######## ssd_scan ########
### Sizing map, ssd_scan

Scale bar: 20 um.
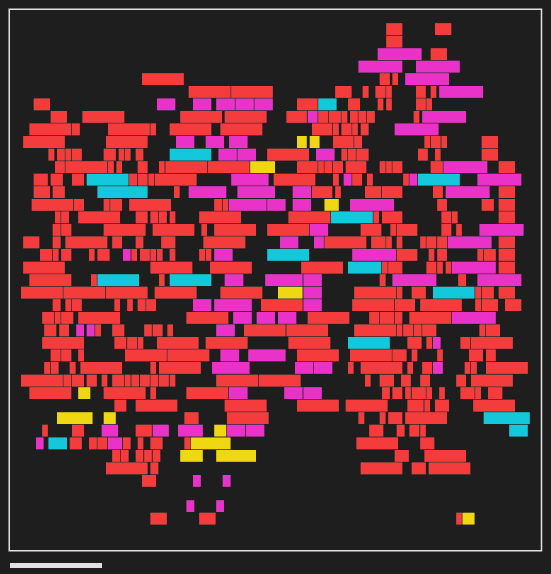
### The metal 2 layer, ssd_scan

Scale bar: 20 um. Cells faint in the background.
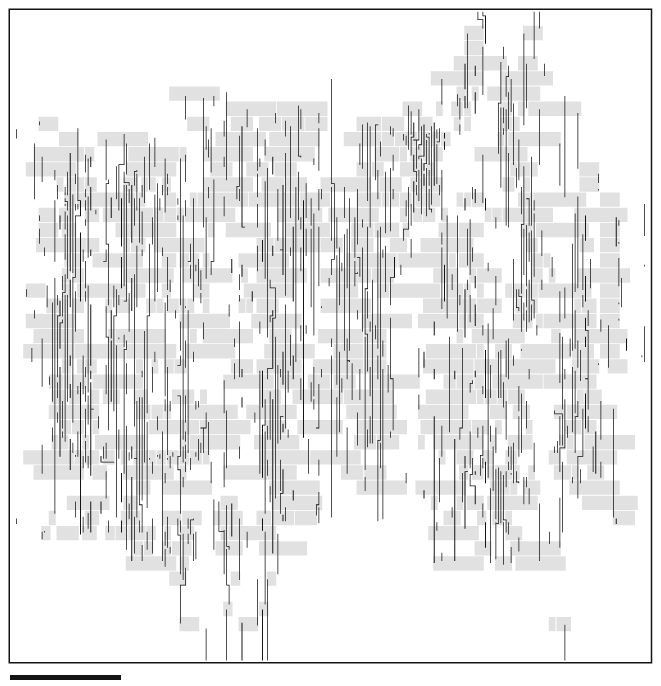
### Routing congestion, ssd_scan

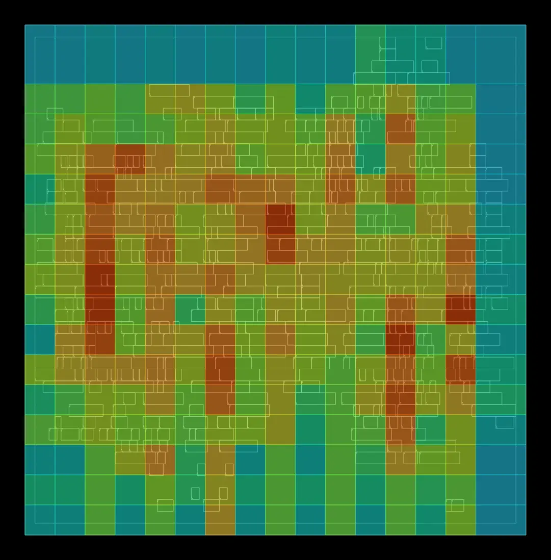
$ cat config.mk
export PLATFORM = sky130hd
export DESIGN_NAME = ssd_scan
export DESIGN_NICKNAME = d
export VERILOG_FILES = /design/src/rtl/ssd_pkg.sv /design/src/rtl/ssd_hex7seg.sv /design/src/rtl/ssd_scan.sv
export SDC_FILE = /design/constraint.sdc
export NUM_CORES = 1
export LEC_CHECK = 0
export CORE_AREA = 2 2 113 115
export CTS_CLUSTER_SIZE = 40
export DETAILED_ROUTE_END_ITERATION = 10
export DIE_AREA = 0 0 115 117
export GPL_TIMING_DRIVEN = 0
export MAX_ROUTING_LAYER = met4
export PLACE_DENSITY = 0.61
export SLEW_MARGIN = 20
export SYNTH_ARGS = -nofsm -noshare
export SYNTH_HDL_FRONTEND = slang
export SYNTH_HIERARCHICAL = 1
export SYNTH_SLANG_ARGS = --single-unit
export TNS_END_PERCENT = 50
$ cat constraint.sdc
create_clock -name clk -period 2.6 [get_ports clk]
set_input_delay 0.78 -clock clk [delete_from_list [all_inputs] [get_ports clk]]
set_output_delay 0.78 -clock clk [all_outputs]
set_load 0.02 [all_outputs]
$ cat src/rtl/ssd_pkg.sv
// rtl/ssd_pkg.sv - shared constants and hex-to-segment table for the seven-segment scanner
package ssd_pkg;

    localparam int         NUM_DIGITS = 8;
    localparam logic [6:0] SEG_BLANK  = 7'h7F;
    localparam logic [7:0] AN_OFF     = 8'hFF;

    // Active-low cathode patterns {g,f,e,d,c,b,a}, indexed by hex nibble 0..F.
    localparam logic [6:0] HEX7_TABLE [16] = '{
        7'h40, 7'h79, 7'h24, 7'h30, 7'h19, 7'h12, 7'h02, 7'h78,
        7'h00, 7'h10, 7'h08, 7'h03, 7'h46, 7'h21, 7'h06, 7'h0E
    };

endpackage

$ cat src/rtl/ssd_hex7seg.sv
// rtl/ssd_hex7seg.sv - combinational hex nibble to active-low segment lookup
//   nibble : input  [3:0] hex value
//   seg    : output [6:0] cathodes {g,f,e,d,c,b,a}, active low
module ssd_hex7seg
    import ssd_pkg::*;
(
    input  logic [3:0] nibble,
    output logic [6:0] seg
);

    assign seg = HEX7_TABLE[nibble];

endmodule

$ cat src/rtl/ssd_scan.sv
// rtl/ssd_scan.sv - 8-digit seven-segment frame capture, atomic commit and multiplexed scan
//   Optional feature macro: SSD_BLANK_LEADING_ZEROS_EN (blank leading zero digits, digit 0 always lit)
//   clk, n_rst           : clock, asynchronous active-low reset
//   display_char[3:0]    : nibble for the digit selected by ssd_en
//   ssd_en[7:0]          : one-hot digit select, bit 7 = leftmost digit
//   shift_strobe         : end of frame, commits shadow (with same-cycle capture) to active
//   seg[6:0], dp, an[7:0]: active-low display pins
//   frame_valid          : a frame has been committed since reset
//   protocol_err         : one-cycle pulse after a multi-hot ssd_en
module ssd_scan
    import ssd_pkg::*;
#(
    parameter int CLK_DIV = 100000
) (
    input  logic       clk,
    input  logic       n_rst,
    input  logic [3:0] display_char,
    input  logic [7:0] ssd_en,
    input  logic       shift_strobe,
    output logic [6:0] seg,
    output logic       dp,
    output logic [7:0] an,
    output logic       frame_valid,
    output logic       protocol_err
);

    localparam int PW = $clog2(CLK_DIV);

    logic [31:0]   shadow_q, shadow_d;
    logic [31:0]   active_q, active_d;
    logic [PW-1:0] prescale_q, prescale_d;
    logic [2:0]    digit_q, digit_d;
    logic          frame_valid_q, frame_valid_d;
    logic          protocol_err_q, protocol_err_d;
    logic [7:0]    an_q, an_d;
    logic [6:0]    seg_q, seg_d;

    logic          en_any;
    logic          en_onehot;
    logic          tick;
    logic [6:0]    seg_lookup;
    logic [7:0]    blank_mask;

    assign en_any    = (ssd_en != 8'h00);
    assign en_onehot = en_any && ((ssd_en & (ssd_en - 8'd1)) == 8'h00);
    assign tick      = (prescale_q == PW'(CLK_DIV - 1));

    ssd_hex7seg u_hex7seg (
        .nibble (active_q[{digit_q, 2'b00} +: 4]),
        .seg    (seg_lookup)
    );

`ifdef SSD_BLANK_LEADING_ZEROS_EN
    logic lead_zero;

    // Walk from the leftmost digit; a digit is blanked while every nibble
    // to its left (and itself) is zero. Digit 0 is never part of the walk.
    always_comb begin
        lead_zero  = 1'b1;
        blank_mask = 8'h00;
        for (int i = NUM_DIGITS - 1; i >= 1; i--) begin
            lead_zero     = lead_zero && (active_q[4*i +: 4] == 4'h0);
            blank_mask[i] = lead_zero;
        end
    end
`else
    assign blank_mask = 8'h00;
`endif

    always_comb begin
        shadow_d       = shadow_q;
        active_d       = active_q;
        frame_valid_d  = frame_valid_q;
        protocol_err_d = en_any && !en_onehot;
        prescale_d     = tick ? '0 : prescale_q + PW'(1);
        digit_d        = tick ? digit_q - 3'd1 : digit_q;
        an_d           = an_q;
        seg_d          = seg_q;

        if (en_onehot) begin
            for (int i = 0; i < NUM_DIGITS; i++) begin
                if (ssd_en[i]) begin
                    shadow_d[4*i +: 4] = display_char;
                end
            end
        end

        // Commit takes the merged shadow so the strobe-cycle digit is included.
        if (shift_strobe) begin
            active_d      = shadow_d;
            frame_valid_d = 1'b1;
        end

        // Outputs only move on a digit tick, so a commit never tears a digit.
        if (tick) begin
            if (!frame_valid_q || blank_mask[digit_q]) begin
                an_d  = AN_OFF;
                seg_d = SEG_BLANK;
            end else begin
                an_d  = ~(8'b1 << digit_q);
                seg_d = seg_lookup;
            end
        end
    end

    always_ff @(posedge clk or negedge n_rst) begin
        if (!n_rst) begin
            shadow_q       <= '0;
            active_q       <= '0;
            prescale_q     <= '0;
            digit_q        <= 3'd7;
            frame_valid_q  <= 1'b0;
            protocol_err_q <= 1'b0;
            an_q           <= AN_OFF;
            seg_q          <= SEG_BLANK;
        end else begin
            shadow_q       <= shadow_d;
            active_q       <= active_d;
            prescale_q     <= prescale_d;
            digit_q        <= digit_d;
            frame_valid_q  <= frame_valid_d;
            protocol_err_q <= protocol_err_d;
            an_q           <= an_d;
            seg_q          <= seg_d;
        end
    end

    assign an           = an_q;
    assign seg          = seg_q;
    assign dp           = 1'b1;
    assign frame_valid  = frame_valid_q;
    assign protocol_err = protocol_err_q;

endmodule
==> run summary <==
yosys + openroad results -> status=complete, no violations, final max-slew violation count=0, comb area leader=multiplexers, register share after synthesis=52.9%, Die ar.=0.0135 mm^2, final wirelength=9700 um, DP HPWL=6950 um, TNS Setup=0 ns, FF-to-FF End=seg[3], IO buf count=24, switching share of total power=24.2%, VDD IR max=0.513 mV, XOR/XNOR Area Share=3.27%, CTS buffer count=9, Synth flops=101, die height=117 um, Arr. time, crit path=2.76 ns, CP dominant cell by count=mux2_2, Signal inverters=15, Top-area cell share=43.1%, syn nets=449, Non-CTS buffers=53, Critical R2R Launch=digit_q[0], sequential cells=101, clk pwr=1.30 mW, CP Data Required Time=2.82 ns, crit end category=flop, Hold Violations, Final=0, Logic pwr share=11.5%, WS Path Type=in2reg, Cell Area, Synth=0.00482 mm^2, core area=0.0123 mm^2, global-route track usage on met1=21.8%, Tool Warnings=38, post-place setup slack=-0.798 ns, Comb group=0.399 mW, Post-Synth Adder-Cell Area=3.38%, Crit path depth=7, antenna-violating nets left=0, Int Pwr=2.64 mW, Post-CTS Setup Bufs=3
## Picture notes: 'Sizing map' of ssd_scan
Key: magenta = drive 2 [cells 78, share 17%]; yellow = drive 3 to 4 [cells 13, share 2.8%]; cyan = drive 6 and up [cells 15, share 3.2%]; red = drive 1 or less [cells 358, share 77%]

## Picture notes: 'The metal 2 layer' of ssd_scan
The layer holds 48% of the routed length. The layer carries 4,650 um of wire.

## Picture notes: 'Routing congestion' of ssd_scan
final core utilization: 45.6%
total global-route track usage: 16.6%
WL/cell: 15.8 um
GRT busiest layer: met2
met2 global-route usage: 26.6%


######## multdiv_ctrl ########
### The metal 2 layer, multdiv_ctrl

Scale bar: 20 um. Cells faint in the background.
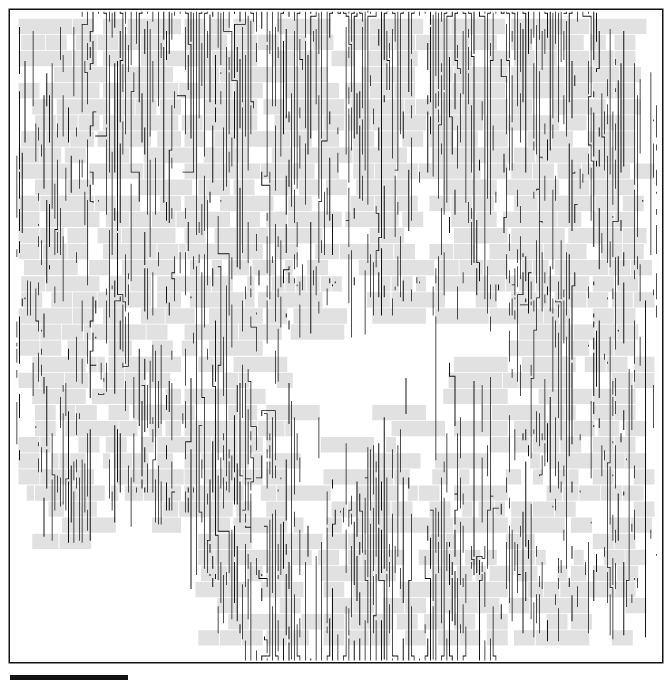
### Metal 1, multdiv_ctrl

Scale bar: 20 um. Supply wires on this layer in grey. Cells faint in the background.
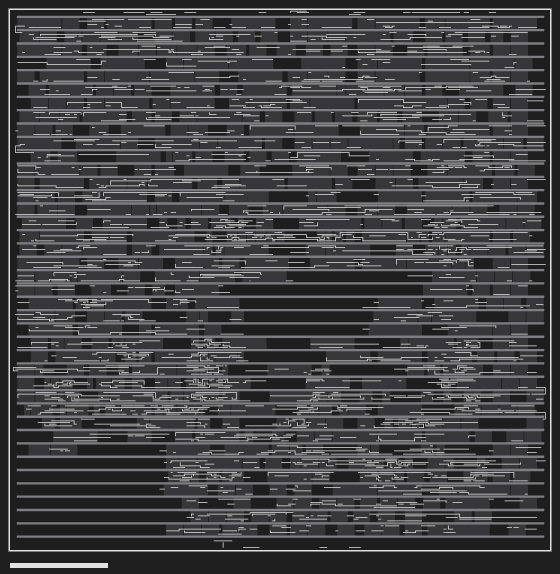
`config.mk`:
```
export PLATFORM = sky130hd
export DESIGN_NAME = multdiv_ctrl
export DESIGN_NICKNAME = d
export VERILOG_FILES = /design/src/rtl/multdiv_ctrl.sv
export SDC_FILE = /design/constraint.sdc
export NUM_CORES = 1
export LEC_CHECK = 0
export CORE_UTILIZATION = 44
export DETAILED_ROUTE_END_ITERATION = 10
export GPL_TIMING_DRIVEN = 1
export HOLD_SLACK_MARGIN = 0.15
export PLACE_DENSITY = 0.84
export SYNTH_ARGS = -nofsm -noshare
export SYNTH_HDL_FRONTEND = slang
export SYNTH_SLANG_ARGS = --single-unit
```
`constraint.sdc`:
```
create_clock -name clock -period 2.77 [get_ports clock]
set_input_delay 0.554 -clock clock [delete_from_list [all_inputs] [get_ports clock]]
set_output_delay 0.554 -clock clock [all_outputs]
set_load 0.01 [all_outputs]
```
`src/rtl/multdiv_ctrl.sv`:
```
// Issue/writeback controller between execute and the multiplier/divider units.
// Optional fast divide-by-zero path: define MULTDIV_DIV0_FAST_EN.
module multdiv_ctrl #(
  parameter int unsigned TIMEOUT    = 40,
  parameter int unsigned STATUS_REG = 30,
  parameter int unsigned EXC_MUL    = 4,
  parameter int unsigned EXC_DIV    = 5
) (
  input  logic        clock,
  input  logic        reset,
  input  logic        op_valid,
  input  logic        op_is_div,
  input  logic [31:0] op_a,
  input  logic [31:0] op_b,
  input  logic [4:0]  op_rd,
  input  logic        op_flush,
  output logic        op_ready,
  output logic        stall,
  output logic [31:0] unit_a,
  output logic [31:0] unit_b,
  output logic        ctrl_MULT,
  output logic        ctrl_DIV,
  input  logic [31:0] mult_result,
  input  logic        mult_exception,
  input  logic        mult_rdy,
  input  logic [31:0] div_result,
  input  logic        div_exception,
  input  logic        div_rdy,
  output logic        wb_valid,
  output logic [4:0]  wb_rd,
  output logic [31:0] wb_data
);

  localparam int unsigned DW = 32;
  localparam int unsigned RW = 5;
  localparam int unsigned CW = $clog2(TIMEOUT + 1);

  localparam logic [RW-1:0] STATUS_RD = RW'(STATUS_REG);
  localparam logic [DW-1:0] EXC_MUL_W = DW'(EXC_MUL);
  localparam logic [DW-1:0] EXC_DIV_W = DW'(EXC_DIV);
  localparam logic [CW-1:0] CNT_LAST  = CW'(TIMEOUT);

  typedef enum logic [1:0] {S_IDLE, S_START, S_BUSY, S_DONE} state_e;

  state_e        state_q, state_d;
  logic [DW-1:0] unit_a_q, unit_a_d, unit_b_q, unit_b_d;
  logic          is_div_q, is_div_d;
  logic [RW-1:0] rd_q, rd_d;
  logic [CW-1:0] cnt_q, cnt_d;
  logic          ctrl_mult_q, ctrl_mult_d, ctrl_div_q, ctrl_div_d;
  logic          wb_valid_q, wb_valid_d;
  logic [RW-1:0] wb_rd_q, wb_rd_d;
  logic [DW-1:0] wb_data_q, wb_data_d;

  logic          div0_fast;
  logic          sel_rdy, sel_exc, fin_exc;
  logic [DW-1:0] sel_res;

`ifdef MULTDIV_DIV0_FAST_EN
  assign div0_fast = op_is_div && (op_b == '0);
`else
  assign div0_fast = 1'b0;
`endif

  // Only the unit that was started is listened to.
  assign sel_rdy = is_div_q ? div_rdy       : mult_rdy;
  assign sel_exc = is_div_q ? div_exception : mult_exception;
  assign sel_res = is_div_q ? div_result    : mult_result;

  always_ff @(posedge clock or negedge reset) begin
    if (!reset) begin
      state_q     <= S_IDLE;
      unit_a_q    <= '0;
      unit_b_q    <= '0;
      is_div_q    <= 1'b0;
      rd_q        <= '0;
      cnt_q       <= '0;
      ctrl_mult_q <= 1'b0;
      ctrl_div_q  <= 1'b0;
      wb_valid_q  <= 1'b0;
      wb_rd_q     <= '0;
      wb_data_q   <= '0;
    end else begin
      state_q     <= state_d;
      unit_a_q    <= unit_a_d;
      unit_b_q    <= unit_b_d;
      is_div_q    <= is_div_d;
      rd_q        <= rd_d;
      cnt_q       <= cnt_d;
      ctrl_mult_q <= ctrl_mult_d;
      ctrl_div_q  <= ctrl_div_d;
      wb_valid_q  <= wb_valid_d;
      wb_rd_q     <= wb_rd_d;
      wb_data_q   <= wb_data_d;
    end
  end

  always_comb begin
    state_d     = state_q;
    unit_a_d    = unit_a_q;
    unit_b_d    = unit_b_q;
    is_div_d    = is_div_q;
    rd_d        = rd_q;
    cnt_d       = cnt_q;
    ctrl_mult_d = 1'b0;
    ctrl_div_d  = 1'b0;
    wb_valid_d  = 1'b0;
    wb_rd_d     = wb_rd_q;
    wb_data_d   = wb_data_q;
    fin_exc     = 1'b0;
    op_ready    = 1'b0;
    stall       = 1'b0;
    unique case (state_q)
      S_IDLE: begin
        op_ready = 1'b1;
        if (op_valid && !op_flush) begin
          stall    = 1'b1;
          unit_a_d = op_a;
          unit_b_d = op_b;
          is_div_d = op_is_div;
          rd_d     = op_rd;
          if (div0_fast) begin
            state_d    = S_DONE;
            wb_valid_d = 1'b1;
            wb_rd_d    = STATUS_RD;
            wb_data_d  = EXC_DIV_W;
          end else begin
            state_d     = S_START;
            ctrl_mult_d = !op_is_div;
            ctrl_div_d  = op_is_div;
          end
        end
      end
      S_START: begin
        stall   = 1'b1;
        cnt_d   = '0;
        state_d = op_flush ? S_IDLE : S_BUSY;
      end
      S_BUSY: begin
        stall = 1'b1;
        if (op_flush) begin
          state_d = S_IDLE;
        end else if (sel_rdy || (cnt_q == CNT_LAST)) begin
          // A missing rdy at the last count is a forced exception.
          state_d = S_DONE;
          fin_exc = !sel_rdy || sel_exc;
          if (fin_exc) begin
            wb_valid_d = 1'b1;
            wb_rd_d    = STATUS_RD;
            wb_data_d  = is_div_q ? EXC_DIV_W : EXC_MUL_W;
          end else begin
            wb_valid_d = (rd_q != '0);
            wb_rd_d    = rd_q;
            wb_data_d  = sel_res;
          end
        end else begin
          cnt_d = cnt_q + CW'(1);
        end
      end
      S_DONE: begin
        state_d = S_IDLE;
      end
      default: begin
        state_d = S_IDLE;
      end
    endcase
  end

  assign unit_a    = unit_a_q;
  assign unit_b    = unit_b_q;
  assign ctrl_MULT = ctrl_mult_q;
  assign ctrl_DIV  = ctrl_div_q;
  assign wb_valid  = wb_valid_q;
  assign wb_rd     = wb_rd_q;
  assign wb_data   = wb_data_q;

endmodule

```
==> run summary <==
yosys + openroad results -> relative slew slack=40.1%, measured slew at the worst slew-check pin=0.898 ns, Post-Synthesis Cells=394, total global-route track usage=23.6%, mux share=21.4%, crit path max fanout=6, TritonCTS clock tree=built, post-placement cell count=762, Comb area=0.00201 mm^2, status=complete, no violations, Startpoint Class=primary input, WS Path Type=in2out, Tool Warnings=31, simple share=4.27%, post-route cell area=0.00826 mm^2, P_leak=3.48 nW, layout cells sized above 1=17.3%, Non-CTS buffers=255, core area=0.0114 mm^2, Int Pwr=6.03 mW, antenna violations before repair=0, met2 global-route usage=43.2%
## Picture notes: 'The metal 2 layer' of multdiv_ctrl
The layer holds 54% of the routed length. The longest straight run is 56.8 um. The layer carries 7,770 um of wire. The wires run mostly vertical. 705 nets have wire on it.

## Picture notes: 'Metal 1' of multdiv_ctrl
The layer holds 36% of the routed length. The longest straight run is 30.4 um. The layer carries 5,290 um of wire. 681 nets have wire on it.
final wirelength: 14,500 um
via count of the routed design: 4,160
global-route track usage on met1: 26.3%


######## sccb_init_seq ########
### Sizing map, sccb_init_seq

Scale bar: 20 um.
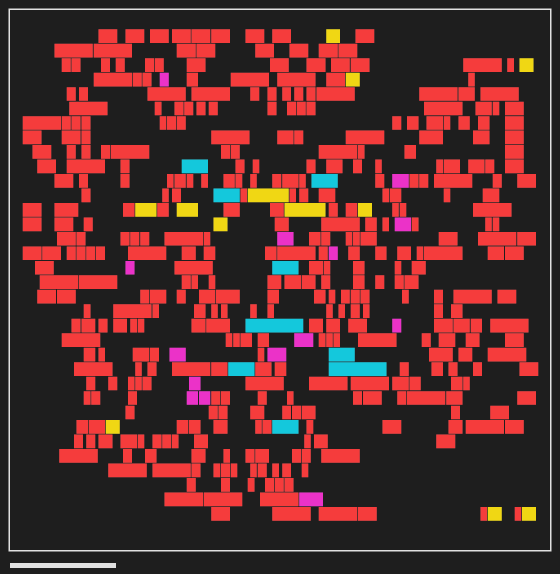
$ cat src/rtl/sccb_init_seq.sv
// SCCB init sequencer: walks a register table and issues camera writes.
// Ports: start/busy/done control, table read port, 1 ms delay tick,
// SCCB controller request (ctrl/sub_adr/data valid-ready) and bus busy.
module sccb_init_seq #(
    parameter int DATA_W    = 8,
    parameter int ENTRY_AMT = 64,
    parameter int DLY_W     = 16
) (
    input  logic                         clk,
    input  logic                         rst,
    input  logic                         start_i,
    output logic                         busy_o,
    output logic                         done_o,
    output logic [$clog2(ENTRY_AMT):0]   entry_cnt_o,
    output logic [$clog2(ENTRY_AMT)-1:0] tbl_addr_o,
    input  logic [2*DATA_W-1:0]          tbl_data_i,
    input  logic                         dly_tick_i,
    output logic                         trans_type_o,
    output logic [1:0]                   phase_amt_o,
    output logic                         ctrl_vld_o,
    input  logic                         ctrl_rdy_i,
    output logic [DATA_W-1:0]            tx_sub_adr_o,
    output logic                         tx_sub_adr_vld_o,
    input  logic                         tx_sub_adr_rdy_i,
    output logic [DATA_W-1:0]            tx_data_o,
    output logic                         tx_data_vld_o,
    input  logic                         tx_data_rdy_i,
    input  logic                         sccb_busy_i
);

    localparam int AW = $clog2(ENTRY_AMT);
    localparam int CW = AW + 1;
    localparam logic [AW-1:0] LAST = AW'(ENTRY_AMT - 1);

    typedef enum logic [2:0] {
        S_IDLE,
        S_FETCH,
        S_DECODE,
        S_ISSUE,
        S_WAIT_BUS,
        S_DELAY,
        S_DONE
    } state_t;

    state_t             r_state;
    logic               r_busy;
    logic               r_done;
    logic               r_vld;
    logic               r_wb_first;
    logic [AW-1:0]      r_ptr;
    logic [CW-1:0]      r_cnt;
    logic [DLY_W-1:0]   r_dly;
    logic [DATA_W-1:0]  r_sub;
    logic [DATA_W-1:0]  r_dat;

    logic [DATA_W-1:0]  w_sub;
    logic [DATA_W-1:0]  w_dat;
    logic               w_end;
    logic               w_dly;
    logic               w_last;
    logic               w_unused;

    assign w_sub  = tbl_data_i[2*DATA_W-1:DATA_W];
    assign w_dat  = tbl_data_i[DATA_W-1:0];
    assign w_end  = (w_sub == '1) && (w_dat == '1);
    assign w_dly  = (w_sub == {{(DATA_W-1){1'b1}}, 1'b0});
    assign w_last = (r_ptr == LAST);

    // Sub-address/data ready always arrive with ctrl_rdy_i.
    assign w_unused = ^{tx_sub_adr_rdy_i, tx_data_rdy_i};

    always_ff @(posedge clk) begin
        if (rst) begin
            r_state    <= S_IDLE;
            r_busy     <= 1'b0;
            r_done     <= 1'b0;
            r_vld      <= 1'b0;
            r_wb_first <= 1'b0;
            r_ptr      <= '0;
            r_cnt      <= '0;
            r_dly      <= '0;
            r_sub      <= '0;
            r_dat      <= '0;
        end else begin
            r_done <= 1'b0;
            unique case (r_state)
                S_IDLE: begin
                    if (start_i) begin
                        r_ptr   <= '0;
                        r_cnt   <= '0;
                        r_busy  <= 1'b1;
                        r_state <= S_FETCH;
                    end
                end
                S_FETCH: r_state <= S_DECODE;
                S_DECODE: begin
                    if (w_end) begin
                        r_done  <= 1'b1;
                        r_state <= S_DONE;
                    end else if (w_dly) begin
                        if (w_dat != '0) begin
                            r_dly   <= DLY_W'(w_dat);
                            r_state <= S_DELAY;
                        end else if (w_last) begin
                            r_done  <= 1'b1;
                            r_state <= S_DONE;
                        end else begin
                            r_ptr   <= r_ptr + AW'(1);
                            r_state <= S_FETCH;
                        end
                    end else begin
                        r_sub   <= w_sub;
                        r_dat   <= w_dat;
                        r_vld   <= 1'b1;
                        r_state <= S_ISSUE;
                    end
                end
                S_ISSUE: begin
                    if (ctrl_rdy_i) begin
                        r_vld      <= 1'b0;
                        r_cnt      <= r_cnt + CW'(1);
                        r_wb_first <= 1'b1;
                        r_state    <= S_WAIT_BUS;
                    end
                end
                S_WAIT_BUS: begin
                    // Controller raises its busy one cycle late; skip that cycle.
                    if (r_wb_first) begin
                        r_wb_first <= 1'b0;
                    end else if (!sccb_busy_i) begin
                        if (w_last) begin
                            r_done  <= 1'b1;
                            r_state <= S_DONE;
                        end else begin
                            r_ptr   <= r_ptr + AW'(1);
                            r_state <= S_FETCH;
                        end
                    end
                end
                S_DELAY: begin
                    if (dly_tick_i) begin
                        r_dly <= r_dly - DLY_W'(1);
                        if (r_dly == DLY_W'(1)) begin
                            if (w_last) begin
                                r_done  <= 1'b1;
                                r_state <= S_DONE;
                            end else begin
                                r_ptr   <= r_ptr + AW'(1);
                                r_state <= S_FETCH;
                            end
                        end
                    end
                end
                S_DONE: begin
                    r_busy  <= 1'b0;
                    r_state <= S_IDLE;
                end
                default: r_state <= S_IDLE;
            endcase
        end
    end

    assign busy_o           = r_busy;
    assign done_o           = r_done;
    assign entry_cnt_o      = r_cnt;
    assign tbl_addr_o       = r_ptr;
    assign trans_type_o     = 1'b1;
    assign phase_amt_o      = 2'd3;
    assign ctrl_vld_o       = r_vld;
    assign tx_sub_adr_vld_o = r_vld;
    assign tx_data_vld_o    = r_vld;
    assign tx_sub_adr_o     = r_sub;
    assign tx_data_o        = r_dat;

endmodule

$ cat config.mk
export PLATFORM = sky130hd
export DESIGN_NAME = sccb_init_seq
export DESIGN_NICKNAME = d
export VERILOG_FILES = /design/src/rtl/sccb_init_seq.sv
export SDC_FILE = /design/constraint.sdc
export NUM_CORES = 1
export LEC_CHECK = 0
export CAP_MARGIN = 5
export CORE_MARGIN = 2
export CORE_UTILIZATION = 30
export CTS_CLUSTER_DIAMETER = 60
export DETAILED_ROUTE_END_ITERATION = 10
export GPL_TIMING_DRIVEN = 0
export PLACE_DENSITY_LB_ADDON = 0.1
export SLEW_MARGIN = 10
export SYNTH_ARGS = -nofsm -noshare
export SYNTH_HDL_FRONTEND = slang
export SYNTH_SLANG_ARGS = --single-unit
$ cat constraint.sdc
create_clock -name clk -period 2.55 [get_ports clk]
set_input_delay 0.51 -clock clk [delete_from_list [all_inputs] [get_ports clk]]
set_output_delay 0.51 -clock clk [all_outputs]
set_load 0.005 [all_outputs]
==> run summary <==
yosys + openroad results -> worst path buffer plus inverter count=1, MaxCap Viol Count=0, CTS Hold Buffers Added=0, yosys cell count=362, Reg clk slew, reported paths=0.10 ns, max reg flops=16, YS warnings=0, crit share post-route=96.8%, sequential power=0.865 mW, mux share=0.351%, post-placement cell count=548, global-route wire length before repair=14,700 um, Hold Violations, Final=0, Post-CTS Setup Bufs=0, highest-power group=sequential cells, switching share of total power=26.5%, relative slew slack=43.9%, count of library flops with an enable pin=0, vias in the first global route=2,902, via count of the routed design=2,958, final wirelength=8880 um, Final Setup Violations=0, placed cell areas=0.00357 mm^2, CP Capture Point=tbl_addr_o[1], met3 GRT Util=3.24%, most common cell in the netlist=dfxtp_1, Logic pwr share=18.8%, PostCTS Resize Cnt=0, VDD IR max=0.240 mV, status=complete, no violations, dominant logic cell type in the layout=clkdlybuf4s50_1, worst-path cell chain=clkdlybuf4s50_1, or4_4, nor4_4, a31oi_4, or4b_1, a21oi_1, die height=101 um, GRT busiest layer=met2, antenna cells=0, R2R setup slack=0.22 ns, ys flop type=dfxtp_1, maximum clock rate=405 MHz, Arr. time, crit path=2.72 ns, clk_skew=0.00811 ns, Comb group=0.356 mW
Notes on 'Sizing map' of sccb_init_seq above:
Key: yellow = drive 3 to 4 [cells 12, share 2.8%]; magenta = drive 2 [cells 14, share 3.3%]; cyan = drive 6 and up [cells 9, share 2.1%]; red = drive 1 or less [cells 392, share 92%]
fin worst setup slack: 0.0808 ns
Area growth syn-to-layout: 30.7%
Non-CTS buffers: 81
post-route cell area: 0.00372 mm^2


######## axil_cmd_master ########
**src/rtl/axil_cmd_master.sv**
```systemverilog
// Single-beat command/response front end driving an AXI4-Lite master port.
// One transaction in flight; all outputs registered.
module axil_cmd_master #(
    parameter int ADDR_WIDTH = 32,
    parameter int DATA_WIDTH = 32
) (
    input  logic                    clk,
    input  logic                    rst,
    input  logic                    cmd_valid,
    output logic                    cmd_ready,
    input  logic                    cmd_write,
    input  logic [ADDR_WIDTH-1:0]   cmd_addr,
    input  logic [DATA_WIDTH-1:0]   cmd_wdata,
    input  logic [DATA_WIDTH/8-1:0] cmd_wstrb,
    output logic                    rsp_valid,
    input  logic                    rsp_ready,
    output logic [DATA_WIDTH-1:0]   rsp_rdata,
    output logic [1:0]              rsp_resp,
    output logic                    rsp_write,
    output logic [ADDR_WIDTH-1:0]   AWADDR,
    output logic [2:0]              AWPROT,
    output logic                    AWVALID,
    input  logic                    AWREADY,
    output logic [DATA_WIDTH-1:0]   WDATA,
    output logic [DATA_WIDTH/8-1:0] WSTRB,
    output logic                    WVALID,
    input  logic                    WREADY,
    input  logic [1:0]              BRESP,
    input  logic                    BVALID,
    output logic                    BREADY,
    output logic [ADDR_WIDTH-1:0]   ARADDR,
    output logic [2:0]              ARPROT,
    output logic                    ARVALID,
    input  logic                    ARREADY,
    input  logic [DATA_WIDTH-1:0]   RDATA,
    input  logic [1:0]              RRESP,
    input  logic                    RVALID,
    output logic                    RREADY
);

    typedef enum logic [2:0] {
        IDLE, WRITE, WRESP, READ, RDATA_S, RESP
    } state_t;

    state_t state_q, state_d;
    logic   aw_done, w_done;
    logic   cmd_hs, aw_hs, w_hs, b_hs, ar_hs, r_hs, rsp_hs;
    logic   aw_fin, w_fin;

    assign AWPROT = 3'b000;
    assign ARPROT = 3'b000;

    assign cmd_hs = cmd_valid & cmd_ready;
    assign aw_hs  = AWVALID & AWREADY;
    assign w_hs   = WVALID & WREADY;
    assign b_hs   = BVALID & BREADY;
    assign ar_hs  = ARVALID & ARREADY;
    assign r_hs   = RVALID & RREADY;
    assign rsp_hs = rsp_valid & rsp_ready;

    // AW and W may complete on different cycles; either finishing now or earlier counts.
    assign aw_fin = aw_done | aw_hs;
    assign w_fin  = w_done | w_hs;

    // State register.
    always_ff @(posedge clk) begin
        if (rst) state_q <= IDLE;
        else     state_q <= state_d;
    end

    // Next-state selection.
    always_comb begin
        state_d = state_q;
        case (state_q)
            IDLE:    if (cmd_hs) state_d = cmd_write ? WRITE : READ;
            WRITE:   if (aw_fin && w_fin) state_d = WRESP;
            WRESP:   if (b_hs) state_d = RESP;
            READ:    if (ar_hs) state_d = RDATA_S;
            RDATA_S: if (r_hs) state_d = RESP;
            RESP:    if (rsp_hs) state_d = IDLE;
            default: state_d = IDLE;
        endcase
    end

    // Registered bus and response outputs, updated on each state's handshake.
    always_ff @(posedge clk) begin
        if (rst) begin
            cmd_ready <= 1'b1;
            rsp_valid <= 1'b0;
            rsp_rdata <= '0;
            rsp_resp  <= 2'b00;
            rsp_write <= 1'b0;
            AWADDR    <= '0;
            AWVALID   <= 1'b0;
            WDATA     <= '0;
            WSTRB     <= '0;
            WVALID    <= 1'b0;
            BREADY    <= 1'b0;
            ARADDR    <= '0;
            ARVALID   <= 1'b0;
            RREADY    <= 1'b0;
            aw_done   <= 1'b0;
            w_done    <= 1'b0;
        end else begin
            case (state_q)
                IDLE: begin
                    if (cmd_hs) begin
                        cmd_ready <= 1'b0;
                        aw_done   <= 1'b0;
                        w_done    <= 1'b0;
                        if (cmd_write) begin
                            AWADDR  <= cmd_addr;
                            WDATA   <= cmd_wdata;
                            WSTRB   <= cmd_wstrb;
                            AWVALID <= 1'b1;
                            WVALID  <= 1'b1;
                        end else begin
                            ARADDR  <= cmd_addr;
                            ARVALID <= 1'b1;
                            RREADY  <= 1'b1;
                        end
                    end
                end
                WRITE: begin
                    if (aw_hs) begin
                        AWVALID <= 1'b0;
                        aw_done <= 1'b1;
                    end
                    if (w_hs) begin
                        WVALID <= 1'b0;
                        w_done <= 1'b1;
                    end
                    if (aw_fin && w_fin) BREADY <= 1'b1;
                end
                WRESP: begin
                    if (b_hs) begin
                        BREADY    <= 1'b0;
                        rsp_resp  <= BRESP;
                        rsp_rdata <= '0;
                        rsp_write <= 1'b1;
                        rsp_valid <= 1'b1;
                    end
                end
                READ: begin
                    if (ar_hs) ARVALID <= 1'b0;
                end
                RDATA_S: begin
                    if (r_hs) begin
                        RREADY    <= 1'b0;
                        rsp_rdata <= RDATA;
                        rsp_resp  <= RRESP;
                        rsp_write <= 1'b0;
                        rsp_valid <= 1'b1;
                    end
                end
                RESP: begin
                    if (rsp_hs) begin
                        rsp_valid <= 1'b0;
                        cmd_ready <= 1'b1;
                    end
                end
                default: begin
                    cmd_ready <= 1'b1;
                end
            endcase
        end
    end

endmodule

```
**config.mk**
```make
export PLATFORM = sky130hd
export DESIGN_NAME = axil_cmd_master
export DESIGN_NICKNAME = d
export VERILOG_FILES = /design/src/rtl/axil_cmd_master.sv
export SDC_FILE = /design/constraint.sdc
export NUM_CORES = 1
export LEC_CHECK = 0
export CAP_MARGIN = 15
export CORE_MARGIN = 10
export CORE_UTILIZATION = 28
export CTS_CLUSTER_DIAMETER = 80
export DETAILED_ROUTE_END_ITERATION = 7
export GPL_TIMING_DRIVEN = 1
export PLACE_DENSITY = 0.58
export SETUP_SLACK_MARGIN = 0.1
export SLEW_MARGIN = 40
export SYNTH_ARGS = -nofsm -noshare
export SYNTH_HDL_FRONTEND = slang
export SYNTH_SLANG_ARGS = --single-unit
```
**constraint.sdc**
```tcl
create_clock -name clk -period 4.4 [get_ports clk]
set_clock_uncertainty 0.1 [all_clocks]
set_input_delay 0.88 -clock clk [delete_from_list [all_inputs] [get_ports clk]]
set_output_delay 0.88 -clock clk [all_outputs]
set_load 0.02 [all_outputs]
```
### Sizing map, axil_cmd_master

Scale bar: 50 um.
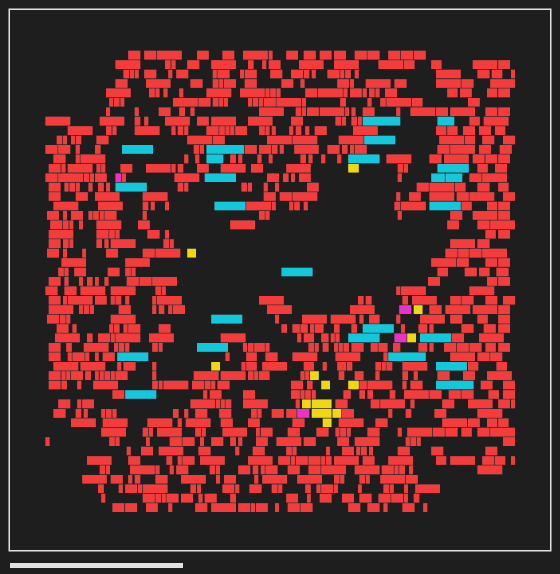
Key: red = drive 1 or less [cells 817, share 95%]; cyan = drive 6 and up [cells 25, share 2.9%]; yellow = drive 3 to 4 [cells 13, share 1.5%]; magenta = drive 2 [cells 4, share 0.47%]
Area growth syn-to-layout: 64.5%
fin worst setup slack: 1.93 ns

==> run summary <==
yosys + openroad results -> WL/cell=16.9 um, drt first-iter violations=217, Data buffer area share=30.7%, Comb group=0.506 mW, Async SR Flop Fraction=0%, Flop area=0.00294 mm^2, VDD IR max=0.236 mV, sequential power=1.44 mW, vias in the first global route=4,776, Post-CTS Setup Bufs=0, CTS root buffer=clkbuf_16, Routed met2 length=8760 um, final max-slew violation count=0, post-place setup slack=1.57 ns, TritonRoute pass-1 iters=4, Remaining DRCs=0, GRT busiest layer=met2, ClkCell Share=7.39%, status=complete, no violations, worst-path cell chain=clkdlybuf4s50_1, Hold Violations, Final=0, Reg power frac=41.2%, R2R cell count=5, crit path max fanout=5, YS warnings=0, met3 GRT Util=6.64%, crit end category=primary output, worst path buffer plus inverter count=1, clk pwr=1.54 mW, Cell area leaders=dfxtp_1, nand2_1, a21oi_1, antenna cells=0, Clock buffer cells=23, RSZ-0062 raised after global routing=no, Cell Area, Synth=0.00517 mm^2, TNS Setup=0 ns, Post-Synthesis Cells=610, Critical R2R Launch=state_q[0], clock sink count=147, antenna violations before repair=0, layout cells sized above 1=4.89%, Startpoint Class=flop, vias per cell=4.55, CTS max path bufs=2, IO buf count=255, TritonCTS clock tree=built, met3 WL post-DR=1850 um, M1 WL=7630 um, register share after synthesis=57.0%, number of logic gates=414, die height=156 um, final cell count without fillers=1,088, WS Path Type=reg2out, HP Start=ARADDR[29], comb area leader=simple AND/OR/NAND/NOR gates, CTS H-tree lvls=4, FF-to-FF End=WVALID, max incr delay on CP=0.66 ns, Signal inverters=4, dominant logic cell type in the layout=clkdlybuf4s50_1, Tapcell Cnt=229, GRT overflow=0, Comb area=0.00201 mm^2, crit share post-route=56.1%, most area-hungry cell type in the Yosys netlist=dfxtp_1, global-route wire length before repair=28,000 um, Area-dominant class=flip-flops and latches
### Metal 1, axil_cmd_master

Scale bar: 50 um. Supply wires on this layer in grey. Cells faint in the background.
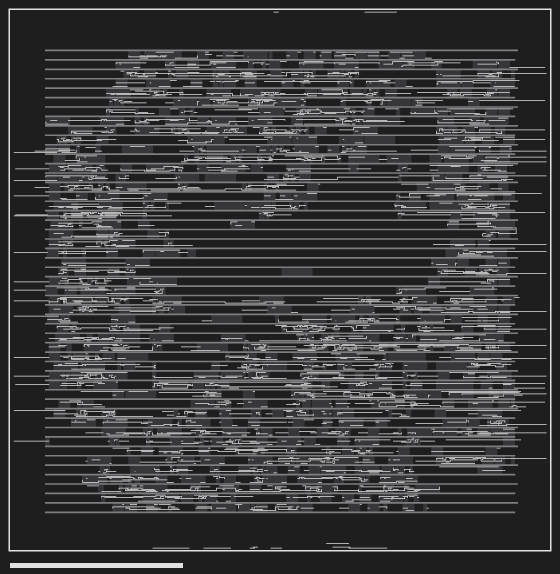
872 nets have wire on it. The layer carries 7,630 um of wire. The layer holds 41% of the routed length. The wires run mostly horizontal. The longest straight run is 42.8 um.
via count of the routed design: 4,951
final wirelength: 18,400 um
global-route track usage on met1: 16.6%


######## pipeline_sequencer ########
### Sizing map, pipeline_sequencer

Scale bar: 20 um.
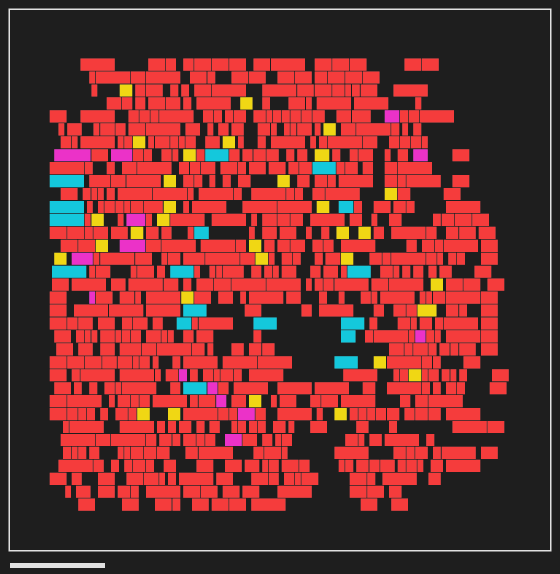
### Routing congestion, pipeline_sequencer

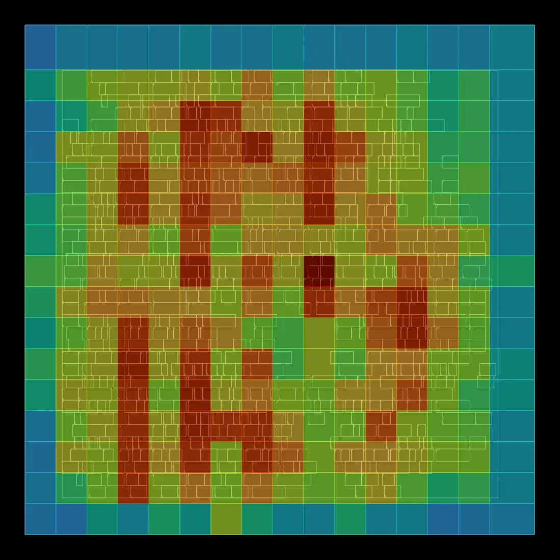
[config.mk]
export PLATFORM = sky130hd
export DESIGN_NAME = pipeline_sequencer
export DESIGN_NICKNAME = d
export VERILOG_FILES = /design/src/rtl/pipe_ctrl_pkg.sv /design/src/rtl/perf_counter.sv /design/src/rtl/pipeline_sequencer.sv
export SDC_FILE = /design/constraint.sdc
export NUM_CORES = 1
export LEC_CHECK = 0
export CAP_MARGIN = 20
export CORE_MARGIN = 8
export CORE_UTILIZATION = 51
export CTS_CLUSTER_SIZE = 8
export DETAILED_ROUTE_END_ITERATION = 10
export PLACE_DENSITY = 0.92
export SYNTH_ARGS = -nofsm -noshare
export SYNTH_HDL_FRONTEND = slang
export SYNTH_SLANG_ARGS = --single-unit
[constraint.sdc]
create_clock -name clk -period 2.54 [get_ports clk]
set_clock_uncertainty 0.15 [all_clocks]
set_input_delay 0.508 -clock clk [delete_from_list [all_inputs] [get_ports clk]]
set_output_delay 0.508 -clock clk [all_outputs]
set_load 0.05 [all_outputs]
[src/rtl/pipe_ctrl_pkg.sv]
// pipe_ctrl_pkg: shared state encoding and default sizing for the pipeline sequencer
package pipe_ctrl_pkg;
  typedef enum logic [1:0] {RUN = 2'd0, DRAIN = 2'd1, HALT = 2'd2} state_t;
  localparam int DEF_CNT_W = 32;
  localparam int DEF_HALT_DRAIN = 3;
endpackage

[src/rtl/perf_counter.sv]
// perf_counter: wrap-around event counter with synchronous active-low clear
module perf_counter #(
  parameter int CNT_W = 32
) (
  input  logic             clk,
  input  logic             rst_n,
  input  logic             inc,
  output logic [CNT_W-1:0] cnt
);
  always_ff @(posedge clk)
    cnt <= !rst_n ? '0 : inc ? cnt + 1'b1 : cnt;
endmodule

[src/rtl/pipeline_sequencer.sv]
// pipeline_sequencer: stall/flush/enable control plus halt-drain-resume FSM and perf counters
module pipeline_sequencer
  import pipe_ctrl_pkg::*;
#(
  parameter int CNT_W      = DEF_CNT_W,
  parameter int HALT_DRAIN = DEF_HALT_DRAIN
) (
  input  logic             clk,
  input  logic             rst_n,
  input  logic             load_use_stall,
  input  logic             redirect,
  input  logic             halt_req,
  input  logic             go,
  output logic             pc_en,
  output logic             ifid_en,
  output logic             ifid_flush,
  output logic             idex_flush,
  output logic             halted,
  output logic [1:0]       state,
  output logic [CNT_W-1:0] cycle_cnt,
  output logic [CNT_W-1:0] stall_cnt,
  output logic [CNT_W-1:0] redirect_cnt
);
  localparam int DW = HALT_DRAIN > 1 ? $clog2(HALT_DRAIN) : 1;
  state_t st, nst;
  logic [DW-1:0] dcnt, ndcnt;
  always_ff @(posedge clk) begin
    if (!rst_n) begin
      st   <= RUN;
      dcnt <= '0;
    end else begin
      st   <= nst;
      dcnt <= ndcnt;
    end
  end
  // DRAIN/HALT share the frozen-front-end outputs set by these defaults
  always_comb begin
    nst        = st;
    ndcnt      = dcnt;
    pc_en      = 1'b0;
    ifid_en    = 1'b0;
    ifid_flush = 1'b0;
    idex_flush = 1'b1;
    if (st == RUN) begin
      if (redirect) begin
        pc_en      = 1'b1;
        ifid_en    = 1'b1;
        ifid_flush = 1'b1;
      end else if (!load_use_stall) begin
        idex_flush = 1'b0;
        pc_en      = !halt_req;
        ifid_en    = !halt_req;
        nst        = halt_req ? DRAIN : RUN;
        ndcnt      = halt_req ? DW'(HALT_DRAIN - 1) : dcnt;
      end
    end else if (st == DRAIN) begin
      nst   = dcnt == '0 ? HALT : DRAIN;
      ndcnt = dcnt == '0 ? dcnt : dcnt - 1'b1;
    end else begin
      nst = go ? RUN : st;
    end
    if (!rst_n) begin
      pc_en      = 1'b0;
      ifid_en    = 1'b0;
      ifid_flush = 1'b1;
      idex_flush = 1'b1;
    end
  end
  assign halted = rst_n && st == HALT;
  assign state  = st;
  perf_counter #(.CNT_W(CNT_W)) u_cyc (
    .clk(clk), .rst_n(rst_n), .inc(st == RUN || st == DRAIN), .cnt(cycle_cnt)
  );
  perf_counter #(.CNT_W(CNT_W)) u_stl (
    .clk(clk), .rst_n(rst_n), .inc(st == RUN && load_use_stall && !redirect), .cnt(stall_cnt)
  );
  perf_counter #(.CNT_W(CNT_W)) u_red (
    .clk(clk), .rst_n(rst_n), .inc(st == RUN && redirect), .cnt(redirect_cnt)
  );
endmodule

==> run summary <==
yosys + openroad results -> status=complete, no violations, most frequent cells in the layout=clkdlybuf4s50_1, dfxtp_1, a21oi_1, final wirelength=13,600 um, minimum clock period after layout=2.44 ns, Post-Synthesis Cells=573, Initial Utilization=52.4%, met3 WL post-DR=868 um, most area-hungry cell type in the Yosys netlist=dfxtp_1, Tapcell Cnt=129, CTS H-tree lvls=3, Signal inverters=13, PostCTS Resize Cnt=0, vias in the first global route=4,610, relative slew slack=38.4%, CTS root buffer=clkbuf_8, max incr delay on CP=0.73 ns, CP Capture Point=u_red.cnt[25], Top Layer Used=met4, largest net degree at the start of global routing=91, Insertion Delay late pin=0.36 ns
Notes on 'Sizing map' of pipeline_sequencer above:
Key: magenta = drive 2 [cells 14, share 2.0%]; red = drive 1 or less [cells 632, share 91%]; yellow = drive 3 to 4 [cells 31, share 4.5%]; cyan = drive 6 and up [cells 17, share 2.4%]
post-route cell area: 0.00640 mm^2
Non-CTS buffers: 135
Area growth syn-to-layout: 32.0%
fin worst setup slack: 0.104 ns

Notes on 'Routing congestion' of pipeline_sequencer above:
total global-route track usage: 20.5%
met3 GRT Util: 4.91%


######## arb4x32_rr_flat ########
### The metal 2 layer, arb4x32_rr_flat

Scale bar: 20 um. Cells faint in the background.
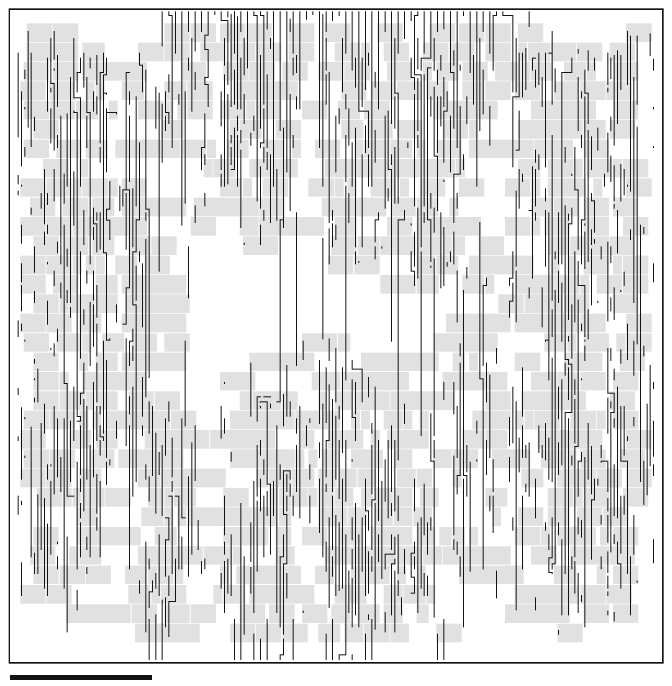
### Close-up of the layout, arb4x32_rr_flat

Scale bar: 10 um. Region (26, 7) to (66, 47) um. Cells in grey, sequential cells in the stronger grey; small squares are vias.
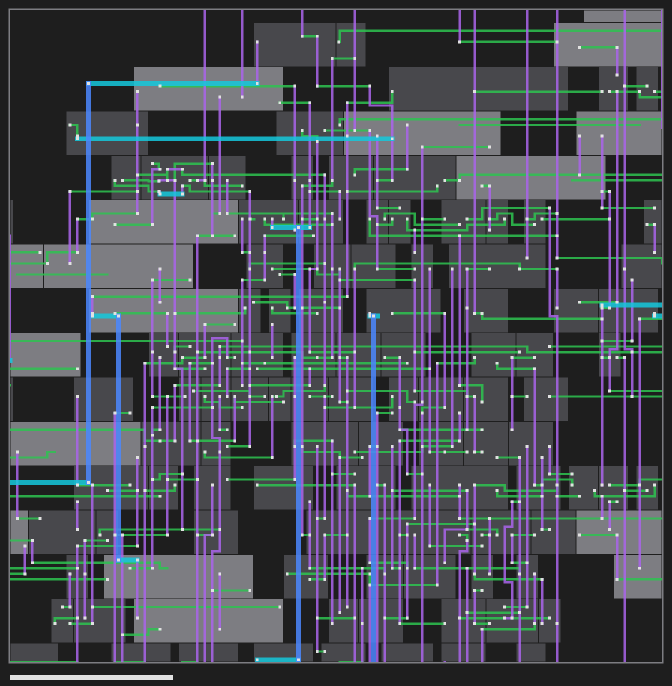
### Metal 1, arb4x32_rr_flat

Scale bar: 20 um. Supply wires on this layer in grey. Cells faint in the background.
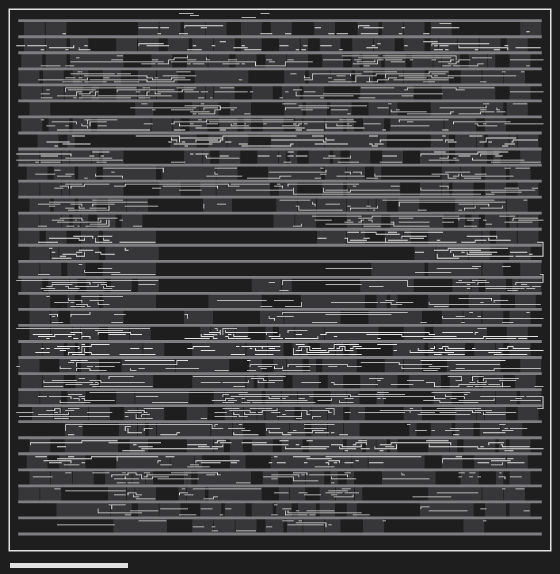
**src/rtl/arb4x32_rr_if.sv**
```systemverilog
// Bus bundle between four requesters, the arb4x32_rr arbiter and its consumer.
// The lock vector exists only when ARB_LOCK_EN is defined.
interface arb4x32_rr_if #(
  parameter int W  = 32,
  parameter int CW = 8
);
  logic [3:0]    req;
  logic [W-1:0]  a0;
  logic [W-1:0]  a1;
  logic [W-1:0]  a2;
  logic [W-1:0]  a3;
  logic [3:0]    ack;
  logic [W-1:0]  y;
  logic          y_valid;
  logic          y_ready;
  logic [1:0]    s;
  logic [3:0]    gnt;
  logic [CW-1:0] count;
`ifdef ARB_LOCK_EN
  logic [3:0]    lock;
`endif

  modport slave (
`ifdef ARB_LOCK_EN
    input  lock,
`endif
    input  req, a0, a1, a2, a3, y_ready,
    output ack, y, y_valid, s, gnt, count
  );

  modport master (
`ifdef ARB_LOCK_EN
    output lock,
`endif
    output req, a0, a1, a2, a3, y_ready,
    input  ack, y, y_valid, s, gnt, count
  );
endinterface

```
**src/rtl/arb4x32_rr.sv**
```systemverilog
// Round-robin arbiter sharing one registered W-bit output between four requesters.
// Optional owner lock (burst hold) is compiled in with ARB_LOCK_EN.
//
// state | meaning
// EMPTY | y holds no unconsumed word (y_valid=0)
// FULL  | y holds a word waiting for y_ready (y_valid=1)
module arb4x32_rr #(
  parameter int W  = 32,
  parameter int CW = 8
) (
  input logic         clk,
  input logic         clrn,
  arb4x32_rr_if.slave bus
);

  typedef enum logic {EMPTY = 1'b0, FULL = 1'b1} state_t;

  state_t        state_q;
  logic [W-1:0]  y_q;
  logic [1:0]    s_q;
  logic [3:0]    gnt_q;
  logic [1:0]    last_q;
  logic [CW-1:0] count_q;

  logic [1:0]    win_d;
  logic [1:0]    idx;
  logic          hit;
  logic          lock_hold;
  logic          load;
  logic          consume;
  logic [W-1:0]  y_d;

  // Scan starts just after the previous winner so everyone gets a turn.
  always_comb begin
    win_d     = last_q;
    idx       = last_q;
    hit       = 1'b0;
    lock_hold = 1'b0;
    for (int k = 1; k <= 4; k++) begin
      idx = last_q + 2'(k);
      if (!hit && bus.req[idx]) begin
        win_d = idx;
        hit   = 1'b1;
      end
    end
`ifdef ARB_LOCK_EN
    lock_hold = |(gnt_q & bus.lock & bus.req);
    if (lock_hold) begin
      win_d = s_q;
    end
`endif
  end

  assign load    = clrn && (|bus.req) && ((state_q == EMPTY) || bus.y_ready);
  assign consume = (state_q == FULL) && bus.y_ready;

  always_comb begin
    y_d = bus.a0;
    unique case (win_d)
      2'd0: y_d = bus.a0;
      2'd1: y_d = bus.a1;
      2'd2: y_d = bus.a2;
      2'd3: y_d = bus.a3;
      default: y_d = bus.a0;
    endcase
  end

  always_ff @(posedge clk or negedge clrn) begin
    if (!clrn) begin
      state_q <= EMPTY;
      y_q     <= '0;
      s_q     <= 2'd0;
      gnt_q   <= 4'b0000;
      last_q  <= 2'd3;
      count_q <= '0;
    end else begin
      if (consume) begin
        count_q <= count_q + 1'b1;
      end
      if (load) begin
        state_q <= FULL;
        y_q     <= y_d;
        s_q     <= win_d;
        gnt_q   <= 4'b0001 << win_d;
        if (!lock_hold) begin
          last_q <= win_d;
        end
      end else if (consume) begin
        // y and s keep the last word; only ownership is cleared.
        state_q <= EMPTY;
        gnt_q   <= 4'b0000;
      end
    end
  end

  assign bus.ack     = load ? (4'b0001 << win_d) : 4'b0000;
  assign bus.y       = y_q;
  assign bus.y_valid = (state_q == FULL);
  assign bus.s       = s_q;
  assign bus.gnt     = gnt_q;
  assign bus.count   = count_q;

endmodule

```
**src/flat_wrapper.sv**
```systemverilog
// flat-port wrapper written by rule: the top's interface ports become plain ports
module arb4x32_rr_flat 
#(
  parameter int W  = 32,
  parameter int CW = 8
)
  (clk, clrn, bus_req, bus_a0, bus_a1, bus_a2, bus_a3, bus_y_ready, bus_ack, bus_y, bus_y_valid, bus_s, bus_gnt, bus_count);
  arb4x32_rr_if #(.W(W), .CW(CW)) bus_i ();
  input logic clk;
  input logic clrn;
  input wire logic [$bits(bus_i.req)-1:0] bus_req;
  input wire logic [$bits(bus_i.a0)-1:0] bus_a0;
  input wire logic [$bits(bus_i.a1)-1:0] bus_a1;
  input wire logic [$bits(bus_i.a2)-1:0] bus_a2;
  input wire logic [$bits(bus_i.a3)-1:0] bus_a3;
  input wire logic [$bits(bus_i.y_ready)-1:0] bus_y_ready;
  output wire logic [$bits(bus_i.ack)-1:0] bus_ack;
  output wire logic [$bits(bus_i.y)-1:0] bus_y;
  output wire logic [$bits(bus_i.y_valid)-1:0] bus_y_valid;
  output wire logic [$bits(bus_i.s)-1:0] bus_s;
  output wire logic [$bits(bus_i.gnt)-1:0] bus_gnt;
  output wire logic [$bits(bus_i.count)-1:0] bus_count;
  assign bus_i.req = bus_req;
  assign bus_i.a0 = bus_a0;
  assign bus_i.a1 = bus_a1;
  assign bus_i.a2 = bus_a2;
  assign bus_i.a3 = bus_a3;
  assign bus_i.y_ready = bus_y_ready;
  assign bus_ack = bus_i.ack;
  assign bus_y = bus_i.y;
  assign bus_y_valid = bus_i.y_valid;
  assign bus_s = bus_i.s;
  assign bus_gnt = bus_i.gnt;
  assign bus_count = bus_i.count;
  arb4x32_rr #(.W(W), .CW(CW)) u_core (.clk(clk), .clrn(clrn), .bus(bus_i));
endmodule
```
**config.mk**
```make
export PLATFORM = sky130hd
export DESIGN_NAME = arb4x32_rr_flat
export DESIGN_NICKNAME = d
export VERILOG_FILES = /design/src/rtl/arb4x32_rr_if.sv /design/src/rtl/arb4x32_rr.sv /design/src/flat_wrapper.sv
export SDC_FILE = /design/constraint.sdc
export NUM_CORES = 1
export LEC_CHECK = 0
export CORE_MARGIN = 1
export CORE_UTILIZATION = 38
export DETAILED_ROUTE_END_ITERATION = 7
export MAX_ROUTING_LAYER = met4
export PLACE_DENSITY = 0.82
export SLEW_MARGIN = 20
export SYNTH_ARGS = -nofsm -noshare
export SYNTH_HDL_FRONTEND = slang
export SYNTH_SLANG_ARGS = --single-unit
```
**constraint.sdc**
```tcl
create_clock -name clk -period 2.92 [get_ports clk]
set_input_delay 0.584 -clock clk [delete_from_list [all_inputs] [get_ports clk]]
set_output_delay 0.584 -clock clk [all_outputs]
set_load 0.02 [all_outputs]
```
==> run summary <==
yosys + openroad results -> status=complete, no violations, most common cell in the netlist=dfrtp_1, Post-CTS Setup Bufs=1, Non-CTS buffers=207, Post-Synth Adder-Cell Area=0.410%, Remaining DRCs=0, max reg flops=32, VDD IR max=0.343 mV, highest-power group=combinational logic, logic share of the area=30.3%, Tapcell Cnt=102, CP Capture Point=bus_ack[1], PostCTS Resize Cnt=13, crit end category=primary output, antenna violations before repair=0, WS Path Type=in2out, post-route cell area=0.00518 mm^2, FF-to-FF End=u_core.bus.y[8], RSZ-0062 raised after global routing=no, CTS max path bufs=2, comb area leader=AND-OR/OR-AND gates, IO buf count=185, met3 WL post-DR=762 um, Logic pwr share=54.9%, vias per cell=5.26, post-place setup slack=-0.443 ns, Top-area cell share=38.6%, mux share=11.2%, post-synthesis cell type count=44, maximum clock rate=350 MHz, drt first-iter violations=135, ClkCell Share=2.32%, Synth Area per Inst=9.90 um^2, measured slew at the worst slew-check pin=0.941 ns, GRT overflow=0, TNS Setup=0 ns, layout cells sized above 1=11.4%, simple share=11.8%, clock sink count=49, TritonCTS clock tree=built, Insertion Delay late pin=0.30 ns, Seq area share=23.7%, count of library flops with an enable pin=0, Data buffer area share=38.6%, CTS H-tree lvls=2, Reg power frac=31.1%, most frequent cells in the layout=clkdlybuf4s50_1, dfrtp_1, nor2_1
## Picture notes: 'The metal 2 layer' of arb4x32_rr_flat
The longest straight run is 42.7 um. 551 nets have wire on it. The wires run mostly vertical. The layer carries 5,390 um of wire.

## Picture notes: 'Close-up of the layout' of arb4x32_rr_flat
Key: purple = met2; green = met1; blue = met4; cyan = met3
Netlist names of flops here include u_core.bus.gnt (4), u_core.bus.count (2), u_core.bus.s (2). 101 logic cells have their middle in the window. Most frequent: buf_4 (19), dfrtp_1 (10), nor2_1 (9). Sequential cells in the window: 12.

## Picture notes: 'Metal 1' of arb4x32_rr_flat
The layer carries 3,790 um of wire. The wires run mostly horizontal. The longest straight run is 31.7 um. The layer holds 37% of the routed length.


######## mem_port_arbiter ########
### src/rtl/mem_port_arbiter.sv
// Shares one single-port memory between the IF fetch port and the MEM data port.
// state  | meaning: IDLE wait for request (DM first) | ACCESS ram_ce held | DONE ack pulse
module mem_port_arbiter #(
  parameter int MEM_LATENCY = 2
) (
  input  logic        clk_i,
  input  logic        rst_i,
  input  logic        if_req_i,
  input  logic [31:0] if_addr_i,
  output logic [31:0] if_rdata_o,
  output logic        if_ack_o,
  input  logic        dm_req_i,
  input  logic        dm_we_i,
  input  logic [3:0]  dm_sel_i,
  input  logic [31:0] dm_addr_i,
  input  logic [31:0] dm_wdata_i,
  output logic [31:0] dm_rdata_o,
  output logic        dm_ack_o,
  output logic        stall_if_o,
  output logic        stall_dm_o,
  output logic        ram_ce_o,
  output logic        ram_we_o,
  output logic [3:0]  ram_sel_o,
  output logic [31:0] ram_addr_o,
  output logic [31:0] ram_wdata_o,
  input  logic [31:0] ram_rdata_i
);

  localparam int CW = (MEM_LATENCY > 1) ? $clog2(MEM_LATENCY) : 1;

  typedef enum logic [1:0] {S_IDLE, S_ACCESS, S_DONE} state_e;

  state_e        state_q, state_d;
  logic          grant_q, grant_d;
  logic          we_q, we_d;
  logic [3:0]    sel_q, sel_d;
  logic [31:0]   addr_q, addr_d;
  logic [31:0]   wdata_q, wdata_d;
  logic [CW-1:0] cnt_q, cnt_d;
  logic [31:0]   rdata_q, rdata_d;
  logic [31:0]   if_hold_q, if_hold_d;
  logic [31:0]   dm_hold_q, dm_hold_d;

  always_ff @(posedge clk_i) begin
    if (rst_i) begin
      state_q   <= S_IDLE;
      grant_q   <= 1'b0;
      we_q      <= 1'b0;
      sel_q     <= 4'd0;
      addr_q    <= 32'd0;
      wdata_q   <= 32'd0;
      cnt_q     <= '0;
      rdata_q   <= 32'd0;
      if_hold_q <= 32'd0;
      dm_hold_q <= 32'd0;
    end else begin
      state_q   <= state_d;
      grant_q   <= grant_d;
      we_q      <= we_d;
      sel_q     <= sel_d;
      addr_q    <= addr_d;
      wdata_q   <= wdata_d;
      cnt_q     <= cnt_d;
      rdata_q   <= rdata_d;
      if_hold_q <= if_hold_d;
      dm_hold_q <= dm_hold_d;
    end
  end

  always_comb begin
    state_d   = state_q;
    grant_d   = grant_q;
    we_d      = we_q;
    sel_d     = sel_q;
    addr_d    = addr_q;
    wdata_d   = wdata_q;
    cnt_d     = cnt_q;
    rdata_d   = rdata_q;
    if_hold_d = if_hold_q;
    dm_hold_d = dm_hold_q;
    unique case (state_q)
      S_IDLE: begin
        if (dm_req_i) begin
          grant_d = 1'b1;
          we_d    = dm_we_i;
          sel_d   = dm_sel_i;
          addr_d  = dm_addr_i;
          wdata_d = dm_wdata_i;
          cnt_d   = CW'(MEM_LATENCY - 1);
          // Zero byte lanes means the MEM stage rejected a misaligned access.
          if (dm_sel_i == 4'd0) begin
            rdata_d = 32'd0;
            state_d = S_DONE;
          end else begin
            state_d = S_ACCESS;
          end
        end else if (if_req_i) begin
          grant_d = 1'b0;
          we_d    = 1'b0;
          sel_d   = 4'b1111;
          addr_d  = if_addr_i;
          wdata_d = 32'd0;
          cnt_d   = CW'(MEM_LATENCY - 1);
          state_d = S_ACCESS;
        end
      end
      S_ACCESS: begin
        if (cnt_q != '0) begin
          cnt_d = cnt_q - CW'(1);
        end else begin
          if (!we_q) rdata_d = ram_rdata_i;
          state_d = S_DONE;
        end
      end
      S_DONE: begin
        if (grant_q) dm_hold_d = rdata_q;
        else         if_hold_d = rdata_q;
        state_d = S_IDLE;
      end
      default: state_d = S_IDLE;
    endcase
  end

  always_comb begin
    ram_ce_o    = 1'b0;
    ram_we_o    = 1'b0;
    ram_sel_o   = 4'd0;
    ram_addr_o  = 32'd0;
    ram_wdata_o = 32'd0;
    if (state_q == S_ACCESS) begin
      ram_ce_o    = 1'b1;
      ram_we_o    = we_q;
      ram_sel_o   = sel_q;
      ram_addr_o  = addr_q;
      ram_wdata_o = we_q ? wdata_q : 32'd0;
    end
  end

  assign if_ack_o   = (state_q == S_DONE) && !grant_q;
  assign dm_ack_o   = (state_q == S_DONE) &&  grant_q;
  assign if_rdata_o = if_ack_o ? rdata_q : if_hold_q;
  assign dm_rdata_o = dm_ack_o ? rdata_q : dm_hold_q;
  assign stall_if_o = if_req_i & ~if_ack_o;
  assign stall_dm_o = dm_req_i & ~dm_ack_o;

endmodule

### config.mk
export PLATFORM = sky130hd
export DESIGN_NAME = mem_port_arbiter
export DESIGN_NICKNAME = d
export VERILOG_FILES = /design/src/rtl/mem_port_arbiter.sv
export SDC_FILE = /design/constraint.sdc
export NUM_CORES = 1
export LEC_CHECK = 0
export ABC_AREA = 1
export CORE_UTILIZATION = 46
export DETAILED_ROUTE_END_ITERATION = 8
export GPL_TIMING_DRIVEN = 0
export PLACE_DENSITY = 0.81
export SLEW_MARGIN = 20
export SYNTH_ARGS = -nofsm -noshare
export SYNTH_HDL_FRONTEND = slang
export SYNTH_SLANG_ARGS = --single-unit
### constraint.sdc
create_clock -name clk_i -period 1.9 [get_ports clk_i]
set_clock_uncertainty 0.05 [all_clocks]
set_input_delay 0.38 -clock clk_i [delete_from_list [all_inputs] [get_ports clk_i]]
set_output_delay 0.38 -clock clk_i [all_outputs]
set_load 0.1 [all_outputs]
==> run summary <==
yosys + openroad results -> R2R setup slack=-0.17 ns, switching share of total power=39.4%, Seq area share=22.2%, register share after synthesis=41.9%, P_leak=6.31 nW, top cells by count=inv_1, nand2_1, dfxtp_1, a21oi_1, nor2_1, status=complete, but fails checks, DP HPWL=20,200 um, Compound Share, Synth=18.7%, ys flop type=dfxtp_1, vias per cell=5.85, WL/cell=22.6 um, Logic pwr share=39.1%, via count of the routed design=10,500, relative slew slack=47.2%, Tapcell Cnt=225, comb area leader=simple AND/OR/NAND/NOR gates, Area growth syn-to-layout=89.4%, MaxCap Viol Count=0, syn nets=1,379, dominant logic cell type in the layout=inv_1, TNS Setup=-45.79 ns, Comb group=4.88 mW, crit share post-route=122%, met2 global-route usage=64.2%, hold crit path type=in2reg, post-route cell area=0.0153 mm^2, CTS buffer count=17, Hold Slack=0.366 ns, mux share=0%, violated checks=negative setup slack, Routed met2 length=19,600 um, Clk network pwr share=28.9%, most frequent cells in the layout=inv_1, nand2_1, dfxtp_1, placed cell areas=0.0120 mm^2, Post-Synthesis Cells=1,242, Comb area=0.00459 mm^2, Async SR Flop Fraction=0%, WS Path Type=reg2out, Die ar.=0.0181 mm^2, minimum clock period after layout=2.33 ns, crit end category=primary output, switching power=4.92 mW, met3 GRT Util=8.30%, fill count=705, Area-dominant class=buffers, Cell area leaders=dfxtp_1, inv_1, nand2_1, Initial Utilization=46.9%, M1 WL=13,500 um, fin worst setup slack=-0.425 ns, pwr/cell area=815 mW/mm^2, VDD IR max=0.718 mV, core area=0.0172 mm^2, Cell Area, Synth=0.00808 mm^2, DIE WIDTH=135 um, simple share=22.2%, Final Setup Violations=156
### Sizing map, mem_port_arbiter

Scale bar: 50 um.
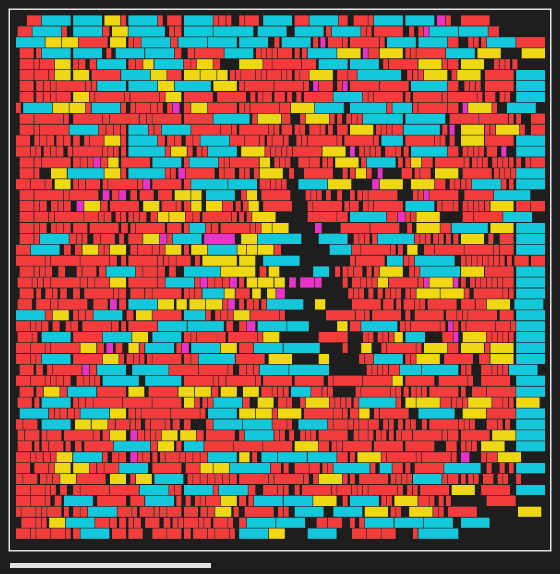
Key: cyan = drive 6 and up [cells 204, share 13%]; magenta = drive 2 [cells 43, share 2.7%]; yellow = drive 3 to 4 [cells 178, share 11%]; red = drive 1 or less [cells 1,153, share 73%]


######## wb_regfile ########
`src/rtl/wb_regfile.sv`:
```
// -----------------------------------------------------------------------------
// wb_regfile
//
// Write-back stage and architectural register file of the five-stage pipeline.
// Formats load data from the MEM/WB register and picks the write-back source.
// Commits the result into a 32 x 32 register file. Serves the two ID read ports
// with same-cycle write-through. Also keeps 64-bit cycle and retired-instruction
// counters.
//
// Ports
//   clk           in   1   rising-edge clock
//   rst           in   1   synchronous, active-high reset
//   MEMWB_RFWr    in   1   register write enable
//   MEMWB_rd      in   5   destination register
//   MEMWB_ins     in  32   instruction word (32'b0 = bubble)
//   MEMWB_pc      in  32   instruction PC
//   MEMWB_DMRd    in   4   load type
//   MEMWB_toReg   in   2   write-back source select
//   MEMWB_DMout   in  32   aligned data-memory word
//   MEMWB_ALUout  in  32   ALU result / load address
//   rs1, rs2      in   5   ID read addresses
//   rdata1/2      out 32   ID read data (combinational, write-through)
//   wb_data       out 32   selected write-back value (for EX forwarding)
//   wb_we         out  1   effective write strobe (RFWr and rd != x0)
//   cycle_cnt     out 64   cycles since reset
//   instret_cnt   out 64   retired (non-bubble) instructions since reset
// -----------------------------------------------------------------------------
module wb_regfile (
    input  logic        clk,
    input  logic        rst,
    input  logic        MEMWB_RFWr,
    input  logic [4:0]  MEMWB_rd,
    input  logic [31:0] MEMWB_ins,
    input  logic [31:0] MEMWB_pc,
    input  logic [3:0]  MEMWB_DMRd,
    input  logic [1:0]  MEMWB_toReg,
    input  logic [31:0] MEMWB_DMout,
    input  logic [31:0] MEMWB_ALUout,
    input  logic [4:0]  rs1,
    input  logic [4:0]  rs2,
    output logic [31:0] rdata1,
    output logic [31:0] rdata2,
    output logic [31:0] wb_data,
    output logic        wb_we,
    output logic [63:0] cycle_cnt,
    output logic [63:0] instret_cnt
);

    // Load-type encodings
    localparam logic [3:0] DMRD_NOP = 4'b0000;
    localparam logic [3:0] DMRD_LW  = 4'b0001;
    localparam logic [3:0] DMRD_LH  = 4'b0010;
    localparam logic [3:0] DMRD_LHU = 4'b0011;
    localparam logic [3:0] DMRD_LB  = 4'b0100;
    localparam logic [3:0] DMRD_LBU = 4'b0101;

    // Write-back source encodings (2'b11 falls back to the ALU result)
    localparam logic [1:0] ALU2REG = 2'b00;
    localparam logic [1:0] MEM2REG = 2'b01;
    localparam logic [1:0] PC2REG  = 2'b10;

    logic [31:0] regs [32];
    logic [31:0] load_data;
    logic [15:0] half;
    logic [7:0]  byte_sel;
    logic [1:0]  off;

    assign off = MEMWB_ALUout[1:0];

    // Lane selection. The halfword lane uses only off[1]. Misaligned halfwords
    // silently use the lower/upper half without trapping.
    assign half = off[1] ? MEMWB_DMout[31:16] : MEMWB_DMout[15:0];

    always_comb begin
        // NOTE: every always_comb output gets a default first so no path
        // leaves it unassigned and infers a latch.
        byte_sel = MEMWB_DMout[7:0];
        case (off)
            2'd0: byte_sel = MEMWB_DMout[7:0];
            2'd1: byte_sel = MEMWB_DMout[15:8];
            2'd2: byte_sel = MEMWB_DMout[23:16];
            2'd3: byte_sel = MEMWB_DMout[31:24];
            default: byte_sel = MEMWB_DMout[7:0];
        endcase
    end

    always_comb begin
        load_data = MEMWB_DMout;
        case (MEMWB_DMRd)
            DMRD_LW:  load_data = MEMWB_DMout;
            DMRD_LH:  load_data = {{16{half[15]}}, half};
            DMRD_LHU: load_data = {16'h0000, half};
            DMRD_LB:  load_data = {{24{byte_sel[7]}}, byte_sel};
            DMRD_LBU: load_data = {24'h000000, byte_sel};
            DMRD_NOP: load_data = MEMWB_DMout;
            default:  load_data = MEMWB_DMout;
        endcase
    end

    always_comb begin
        wb_data = MEMWB_ALUout;
        case (MEMWB_toReg)
            ALU2REG: wb_data = MEMWB_ALUout;
            MEM2REG: wb_data = load_data;
            PC2REG:  wb_data = MEMWB_pc + 32'd4;   // wraps mod 2^32
            default: wb_data = MEMWB_ALUout;
        endcase
    end

    // x0 is hard-wired, so a write aimed at it is not a write at all.
    assign wb_we = MEMWB_RFWr && (MEMWB_rd != 5'd0);

    // Register array. Reset clears every entry, and a reset edge drops any
    // write presented in the same cycle.
    always_ff @(posedge clk) begin
        if (rst) begin
            // NOTE: this array is small architectural state that must read 0
            // after reset, so it lives in flops with an explicit clear.
            // Do not map it to a RAM macro, which could not be reset this way.
            for (int i = 0; i < 32; i++) begin
                regs[i] <= '0;
            end
        end else if (wb_we) begin
            regs[MEMWB_rd] <= wb_data;
        end
    end

    // Read ports: x0 first, then write-through from the committing write,
    // then the array.
    always_comb begin
        rdata1 = regs[rs1];
        if (rs1 == 5'd0)
            rdata1 = '0;
        else if (wb_we && (MEMWB_rd == rs1))
            rdata1 = wb_data;
    end

    always_comb begin
        rdata2 = regs[rs2];
        if (rs2 == 5'd0)
            rdata2 = '0;
        else if (wb_we && (MEMWB_rd == rs2))
            rdata2 = wb_data;
    end

    // Performance counters. Both wrap naturally at 2^64.
    // An instruction retires when it is not a bubble, even without a register
    // write (stores and branches count).
    always_ff @(posedge clk) begin
        if (rst) begin
            // NOTE: sequential state uses non-blocking assignments so every
            // flop samples pre-edge values regardless of block ordering.
            cycle_cnt   <= '0;
            instret_cnt <= '0;
        end else begin
            cycle_cnt <= cycle_cnt + 64'd1;
            if (MEMWB_ins != 32'd0)
                instret_cnt <= instret_cnt + 64'd1;
        end
    end

endmodule

```
`config.mk`:
```
export PLATFORM = sky130hd
export DESIGN_NAME = wb_regfile
export DESIGN_NICKNAME = d
export VERILOG_FILES = /design/src/rtl/wb_regfile.sv
export SDC_FILE = /design/constraint.sdc
export NUM_CORES = 2
export LEC_CHECK = 0
export CORE_ASPECT_RATIO = 1.75
export CORE_UTILIZATION = 54
export DETAILED_ROUTE_END_ITERATION = 12
export GPL_TIMING_DRIVEN = 0
export PLACE_DENSITY = 0.75
export SLEW_MARGIN = 20
export SYNTH_ARGS = -nofsm -noshare
export SYNTH_HDL_FRONTEND = slang
export SYNTH_SLANG_ARGS = --single-unit
```
`constraint.sdc`:
```
create_clock -name clk -period 5.2 [get_ports clk]
set_input_delay 1.3 -clock clk [delete_from_list [all_inputs] [get_ports clk]]
set_output_delay 1.3 -clock clk [all_outputs]
set_load 0.02 [all_outputs]
```
### Metal 1, wb_regfile

Scale bar: 100 um. Supply wires on this layer in grey. Cells faint in the background.
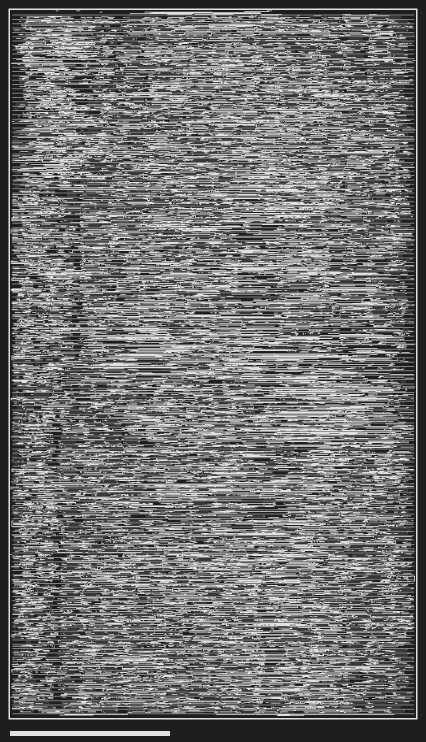
The layer holds 27% of the routed length. The longest straight run is 87.9 um.
final wirelength: 323,000 um
via count of the routed design: 52,100
global-route track usage on met1: 59.1%

==> run summary <==
yosys + openroad results -> status=complete, but fails checks, violated checks=negative setup slack, switching share of total power=31.1%, met3 WL post-DR=49,900 um, DP HPWL=217,000 um, FF-to-FF End=instret_cnt[58], die height=444 um, Initial Utilization=54.6%, final max-slew violation count=0, Tool Warnings=30, fin worst setup slack=-0.337 ns, yosys cell count=4,583, most area-hungry cell type in the Yosys netlist=edfxtp_1, TritonCTS clock tree=built, Signal inverters=78, core area=0.110 mm^2, R2R cell count=9, CTS root buffer=clkbuf_16, Area-dominant class=flip-flops and latches, post-place setup slack=-3.39 ns, register share after synthesis=55.3%, WS Path Type=in2out, Flop area=0.0333 mm^2, Synth Area per Inst=13.1 um^2, post-synthesis cell type count=68, Final Setup Violations=36, Hold EP=instret_cnt[63], logic share of the area=36.1%, max reg flops=1,024, relative slew slack=12.3%, CP dominant cell by count=clkbuf_2, ClkCell Share=4.73%, Arr. time, crit path=4.24 ns

######## seven_seg_scan_driver ########
### Close-up of the layout, seven_seg_scan_driver

Scale bar: 10 um. Region (33, 12) to (73, 52) um. Cells in grey, sequential cells in the stronger grey; small squares are vias.
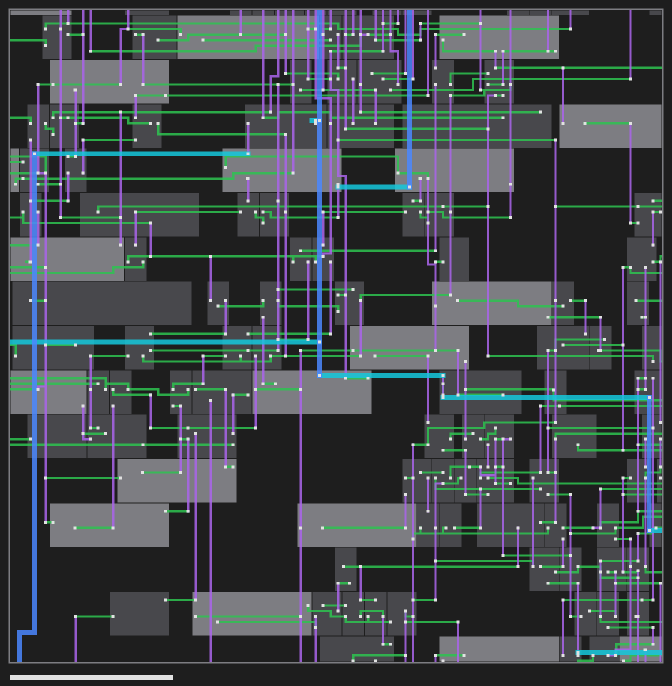
[config.mk]
export PLATFORM = sky130hd
export DESIGN_NAME = seven_seg_scan_driver
export DESIGN_NICKNAME = d
export VERILOG_FILES = /design/src/rtl/seven_seg_scan_driver.sv
export SDC_FILE = /design/constraint.sdc
export NUM_CORES = 1
export LEC_CHECK = 0
export ABC_AREA = 1
export CAP_MARGIN = 0
export CORE_UTILIZATION = 30
export DETAILED_ROUTE_END_ITERATION = 12
export PLACE_DENSITY = 0.52
export SLEW_MARGIN = 20
export SYNTH_ARGS = -nofsm -noshare
export SYNTH_HDL_FRONTEND = slang
export SYNTH_SLANG_ARGS = --single-unit
[constraint.sdc]
create_clock -name clk -period 2.05 [get_ports clk]
set_input_delay 0.41 -clock clk [delete_from_list [all_inputs] [get_ports clk]]
set_output_delay 0.41 -clock clk [all_outputs]
set_load 0.01 [all_outputs]
[src/rtl/seven_seg_scan_driver.sv]
// Multiplexed hex seven-segment scanner with double-buffered value and per-slot anode blanking.
// Optional: define LEADING_ZERO_BLANK_EN to suppress segments of leading zero digits.
module seven_seg_scan_driver #(
  parameter int NUM_DIGITS   = 4,
  parameter int REFRESH_DIV  = 100000,
  parameter int BLANK_CYCLES = 16
) (
  input  logic                    clk,
  input  logic                    rst,
  input  logic                    load,
  input  logic [4*NUM_DIGITS-1:0] value,
  input  logic [NUM_DIGITS-1:0]   dp_in,
  input  logic                    enable,
  output logic [6:0]              seg,
  output logic                    dp,
  output logic [NUM_DIGITS-1:0]   an,
  output logic                    frame_tick
);

  localparam int PW = $clog2(REFRESH_DIV);
  localparam int IW = (NUM_DIGITS > 1) ? $clog2(NUM_DIGITS) : 1;

  logic [PW-1:0]           prescaler;
  logic [IW-1:0]           idx;
  logic [4*NUM_DIGITS-1:0] pending;
  logic [4*NUM_DIGITS-1:0] active;
  logic [NUM_DIGITS-1:0]   pending_dp;
  logic [NUM_DIGITS-1:0]   active_dp;

  logic                    wrap;
  logic                    last;
  logic                    anode_on;
  logic [3:0]              cur_nib;
  logic                    cur_dp;
  logic [NUM_DIGITS-1:0]   an_next;
  logic [6:0]              digit_seg;

  function automatic logic [6:0] hex_decode(input logic [3:0] nib);
    case (nib)
      4'h0: hex_decode = 7'h40;
      4'h1: hex_decode = 7'h79;
      4'h2: hex_decode = 7'h24;
      4'h3: hex_decode = 7'h30;
      4'h4: hex_decode = 7'h19;
      4'h5: hex_decode = 7'h12;
      4'h6: hex_decode = 7'h02;
      4'h7: hex_decode = 7'h78;
      4'h8: hex_decode = 7'h00;
      4'h9: hex_decode = 7'h10;
      4'hA: hex_decode = 7'h08;
      4'hB: hex_decode = 7'h03;
      4'hC: hex_decode = 7'h46;
      4'hD: hex_decode = 7'h21;
      4'hE: hex_decode = 7'h06;
      default: hex_decode = 7'h0E;
    endcase
  endfunction

  assign wrap     = (prescaler == PW'(REFRESH_DIV - 1));
  assign last     = (idx == IW'(NUM_DIGITS - 1));
  assign anode_on = enable && (prescaler >= PW'(BLANK_CYCLES));

  always_comb begin
    cur_nib = 4'h0;
    cur_dp  = 1'b0;
    an_next = '1;
    for (int i = 0; i < NUM_DIGITS; i++) begin
      if (idx == IW'(i)) begin
        cur_nib = active[4*i +: 4];
        cur_dp  = active_dp[i];
        if (anode_on) an_next[i] = 1'b0;
      end
    end
  end

`ifdef LEADING_ZERO_BLANK_EN
  logic higher_zero;
  logic lz_blank;

  // Walk from the most significant digit down; digit 0 is never blanked.
  always_comb begin
    higher_zero = 1'b1;
    lz_blank    = 1'b0;
    for (int i = NUM_DIGITS - 1; i >= 0; i--) begin
      higher_zero = higher_zero && (active[4*i +: 4] == 4'h0);
      if ((idx == IW'(i)) && (i != 0)) lz_blank = higher_zero;
    end
  end

  assign digit_seg = lz_blank ? 7'h7F : hex_decode(cur_nib);
`else
  assign digit_seg = hex_decode(cur_nib);
`endif

  always_ff @(posedge clk) begin
    if (rst) begin
      prescaler  <= '0;
      idx        <= '0;
      pending    <= '0;
      pending_dp <= '0;
      active     <= '0;
      active_dp  <= '0;
      an         <= '1;
      seg        <= 7'h7F;
      dp         <= 1'b1;
      frame_tick <= 1'b0;
    end else begin
      an         <= an_next;
      seg        <= anode_on ? digit_seg : 7'h7F;
      dp         <= anode_on ? ~cur_dp : 1'b1;
      frame_tick <= wrap && last;
      if (wrap) begin
        prescaler <= '0;
        idx       <= last ? '0 : idx + 1'b1;
        // A load on the boundary edge bypasses the pending buffer.
        if (last) begin
          active    <= load ? value : pending;
          active_dp <= load ? dp_in : pending_dp;
        end
      end else begin
        prescaler <= prescaler + 1'b1;
      end
      if (load) begin
        pending    <= value;
        pending_dp <= dp_in;
      end
    end
  end

endmodule

==> run summary <==
yosys + openroad results -> status=complete, no violations, TritonRoute pass-1 iters=4, post-synthesis cell type count=27, most common cell in the netlist=nand2_1, Hold Violations, Final=0, site row count=37, Synth flops=72, Synth Area per Inst=7.48 um^2, GP Congestion=0.855, Critical R2R Launch=idx[0], Crit. Startpoint=idx[0], Cell area leaders=dfxtp_1, nand2_1, nand3_1, syn nets=476, FF-to-FF End=seg[3], Hold Slack=0.460 ns, layout cells sized above 1=10.0%, VDD IR max=0.399 mV, MaxCap Viol Count=0, WL/cell=11.8 um, Comb group=0.147 mW, ys flop type=dfxtp_1, post-place setup slack=0.0697 ns, PostCTS Resize Cnt=0, crit path max fanout=6, worst path buffer plus inverter count=3, Routed met2 length=3070 um, Area-dominant class=multi-input combinational cells, IO buf count=36, TNS Setup=0 ns, # IOs=37, hold crit path type=reg2reg, simple share=30.2%, Async SR Flop Fraction=0%, placed cell areas=0.00387 mm^2, Logic pwr share=5.2%, final core utilization=39.5%, antenna cells=0, Signal inverters=35, most frequent cells in the layout=nand2_1, nor2_1, dfxtp_1, Largest regs=prescaler x17, active x16, pending x16, fin worst setup slack=0.205 ns, highest-power group=sequential cells, Top Layer Used=met4, number of logic gates=315, Non-CTS buffers=52, Post-Synth Adder-Cell Area=4.56%, post-route cell area=0.00413 mm^2
Notes on 'Close-up of the layout' of seven_seg_scan_driver above:
Key: purple = met2; blue = met4; green = met1; cyan = met3
Netlist names of flops here include prescaler (6), active_dp (4), active (2). Sequential cells in the window: 16. 100 logic cells have their middle in the window. Most frequent: nand2_1 (15), dfxtp_1 (15), nor2_1 (13).


######## traffic_light_monitor ########
### Sizing map, traffic_light_monitor

Scale bar: 20 um.
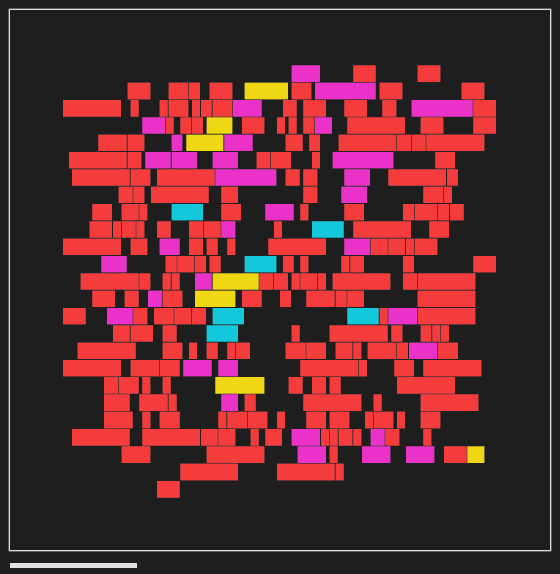
### The metal 2 layer, traffic_light_monitor

Scale bar: 20 um. Cells faint in the background.
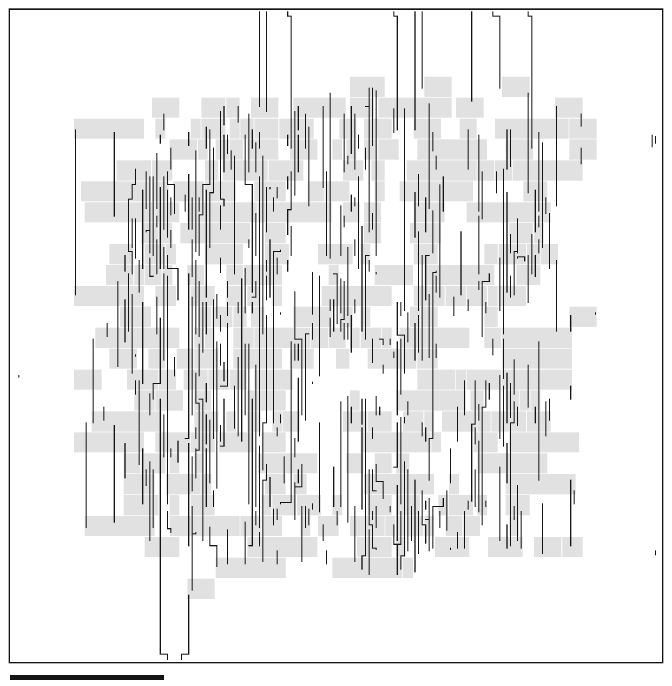
$ cat config.mk
export PLATFORM = sky130hd
export DESIGN_NAME = traffic_light_monitor
export DESIGN_NICKNAME = d
export VERILOG_FILES = /design/src/rtl/traffic_light_monitor.sv
export SDC_FILE = /design/constraint.sdc
export NUM_CORES = 1
export LEC_CHECK = 0
export CAP_MARGIN = 15
export CELL_PAD_IN_SITES_DETAIL_PLACEMENT = 0
export CELL_PAD_IN_SITES_GLOBAL_PLACEMENT = 1
export CORE_MARGIN = 8
export CORE_UTILIZATION = 49
export DETAILED_ROUTE_END_ITERATION = 8
export PLACE_DENSITY_LB_ADDON = 0.08
export SYNTH_ARGS = -nofsm -noshare
export SYNTH_HDL_FRONTEND = slang
export SYNTH_SLANG_ARGS = --single-unit
$ cat constraint.sdc
create_clock -name clk -period 6.35 [get_ports clk]
set_input_delay 1.27 -clock clk [delete_from_list [all_inputs] [get_ports clk]]
set_output_delay 1.27 -clock clk [all_outputs]
set_load 0.03 [all_outputs]
$ cat src/rtl/traffic_light_monitor.sv
// Safety monitor between the traffic-light controller and the lamp drivers. Legal light pairs
// pass through one register stage; the first violation is latched and both roads forced RED.
module traffic_light_monitor #(
    parameter int unsigned MIN_YELLOW  = 3,
    parameter int unsigned WDOG_CYCLES = 1024,
    parameter int unsigned CNT_W       = 11
) (
    input  logic       clk,
    input  logic       rst_n,
    input  logic [2:0] light_highway,
    input  logic [2:0] light_farm,
    input  logic       sensor,
    input  logic       fault_clr,
    output logic [2:0] safe_highway,
    output logic [2:0] safe_farm,
    output logic       fault,
    output logic [2:0] fault_code
);

    localparam logic [2:0] RED    = 3'b100;
    localparam logic [2:0] YELLOW = 3'b010;
    localparam logic [2:0] GREEN  = 3'b001;

    localparam logic [2:0] CODE_NONE     = 3'd0;
    localparam logic [2:0] CODE_ENC      = 3'd1;
    localparam logic [2:0] CODE_CONFLICT = 3'd2;
    localparam logic [2:0] CODE_MOVE     = 3'd3;
    localparam logic [2:0] CODE_SHORT    = 3'd4;
    localparam logic [2:0] CODE_UNJUST   = 3'd5;
    localparam logic [2:0] CODE_STALL    = 3'd6;

    localparam int unsigned       YEL_W     = (MIN_YELLOW < 1) ? 1 : $clog2(MIN_YELLOW + 1);
    localparam logic [YEL_W-1:0]  YEL_MIN   = YEL_W'(MIN_YELLOW);
    localparam logic [CNT_W-1:0]  WDOG_LAST = CNT_W'(WDOG_CYCLES - 1);
    localparam logic [CNT_W-1:0]  WDOG_MAX  = '1;

    typedef enum logic [1:0] {StInit, StRun, StFault} state_e;

    state_e           state_q;
    logic [2:0]       prev_hw_q;
    logic [2:0]       prev_fm_q;
    logic             sensor_q;
    logic [YEL_W-1:0] yel_cnt_hw_q;
    logic [YEL_W-1:0] yel_cnt_fm_q;
    logic [CNT_W-1:0] wdog_cnt_q;

    logic             enc_bad;
    logic             conflict;
    logic             move_bad;
    logic             yel_short;
    logic             farm_unjust;
    logic             changed;
    logic             stall;
    logic [2:0]       init_code;
    logic [2:0]       run_code;
    logic [YEL_W-1:0] yel_cnt_hw_d;
    logic [YEL_W-1:0] yel_cnt_fm_d;
    logic [CNT_W-1:0] wdog_cnt_d;

    function automatic logic is_light(input logic [2:0] l);
        return (l == RED) || (l == YELLOW) || (l == GREEN);
    endfunction

    // Legal moves: hold, G->Y, Y->R, R->G.
    function automatic logic legal_move(input logic [2:0] prv, input logic [2:0] cur);
        return (prv == cur) ||
               ((prv == GREEN)  && (cur == YELLOW)) ||
               ((prv == YELLOW) && (cur == RED)) ||
               ((prv == RED)    && (cur == GREEN));
    endfunction

    function automatic logic [YEL_W-1:0] next_yel(input logic [2:0]       prv,
                                                  input logic [2:0]       cur,
                                                  input logic [YEL_W-1:0] cnt);
        logic [YEL_W-1:0] nxt;
        nxt = '0;
        if (cur == YELLOW) begin
            if (prv != YELLOW) begin
                nxt = YEL_W'(1);
            end else if (cnt < YEL_MIN) begin
                nxt = cnt + YEL_W'(1);
            end else begin
                nxt = cnt;
            end
        end
        return nxt;
    endfunction

    always_comb begin
        enc_bad  = !is_light(light_highway) || !is_light(light_farm);
        conflict = (light_highway != RED) && (light_farm != RED);
        move_bad = !legal_move(prev_hw_q, light_highway) || !legal_move(prev_fm_q, light_farm);

        yel_short = ((prev_hw_q == YELLOW) && (light_highway == RED) &&
                     (yel_cnt_hw_q < YEL_MIN)) ||
                    ((prev_fm_q == YELLOW) && (light_farm == RED) &&
                     (yel_cnt_fm_q < YEL_MIN));

        // Either the current or the previous sensor sample justifies a farm green.
        farm_unjust = (prev_fm_q == RED) && (light_farm == GREEN) && !sensor && !sensor_q;

        changed = (light_highway != prev_hw_q) || (light_farm != prev_fm_q);
        stall   = (wdog_cnt_q == WDOG_LAST) && sensor && !changed;

        init_code = CODE_NONE;
        if (enc_bad) begin
            init_code = CODE_ENC;
        end else if (conflict) begin
            init_code = CODE_CONFLICT;
        end

        run_code = CODE_NONE;
        if (enc_bad) begin
            run_code = CODE_ENC;
        end else if (conflict) begin
            run_code = CODE_CONFLICT;
        end else if (move_bad) begin
            run_code = CODE_MOVE;
        end else if (yel_short) begin
            run_code = CODE_SHORT;
        end else if (farm_unjust) begin
            run_code = CODE_UNJUST;
        end else if (stall) begin
            run_code = CODE_STALL;
        end

        yel_cnt_hw_d = next_yel(prev_hw_q, light_highway, yel_cnt_hw_q);
        yel_cnt_fm_d = next_yel(prev_fm_q, light_farm, yel_cnt_fm_q);

        if (!sensor || changed) begin
            wdog_cnt_d = '0;
        end else if (wdog_cnt_q != WDOG_MAX) begin
            wdog_cnt_d = wdog_cnt_q + CNT_W'(1);
        end else begin
            wdog_cnt_d = wdog_cnt_q;
        end
    end

    always_ff @(posedge clk or negedge rst_n) begin
        if (!rst_n) begin
            state_q      <= StInit;
            prev_hw_q    <= RED;
            prev_fm_q    <= RED;
            sensor_q     <= 1'b0;
            yel_cnt_hw_q <= '0;
            yel_cnt_fm_q <= '0;
            wdog_cnt_q   <= '0;
            safe_highway <= RED;
            safe_farm    <= RED;
            fault        <= 1'b0;
            fault_code   <= CODE_NONE;
        end else begin
            sensor_q <= sensor;
            unique case (state_q)
                StInit: begin
                    // Seed the history from the first sample; lamps stay RED this cycle.
                    prev_hw_q    <= light_highway;
                    prev_fm_q    <= light_farm;
                    yel_cnt_hw_q <= YEL_W'(light_highway == YELLOW);
                    yel_cnt_fm_q <= YEL_W'(light_farm == YELLOW);
                    wdog_cnt_q   <= '0;
                    safe_highway <= RED;
                    safe_farm    <= RED;
                    if (init_code != CODE_NONE) begin
                        state_q    <= StFault;
                        fault      <= 1'b1;
                        fault_code <= init_code;
                    end else begin
                        state_q <= StRun;
                    end
                end
                StRun: begin
                    if (run_code != CODE_NONE) begin
                        state_q      <= StFault;
                        fault        <= 1'b1;
                        fault_code   <= run_code;
                        safe_highway <= RED;
                        safe_farm    <= RED;
                        yel_cnt_hw_q <= '0;
                        yel_cnt_fm_q <= '0;
                        wdog_cnt_q   <= '0;
                    end else begin
                        safe_highway <= light_highway;
                        safe_farm    <= light_farm;
                        prev_hw_q    <= light_highway;
                        prev_fm_q    <= light_farm;
                        yel_cnt_hw_q <= yel_cnt_hw_d;
                        yel_cnt_fm_q <= yel_cnt_fm_d;
                        wdog_cnt_q   <= wdog_cnt_d;
                    end
                end
                StFault: begin
                    safe_highway <= RED;
                    safe_farm    <= RED;
                    yel_cnt_hw_q <= '0;
                    yel_cnt_fm_q <= '0;
                    wdog_cnt_q   <= '0;
                    if (fault_clr) begin
                        state_q    <= StInit;
                        fault      <= 1'b0;
                        fault_code <= CODE_NONE;
                    end
                end
                default: begin
                    state_q      <= StFault;
                    fault        <= 1'b1;
                    safe_highway <= RED;
                    safe_farm    <= RED;
                end
            endcase
        end
    end

endmodule
==> run summary <==
yosys + openroad results -> CP Capture Point=prev_fm_q[1], VDD IR max=0.167 mV, final core utilization=55.9%, Tapcell Cnt=54, Flop area=856 um^2, PnR Total Power=0.737 mW, Final #Nets=266, post-synthesis cell type count=61, Top Layer Used=met4, logic share of the area=51.7%, Comb area=0.00134 mm^2, number of logic gates=178, most frequent cells in the layout=dfrtp_1, nand2_1, clkdlybuf4s50_1, post-placement cell count=296, Critical R2R Launch=prev_hw_q[2], Final Setup Violations=0, Area-dominant class=multi-input combinational cells, GRT overflow=0, simple share=27.4%, clock sink count=34, comb area leader=simple AND/OR/NAND/NOR gates, core area=0.00463 mm^2, total global-route track usage=15.3%, antenna violations before repair=0, Largest Register=wdog_cnt_q, dominant logic cell type in the layout=dfrtp_1, fill count=441, RSZ-0062 raised after global routing=no, TritonRoute pass-1 iters=4, M1 WL=2610 um, WS Path Type=in2reg, Logic pwr share=37.0%, Crit. Startpoint=light_highway[0], Reg power frac=40.8%, final max-slew violation count=0, Tool Warnings=29, Compound Share, Synth=19.4%, met3 GRT Util=3.80%, Post-CTS Setup Bufs=0, R2R setup slack=3.53 ns, Routed met2 length=2500 um, crit share post-route=64.3%, Post-Synthesis Cells=232, Reg clk slew, reported paths=0.07 ns, Crit path depth=8, global-route wire length before repair=8880 um, HP Start=fault_code[2], hold crit path type=reg2reg, Signal inverters=10, relative slew slack=65.6%, status=complete, no violations, CTS H-tree lvls=2
Notes on 'Sizing map' of traffic_light_monitor above:
Key: yellow = drive 3 to 4 [cells 7, share 2.8%]; magenta = drive 2 [cells 33, share 13%]; red = drive 1 or less [cells 204, share 82%]; cyan = drive 6 and up [cells 6, share 2.4%]
fin worst setup slack: 2.27 ns
post-route cell area: 0.00259 mm^2
Non-CTS buffers: 20
Area growth syn-to-layout: 11.5%

Notes on 'The metal 2 layer' of traffic_light_monitor above:
The layer holds 47% of the routed length. The layer carries 2,500 um of wire. The wires run mostly vertical. The longest straight run is 33.7 um. 225 nets have wire on it.
met2 global-route usage: 23.3%
via count of the routed design: 1,813
final wirelength: 5310 um


######## param_register_file ########
### src/rtl/param_register_file_pkg.sv
// Shared register-file constants: default widths common with the processor core
// and the index of the hardwired zero register.
package param_register_file_pkg;

    localparam int RF_DATA_W   = 32;
    localparam int RF_ADDR_W   = 5;
    localparam int RF_ZERO_IDX = 0;

endpackage : param_register_file_pkg

### src/rtl/param_register_file_rf_scoreboard.sv
// Pending-write scoreboard: one busy bit per register, reserve wins over writeback.
// State updates on the rising edge; busy_any is the registered OR, no bypass, never stalls.
module rf_scoreboard
    import param_register_file_pkg::*;
#(
    parameter int ADDR_W   = RF_ADDR_W,
    parameter int ZERO_REG = 1
) (
    input  logic                     clk,
    input  logic                     rst,
    input  logic                     rsv_en_i,
    input  logic [ADDR_W-1:0]        rsv_addr_i,
    input  logic                     wr_en_i,
    input  logic [ADDR_W-1:0]        wr_addr_i,
    output logic [(1<<ADDR_W)-1:0]   busy_o,
    output logic                     busy_any_o
);

    localparam int DEPTH = 1 << ADDR_W;

    logic [DEPTH-1:0] busy_q;
    logic [DEPTH-1:0] busy_d;

    always_comb begin
        busy_d = busy_q;
        for (int r = 0; r < DEPTH; r++) begin
            if (wr_en_i && (wr_addr_i == ADDR_W'(r))) begin
                busy_d[r] = 1'b0;
            end
            // A newly issued producer outranks the retiring one.
            if (rsv_en_i && (rsv_addr_i == ADDR_W'(r))) begin
                busy_d[r] = 1'b1;
            end
            if ((ZERO_REG != 0) && (r == RF_ZERO_IDX)) begin
                busy_d[r] = 1'b0;
            end
        end
    end

    always_ff @(posedge clk or posedge rst) begin
        if (rst) begin
            busy_q <= '0;
        end else begin
            busy_q <= busy_d;
        end
    end

    assign busy_o     = busy_q;
    assign busy_any_o = |busy_q;

endmodule : rf_scoreboard

### src/rtl/param_register_file.sv
// Parametrised register file with zero register, write-first bypass and pending-write scoreboard.
// Reads are combinational (0 cycles), writes land on the rising edge; no backpressure, caller stalls on rd_busy.
module param_register_file
    import param_register_file_pkg::*;
#(
    parameter int DATA_W   = RF_DATA_W,
    parameter int ADDR_W   = RF_ADDR_W,
    parameter int NUM_RD   = 2,
    parameter int ZERO_REG = 1,
    parameter int DBG_IDX  = 12
) (
    input  logic                       clk,
    input  logic                       rst,
    input  logic [NUM_RD*ADDR_W-1:0]   rd_addr,
    output logic [NUM_RD*DATA_W-1:0]   rd_data,
    output logic [NUM_RD-1:0]          rd_busy,
    input  logic                       wr_en,
    input  logic [ADDR_W-1:0]          wr_addr,
    input  logic [DATA_W-1:0]          wr_data,
    input  logic                       rsv_en,
    input  logic [ADDR_W-1:0]          rsv_addr,
    output logic                       busy_any,
    output logic [DATA_W-1:0]          dbg_data
);

    localparam int                DEPTH  = 1 << ADDR_W;
    localparam logic [ADDR_W-1:0] DBG_A  = ADDR_W'(DBG_IDX);
    localparam logic [ADDR_W-1:0] ZERO_A = ADDR_W'(RF_ZERO_IDX);

    logic [DATA_W-1:0] mem_q [DEPTH];
    logic [DEPTH-1:0]  busy;
    logic              wr_ok;

    assign wr_ok = wr_en && !((ZERO_REG != 0) && (wr_addr == ZERO_A));

    always_ff @(posedge clk or posedge rst) begin
        if (rst) begin
            for (int r = 0; r < DEPTH; r++) begin
                mem_q[r] <= '0;
            end
        end else if (wr_ok) begin
            mem_q[wr_addr] <= wr_data;
        end
    end

    rf_scoreboard #(
        .ADDR_W   (ADDR_W),
        .ZERO_REG (ZERO_REG)
    ) u_scoreboard (
        .clk        (clk),
        .rst        (rst),
        .rsv_en_i   (rsv_en),
        .rsv_addr_i (rsv_addr),
        .wr_en_i    (wr_en),
        .wr_addr_i  (wr_addr),
        .busy_o     (busy),
        .busy_any_o (busy_any)
    );

    for (genvar i = 0; i < NUM_RD; i++) begin : g_rd
        logic [ADDR_W-1:0] addr;
        logic              is_zero;
        logic              hit_wr;
        logic              hit_rsv;

        assign addr    = rd_addr[i*ADDR_W +: ADDR_W];
        assign is_zero = (ZERO_REG != 0) && (addr == ZERO_A);
        assign hit_wr  = wr_en && (wr_addr == addr);
        assign hit_rsv = rsv_en && (rsv_addr == addr);

        assign rd_data[i*DATA_W +: DATA_W] = is_zero ? '0 :
                                             hit_wr  ? wr_data : mem_q[addr];
        // A retiring write hides the busy bit unless a new producer is reserved in the same cycle.
        assign rd_busy[i] = !is_zero && busy[addr] && !(hit_wr && !hit_rsv);
    end

    assign dbg_data = mem_q[DBG_A];

endmodule : param_register_file

### config.mk
export PLATFORM = sky130hd
export DESIGN_NAME = param_register_file
export DESIGN_NICKNAME = d
export VERILOG_FILES = /design/src/rtl/param_register_file_pkg.sv /design/src/rtl/param_register_file_rf_scoreboard.sv /design/src/rtl/param_register_file.sv
export SDC_FILE = /design/constraint.sdc
export NUM_CORES = 2
export LEC_CHECK = 0
export ABC_AREA = 0
export CAP_MARGIN = 30
export CORE_MARGIN = 10
export CORE_UTILIZATION = 57
export CTS_CLUSTER_SIZE = 28
export DETAILED_ROUTE_END_ITERATION = 6
export GPL_ROUTABILITY_DRIVEN = 1
export PLACE_DENSITY = 0.83
export SYNTH_ARGS = -nofsm -noshare
export SYNTH_HDL_FRONTEND = slang
export SYNTH_SLANG_ARGS = --single-unit
### constraint.sdc
create_clock -name clk -period 34.1 [get_ports clk]
set_input_delay 6.82 -clock clk [delete_from_list [all_inputs] [get_ports clk]]
set_output_delay 6.82 -clock clk [all_outputs]
set_load 0.01 [all_outputs]
### Close-up of the layout, param_register_file

Scale bar: 10 um. Region (148, 81) to (188, 121) um. Cells in grey, sequential cells in the stronger grey; small squares are vias.
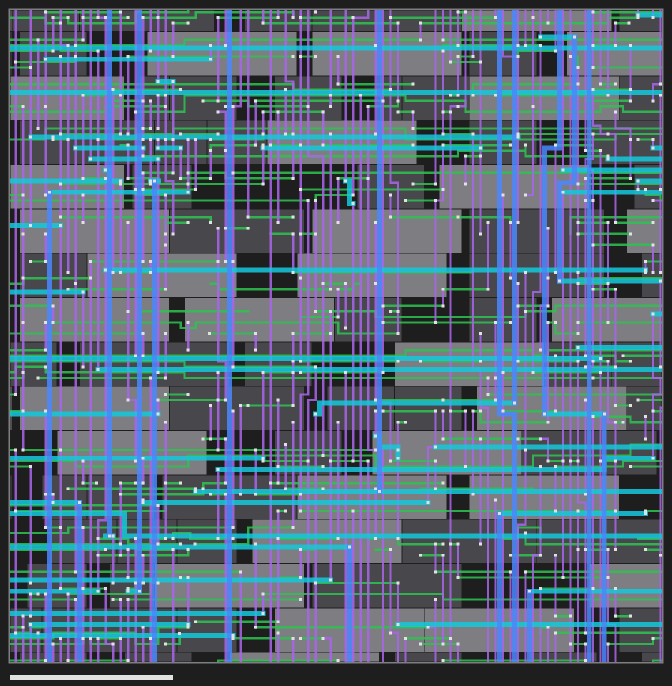
Key: blue = met4; purple = met2; cyan = met3; green = met1
75 logic cells have their middle in the window. Sequential cells in the window: 26. Netlist names of flops here include mem_q (26). Most frequent: dfrtp_1 (26), mux2_2 (20), mux4_2 (11).

### The metal 2 layer, param_register_file

Scale bar: 100 um. Cells faint in the background.
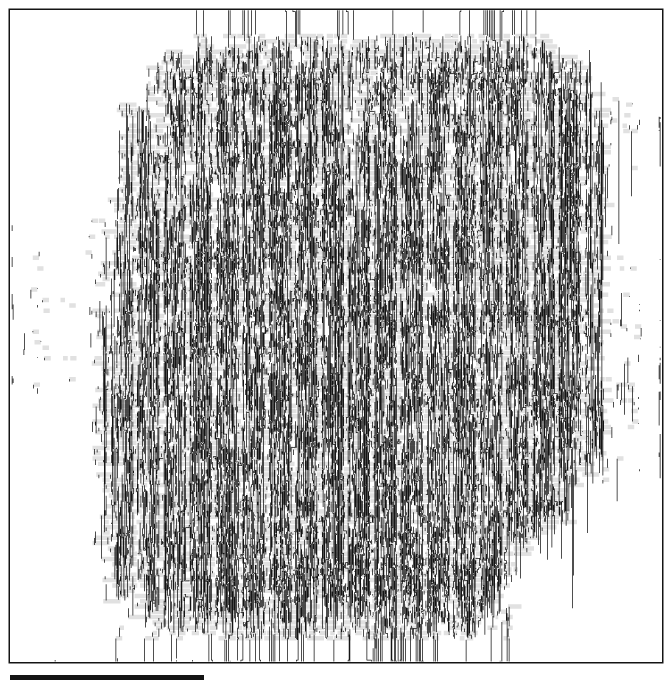
The wires run mostly vertical. The layer holds 45% of the routed length. The longest straight run is 147 um.

==> run summary <==
yosys + openroad results -> status=complete, no violations, R2R setup slack=33.19 ns, Largest Register=mem_q, final wirelength=176,000 um, TNS Setup=0 ns, antenna cells=1, CTS buffer count=105, DIE WIDTH=336 um, site row count=115, CP Capture Point=rd_data[63], VDD IR max=0.0466 mV, P_leak=26.7 nW, CP dominant cell by count=buf_4, WS Path Type=in2out, Arr. time, crit path=11.03 ns, final max-slew violation count=0, top cells by count=dfrtp_1, mux2_2, mux4_2, clkbuf_1, mux2i_1, Reg clk slew, reported paths=0.06 ns, yosys cell count=3,820, Final #Nets=3,794, YS warnings=0, fin worst setup slack=16.25 ns, Crit path depth=9, Cell Area, Synth=0.0568 mm^2, R2R cell count=1, Final Setup Violations=0, hold crit path type=reg2reg, Hold Violations, Final=0, Area growth syn-to-layout=10.2%, die height=336 um, clk_skew=0 ns, Area-dominant class=multi-input combinational cells, Tapcell Cnt=1,287, CTS max path bufs=3, met2 global-route usage=47.0%, maximum clock rate=56.0 MHz, worst-path cell chain=buf_8, buf_4, buf_4, mux4_2, mux2i_1, nor2_1, a221oi_1, a31oi_1, clkdlybuf4s50_1, Hold EP=mem_q[1016], PnR Total Power=3.68 mW, Startpoint Class=primary input, largest net degree at the start of global routing=168, FF-to-FF End=dbg_data[25], Comb group=0.791 mW, Cell area leaders=dfrtp_1, mux2_2, mux4_2, HP Start=mem_q[1016]
### Routing congestion, param_register_file

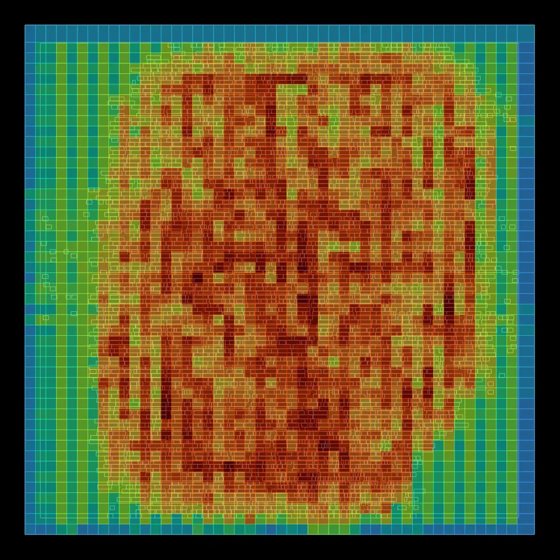
final core utilization: 63.5%
global-route track usage on met1: 39.7%
GRT busiest layer: met2


######## sink_scheduler_flat ########
### Close-up of the layout, sink_scheduler_flat

Scale bar: 10 um. Region (24, 7) to (64, 47) um. Cells in grey, sequential cells in the stronger grey; small squares are vias.
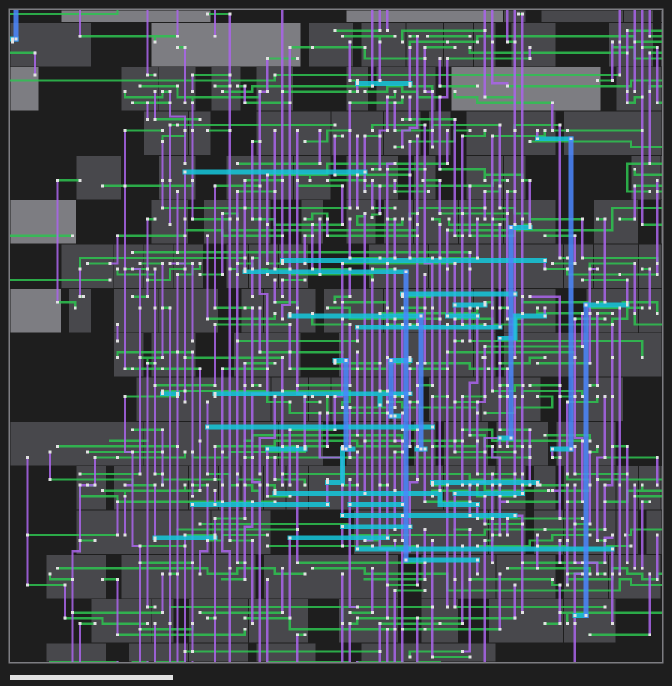
### The metal 2 layer, sink_scheduler_flat

Scale bar: 20 um. Cells faint in the background.
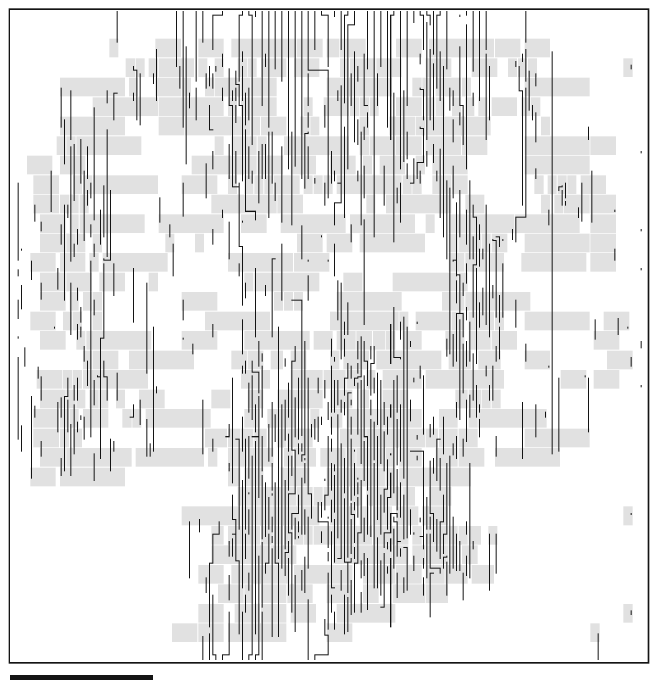
### config.mk
export PLATFORM = sky130hd
export DESIGN_NAME = sink_scheduler_flat
export DESIGN_NICKNAME = d
export VERILOG_FILES = /design/src/rtl/sink_scheduler_pkg.sv /design/src/rtl/sink_scheduler_if.sv /design/src/rtl/sink_scheduler_rr_arbiter.sv /design/src/rtl/sink_scheduler.sv /design/src/flat_wrapper.sv
export SDC_FILE = /design/constraint.sdc
export NUM_CORES = 1
export LEC_CHECK = 0
export ABC_AREA = 0
export CORE_AREA = 2 2 87 89
export CTS_CLUSTER_DIAMETER = 150
export DETAILED_ROUTE_END_ITERATION = 6
export DIE_AREA = 0 0 89 91
export GPL_ROUTABILITY_DRIVEN = 0
export HOLD_SLACK_MARGIN = 0.1
export PLACE_DENSITY = 0.84
export SLEW_MARGIN = 20
export SYNTH_ARGS = -nofsm -noshare
export SYNTH_HDL_FRONTEND = slang
export SYNTH_SLANG_ARGS = --single-unit
### constraint.sdc
create_clock -name pclk -period 3.3 [get_ports pclk]
set_input_delay 0.66 -clock pclk [delete_from_list [all_inputs] [get_ports pclk]]
set_output_delay 0.66 -clock pclk [all_outputs]
set_load 0.005 [all_outputs]
### src/rtl/sink_scheduler_pkg.sv
// Shared interconnect definitions: scheduler state encoding and the
// helper that derives an index width from a sink count.
package interconnect_pkg;

   typedef enum logic [2:0] {
      ST_IDLE      = 3'd0,
      ST_RD_SETUP  = 3'd1,
      ST_RD_ACCESS = 3'd2,
      ST_WR_SETUP  = 3'd3,
      ST_WR_ACCESS = 3'd4
   } sched_state_t;

   localparam int unsigned SCHED_NSINKS = 8;

   // A single-entry range still needs one bit to carry an index.
   function automatic int unsigned idx_width(input int unsigned n);
      return (n < 2) ? 1 : $clog2(n);
   endfunction

endpackage

### src/rtl/sink_scheduler_if.sv
// Sink-valid and APB-side signal bundle between the sink scheduler
// and the interconnect valid logic / APB slave.
interface sink_scheduler_if
   import interconnect_pkg::*;
#(
   parameter int unsigned NSINKS     = SCHED_NSINKS,
   parameter int unsigned ADDR_WIDTH = 8,
   parameter int unsigned DATA_WIDTH = 32
);
   localparam int unsigned IDX_W = idx_width(NSINKS);

   logic [NSINKS-1:0]     valids_active;
   logic [IDX_W-1:0]      current_idx;
   logic                  psel;
   logic                  penable;
   logic                  pwrite;
   logic [ADDR_WIDTH-1:0] paddr;
   logic [DATA_WIDTH-1:0] pwdata;
   logic [DATA_WIDTH-1:0] prdata;
   logic                  pready;
   logic                  busy;
   logic                  xfer_done;
   logic                  err;

   modport master (
      input  valids_active, prdata, pready,
      output current_idx, psel, penable, pwrite, paddr, pwdata,
             busy, xfer_done, err
   );

   modport slave (
      output valids_active, prdata, pready,
      input  current_idx, psel, penable, pwrite, paddr, pwdata,
             busy, xfer_done, err
   );

endinterface

### src/rtl/sink_scheduler_rr_arbiter.sv
// Combinational round-robin arbiter: first set request at or after
// last_idx+1, wrapping from N-1 back to 0.
module rr_arbiter
   import interconnect_pkg::*;
#(
   parameter  int unsigned N     = SCHED_NSINKS,
   localparam int unsigned IDX_W = idx_width(N)
) (
   input  logic [N-1:0]     req,
   input  logic [IDX_W-1:0] last_idx,
   output logic             grant_valid,
   output logic [IDX_W-1:0] grant_idx
);

   logic [IDX_W-1:0] w_pos;

   // Walk candidates farthest-first so the nearest requester overwrites the rest.
   always_comb begin
      grant_valid = 1'b0;
      grant_idx   = {IDX_W{1'b0}};
      w_pos       = {IDX_W{1'b0}};
      for (int k = int'(N); k >= 1; k--) begin
         w_pos       = IDX_W'((int'(last_idx) + k) % int'(N));
         grant_idx   = req[w_pos] ? w_pos : grant_idx;
         grant_valid = grant_valid | req[w_pos];
      end
   end

endmodule

### src/rtl/sink_scheduler.sv
// Round-robin sink scheduler: per grant, APB-reads the sink data register
// and writes it to the sink slot. Optional access timeout: SCHED_TIMEOUT_EN.
module sink_scheduler
   import interconnect_pkg::*;
#(
   parameter int unsigned           NSINKS     = SCHED_NSINKS,
   parameter int unsigned           ADDR_WIDTH = 8,
   parameter int unsigned           DATA_WIDTH = 32,
   parameter logic [ADDR_WIDTH-1:0] SINK_BASE  = 8'h80,
   parameter int unsigned           TIMEOUT    = 16
) (
   input  logic             pclk,
   input  logic             rst,
   sink_scheduler_if.master bus
);

   localparam int unsigned      IDX_W    = idx_width(NSINKS);
   localparam logic [IDX_W-1:0] LAST_RST = IDX_W'(NSINKS - 1);

   sched_state_t          r_state;
   sched_state_t          w_nxt_state;
   logic [IDX_W-1:0]      r_cur_idx, w_nxt_cur;
   logic [IDX_W-1:0]      r_last_idx, w_nxt_last;
   logic [ADDR_WIDTH-1:0] r_paddr, w_nxt_paddr;
   logic [DATA_WIDTH-1:0] r_pwdata, w_nxt_pwdata;
   logic                  r_pwrite, w_nxt_pwrite;
   logic                  r_psel, r_penable, r_busy, r_xfer_done;
   logic                  w_nxt_done;
   logic                  w_tmo_expired;
   logic                  w_tmo_hit;
   logic                  w_grant_valid;
   logic [IDX_W-1:0]      w_grant_idx;

   rr_arbiter #(.N(NSINKS)) u_arb (
      .req         (bus.valids_active),
      .last_idx    (r_last_idx),
      .grant_valid (w_grant_valid),
      .grant_idx   (w_grant_idx)
   );

   // Next-state and next-bus-value decode for the read-then-write service pass.
   always_comb begin
      w_nxt_state  = r_state;
      w_nxt_cur    = r_cur_idx;
      w_nxt_last   = r_last_idx;
      w_nxt_paddr  = r_paddr;
      w_nxt_pwrite = r_pwrite;
      w_nxt_pwdata = r_pwdata;
      w_nxt_done   = 1'b0;
      w_tmo_hit    = 1'b0;
      case (r_state)
         ST_IDLE: begin
            if (w_grant_valid) begin
               w_nxt_state  = ST_RD_SETUP;
               w_nxt_cur    = w_grant_idx;
               w_nxt_last   = w_grant_idx;
               w_nxt_paddr  = SINK_BASE + ADDR_WIDTH'(w_grant_idx);
               w_nxt_pwrite = 1'b0;
            end else begin
               w_nxt_state = ST_IDLE;
            end
         end
         ST_RD_SETUP: w_nxt_state = ST_RD_ACCESS;
         ST_RD_ACCESS: begin
            if (bus.pready) begin
               w_nxt_state  = ST_WR_SETUP;
               w_nxt_pwdata = bus.prdata;
               w_nxt_paddr  = ADDR_WIDTH'(r_cur_idx);
               w_nxt_pwrite = 1'b1;
            end else if (w_tmo_expired) begin
               w_nxt_state = ST_IDLE;
               w_tmo_hit   = 1'b1;
            end else begin
               w_nxt_state = ST_RD_ACCESS;
            end
         end
         ST_WR_SETUP: w_nxt_state = ST_WR_ACCESS;
         ST_WR_ACCESS: begin
            if (bus.pready) begin
               w_nxt_state = ST_IDLE;
               w_nxt_done  = 1'b1;
            end else if (w_tmo_expired) begin
               w_nxt_state = ST_IDLE;
               w_tmo_hit   = 1'b1;
            end else begin
               w_nxt_state = ST_WR_ACCESS;
            end
         end
         default: w_nxt_state = ST_IDLE;
      endcase
   end

   // State and registered bus outputs; strobes decode from the next state.
   always_ff @(posedge pclk or posedge rst) begin
      if (rst) begin
         r_state     <= ST_IDLE;
         r_cur_idx   <= {IDX_W{1'b0}};
         r_last_idx  <= LAST_RST;
         r_paddr     <= {ADDR_WIDTH{1'b0}};
         r_pwdata    <= {DATA_WIDTH{1'b0}};
         r_pwrite    <= 1'b0;
         r_psel      <= 1'b0;
         r_penable   <= 1'b0;
         r_busy      <= 1'b0;
         r_xfer_done <= 1'b0;
      end else begin
         r_state     <= w_nxt_state;
         r_cur_idx   <= w_nxt_cur;
         r_last_idx  <= w_nxt_last;
         r_paddr     <= w_nxt_paddr;
         r_pwdata    <= w_nxt_pwdata;
         r_pwrite    <= w_nxt_pwrite;
         r_psel      <= (w_nxt_state != ST_IDLE);
         r_penable   <= (w_nxt_state == ST_RD_ACCESS) || (w_nxt_state == ST_WR_ACCESS);
         r_busy      <= (w_nxt_state != ST_IDLE);
         r_xfer_done <= w_nxt_done;
      end
   end

`ifdef SCHED_TIMEOUT_EN
   localparam int unsigned TMO_W = idx_width(TIMEOUT);

   logic [TMO_W-1:0] r_tmo_cnt;
   logic             r_err;

   assign w_tmo_expired = (r_tmo_cnt == TMO_W'(TIMEOUT - 1));

   // Access-phase wait counter; any state change restarts it from zero.
   always_ff @(posedge pclk or posedge rst) begin
      if (rst) begin
         r_tmo_cnt <= {TMO_W{1'b0}};
      end else if (((r_state == ST_RD_ACCESS) || (r_state == ST_WR_ACCESS)) &&
                   (w_nxt_state == r_state)) begin
         r_tmo_cnt <= r_tmo_cnt + TMO_W'(1'b1);
      end else begin
         r_tmo_cnt <= {TMO_W{1'b0}};
      end
   end

   // Sticky abort flag, cleared only by reset.
   always_ff @(posedge pclk or posedge rst) begin
      if (rst) begin
         r_err <= 1'b0;
      end else if (w_tmo_hit) begin
         r_err <= 1'b1;
      end else begin
         r_err <= r_err;
      end
   end

   assign bus.err = r_err;
`else
   logic w_unused_cfg;

   assign w_tmo_expired = 1'b0;
   assign w_unused_cfg  = ^{TIMEOUT, w_tmo_hit};
   assign bus.err       = 1'b0;
`endif

   assign bus.current_idx = r_cur_idx;
   assign bus.psel        = r_psel;
   assign bus.penable     = r_penable;
   assign bus.pwrite      = r_pwrite;
   assign bus.paddr       = r_paddr;
   assign bus.pwdata      = r_pwdata;
   assign bus.busy        = r_busy;
   assign bus.xfer_done   = r_xfer_done;

endmodule
### src/flat_wrapper.sv
// flat-port wrapper written by rule: the top's interface ports become plain ports
module sink_scheduler_flat import interconnect_pkg::*;
#(
   parameter int unsigned           NSINKS     = SCHED_NSINKS,
   parameter int unsigned           ADDR_WIDTH = 8,
   parameter int unsigned           DATA_WIDTH = 32,
   parameter logic [ADDR_WIDTH-1:0] SINK_BASE  = 8'h80,
   parameter int unsigned           TIMEOUT    = 16
)
  (pclk, rst, bus_valids_active, bus_prdata, bus_pready, bus_current_idx, bus_psel, bus_penable, bus_pwrite, bus_paddr, bus_pwdata, bus_busy, bus_xfer_done, bus_err);
  sink_scheduler_if #(.NSINKS(NSINKS), .ADDR_WIDTH(ADDR_WIDTH), .DATA_WIDTH(DATA_WIDTH)) bus_i ();
  input  logic pclk;
  input  logic rst;
  input wire logic [$bits(bus_i.valids_active)-1:0] bus_valids_active;
  input wire logic [$bits(bus_i.prdata)-1:0] bus_prdata;
  input wire logic [$bits(bus_i.pready)-1:0] bus_pready;
  output wire logic [$bits(bus_i.current_idx)-1:0] bus_current_idx;
  output wire logic [$bits(bus_i.psel)-1:0] bus_psel;
  output wire logic [$bits(bus_i.penable)-1:0] bus_penable;
  output wire logic [$bits(bus_i.pwrite)-1:0] bus_pwrite;
  output wire logic [$bits(bus_i.paddr)-1:0] bus_paddr;
  output wire logic [$bits(bus_i.pwdata)-1:0] bus_pwdata;
  output wire logic [$bits(bus_i.busy)-1:0] bus_busy;
  output wire logic [$bits(bus_i.xfer_done)-1:0] bus_xfer_done;
  output wire logic [$bits(bus_i.err)-1:0] bus_err;
  assign bus_i.valids_active = bus_valids_active;
  assign bus_i.prdata = bus_prdata;
  assign bus_i.pready = bus_pready;
  assign bus_current_idx = bus_i.current_idx;
  assign bus_psel = bus_i.psel;
  assign bus_penable = bus_i.penable;
  assign bus_pwrite = bus_i.pwrite;
  assign bus_paddr = bus_i.paddr;
  assign bus_pwdata = bus_i.pwdata;
  assign bus_busy = bus_i.busy;
  assign bus_xfer_done = bus_i.xfer_done;
  assign bus_err = bus_i.err;
  sink_scheduler #(.NSINKS(NSINKS), .ADDR_WIDTH(ADDR_WIDTH), .DATA_WIDTH(DATA_WIDTH), .SINK_BASE(SINK_BASE), .TIMEOUT(TIMEOUT)) u_core (.pclk(pclk), .rst(rst), .bus(bus_i));
endmodule
==> run summary <==
yosys + openroad results -> WS Path Type=reg2reg, GRT busiest layer=met2, met3 GRT Util=3.45%, Startpoint Class=flop, switching power=1.70 mW, minimum clock period after layout=2.97 ns, Post-Synthesis Cells=315, GRT overflow=0, PnR Total Power=4.15 mW, DIE WIDTH=89 um, CTS max path bufs=2, Critical R2R Launch=u_core.r_last_idx[0], Cell area leaders=dfrtp_1, nand2_1, mux4_2, Clk network pwr share=10.5%, antenna-violating nets left=0, global-route wire length before repair=11,900 um, ys flop type=dfrtp_1, FF-to-FF End=u_core.bus.current_idx[2], Clock buffer cells=7, Int Pwr=2.45 mW, WL/cell=14.7 um, Hold EP=u_core.bus.pwdata[22], CTS Hold Buffers Added=0, register share after synthesis=42.4%, vias in the first global route=2,504, met3 WL post-DR=419 um, clock sink count=49, Hold Violations, Final=0, Reg power frac=26.8%, Crit. Startpoint=u_core.r_last_idx[0], global-route track usage on met1=24.5%, Data buffer area share=23.4%, status=complete, no violations, CTS H-tree lvls=2, DP HPWL=5370 um, hold crit path type=reg2reg
About 'Close-up of the layout' of sink_scheduler_flat:
Key: green = met1; blue = met4; purple = met2; cyan = met3
Sequential cells in the window: 2. Most frequent: nand2_1 (11), mux4_2 (9). Netlist names of flops here include u_core.bus.paddr (2). 125 logic cells have their middle in the window.

About 'The metal 2 layer' of sink_scheduler_flat:
The layer holds 49% of the routed length. The longest straight run is 56.1 um. 371 nets have wire on it. The wires run mostly vertical.
via count of the routed design: 2,630
met2 global-route usage: 30.0%
final wirelength: 7300 um



==> gallery <==
Close-up of the layout.
(a)
Scale bar: 10 um. Region (22, 5) to (62, 45) um. Cells in grey, sequential cells in the stronger grey; small squares are vias.
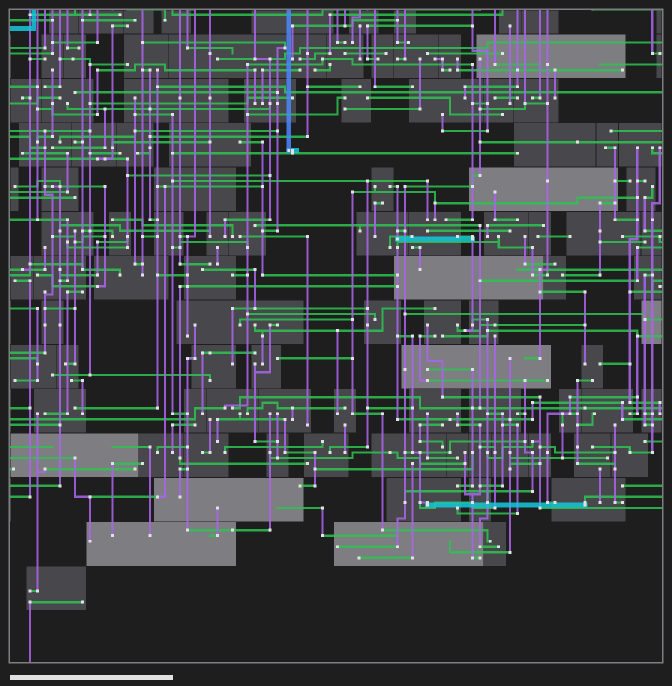
(b)
Scale bar: 10 um. Region (47, 20) to (87, 60) um. Cells in grey, sequential cells in the stronger grey; small squares are vias.
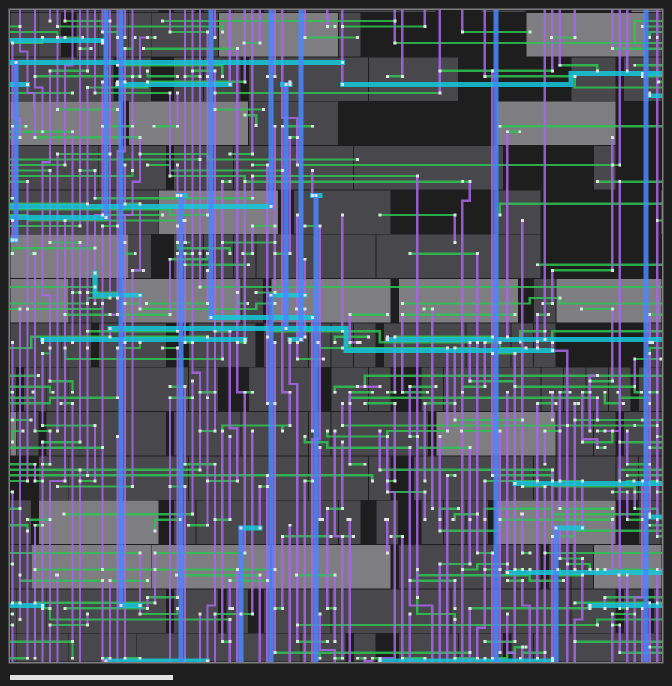
(c)
Scale bar: 10 um. Region (35, 13) to (75, 53) um. Cells in grey, sequential cells in the stronger grey; small squares are vias.
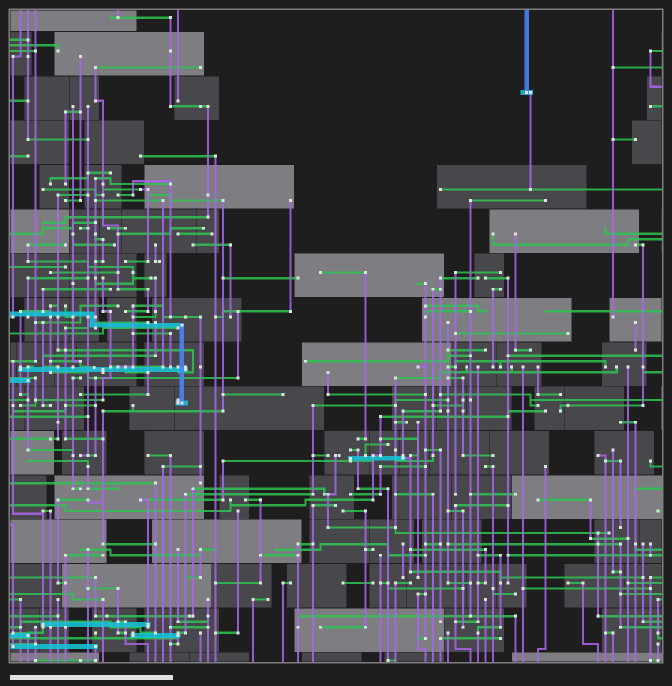
(d)
Scale bar: 10 um. Region (38, 15) to (78, 55) um. Cells in grey, sequential cells in the stronger grey; small squares are vias.
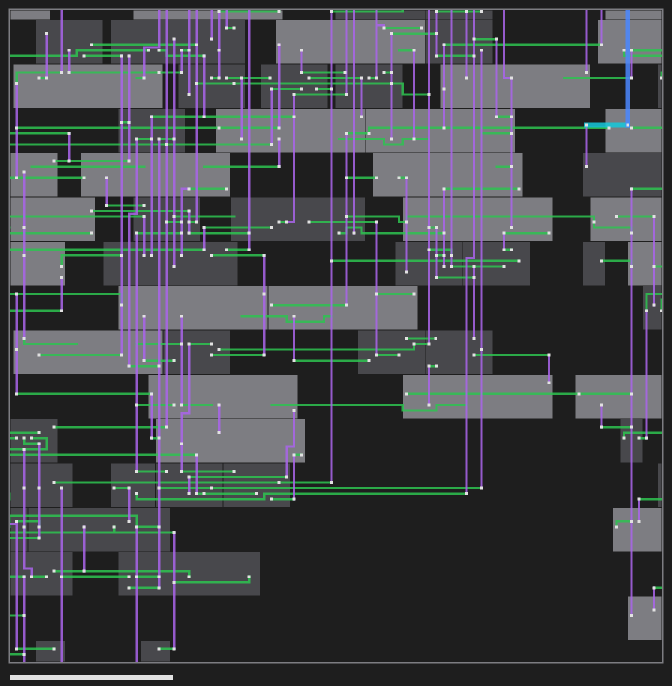
(e)
Scale bar: 10 um. Region (58, 27) to (98, 67) um. Cells in grey, sequential cells in the stronger grey; small squares are vias.
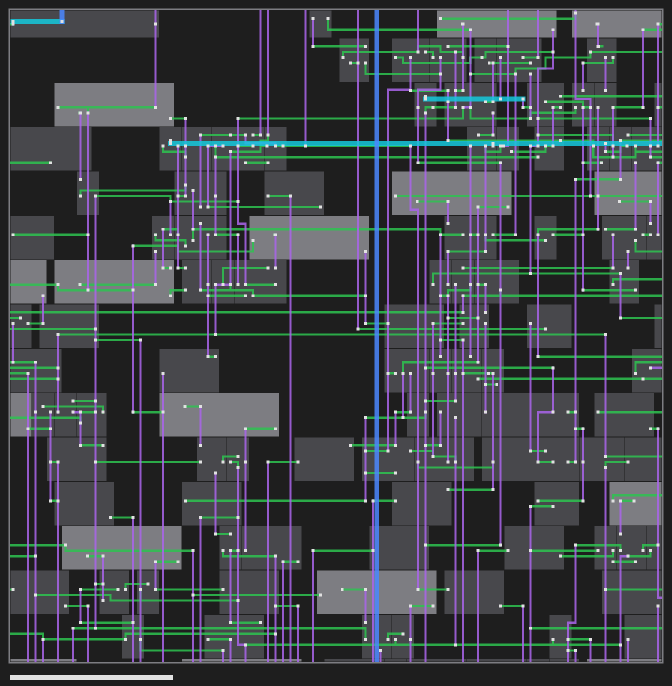
(f)
Scale bar: 10 um. Region (31, 10) to (71, 50) um. Cells in grey, sequential cells in the stronger grey; small squares are vias.
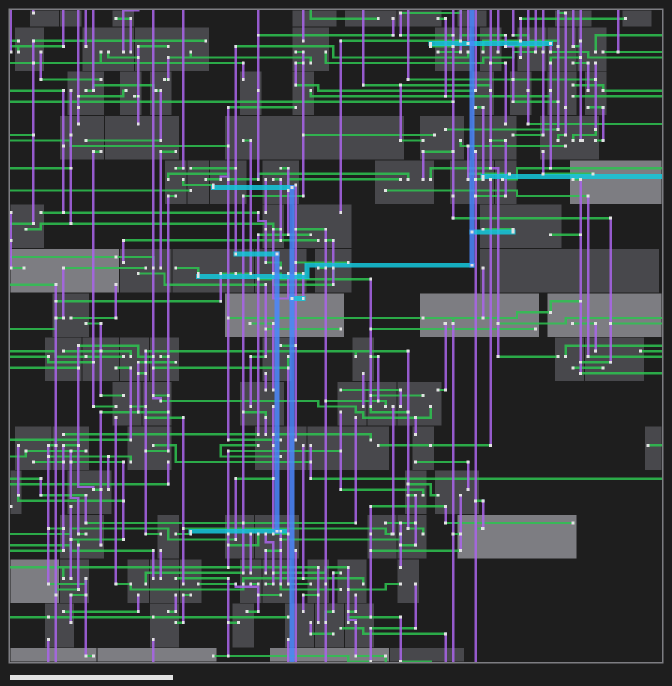
(c) -> multdiv_ctrl
(b) -> mem_port_arbiter
(f) -> sccb_init_seq
(a) -> traffic_light_monitor
(d) -> ssd_scan
(e) -> axil_cmd_master

No activity file was given, so power comes from the tool's default toggle rates.
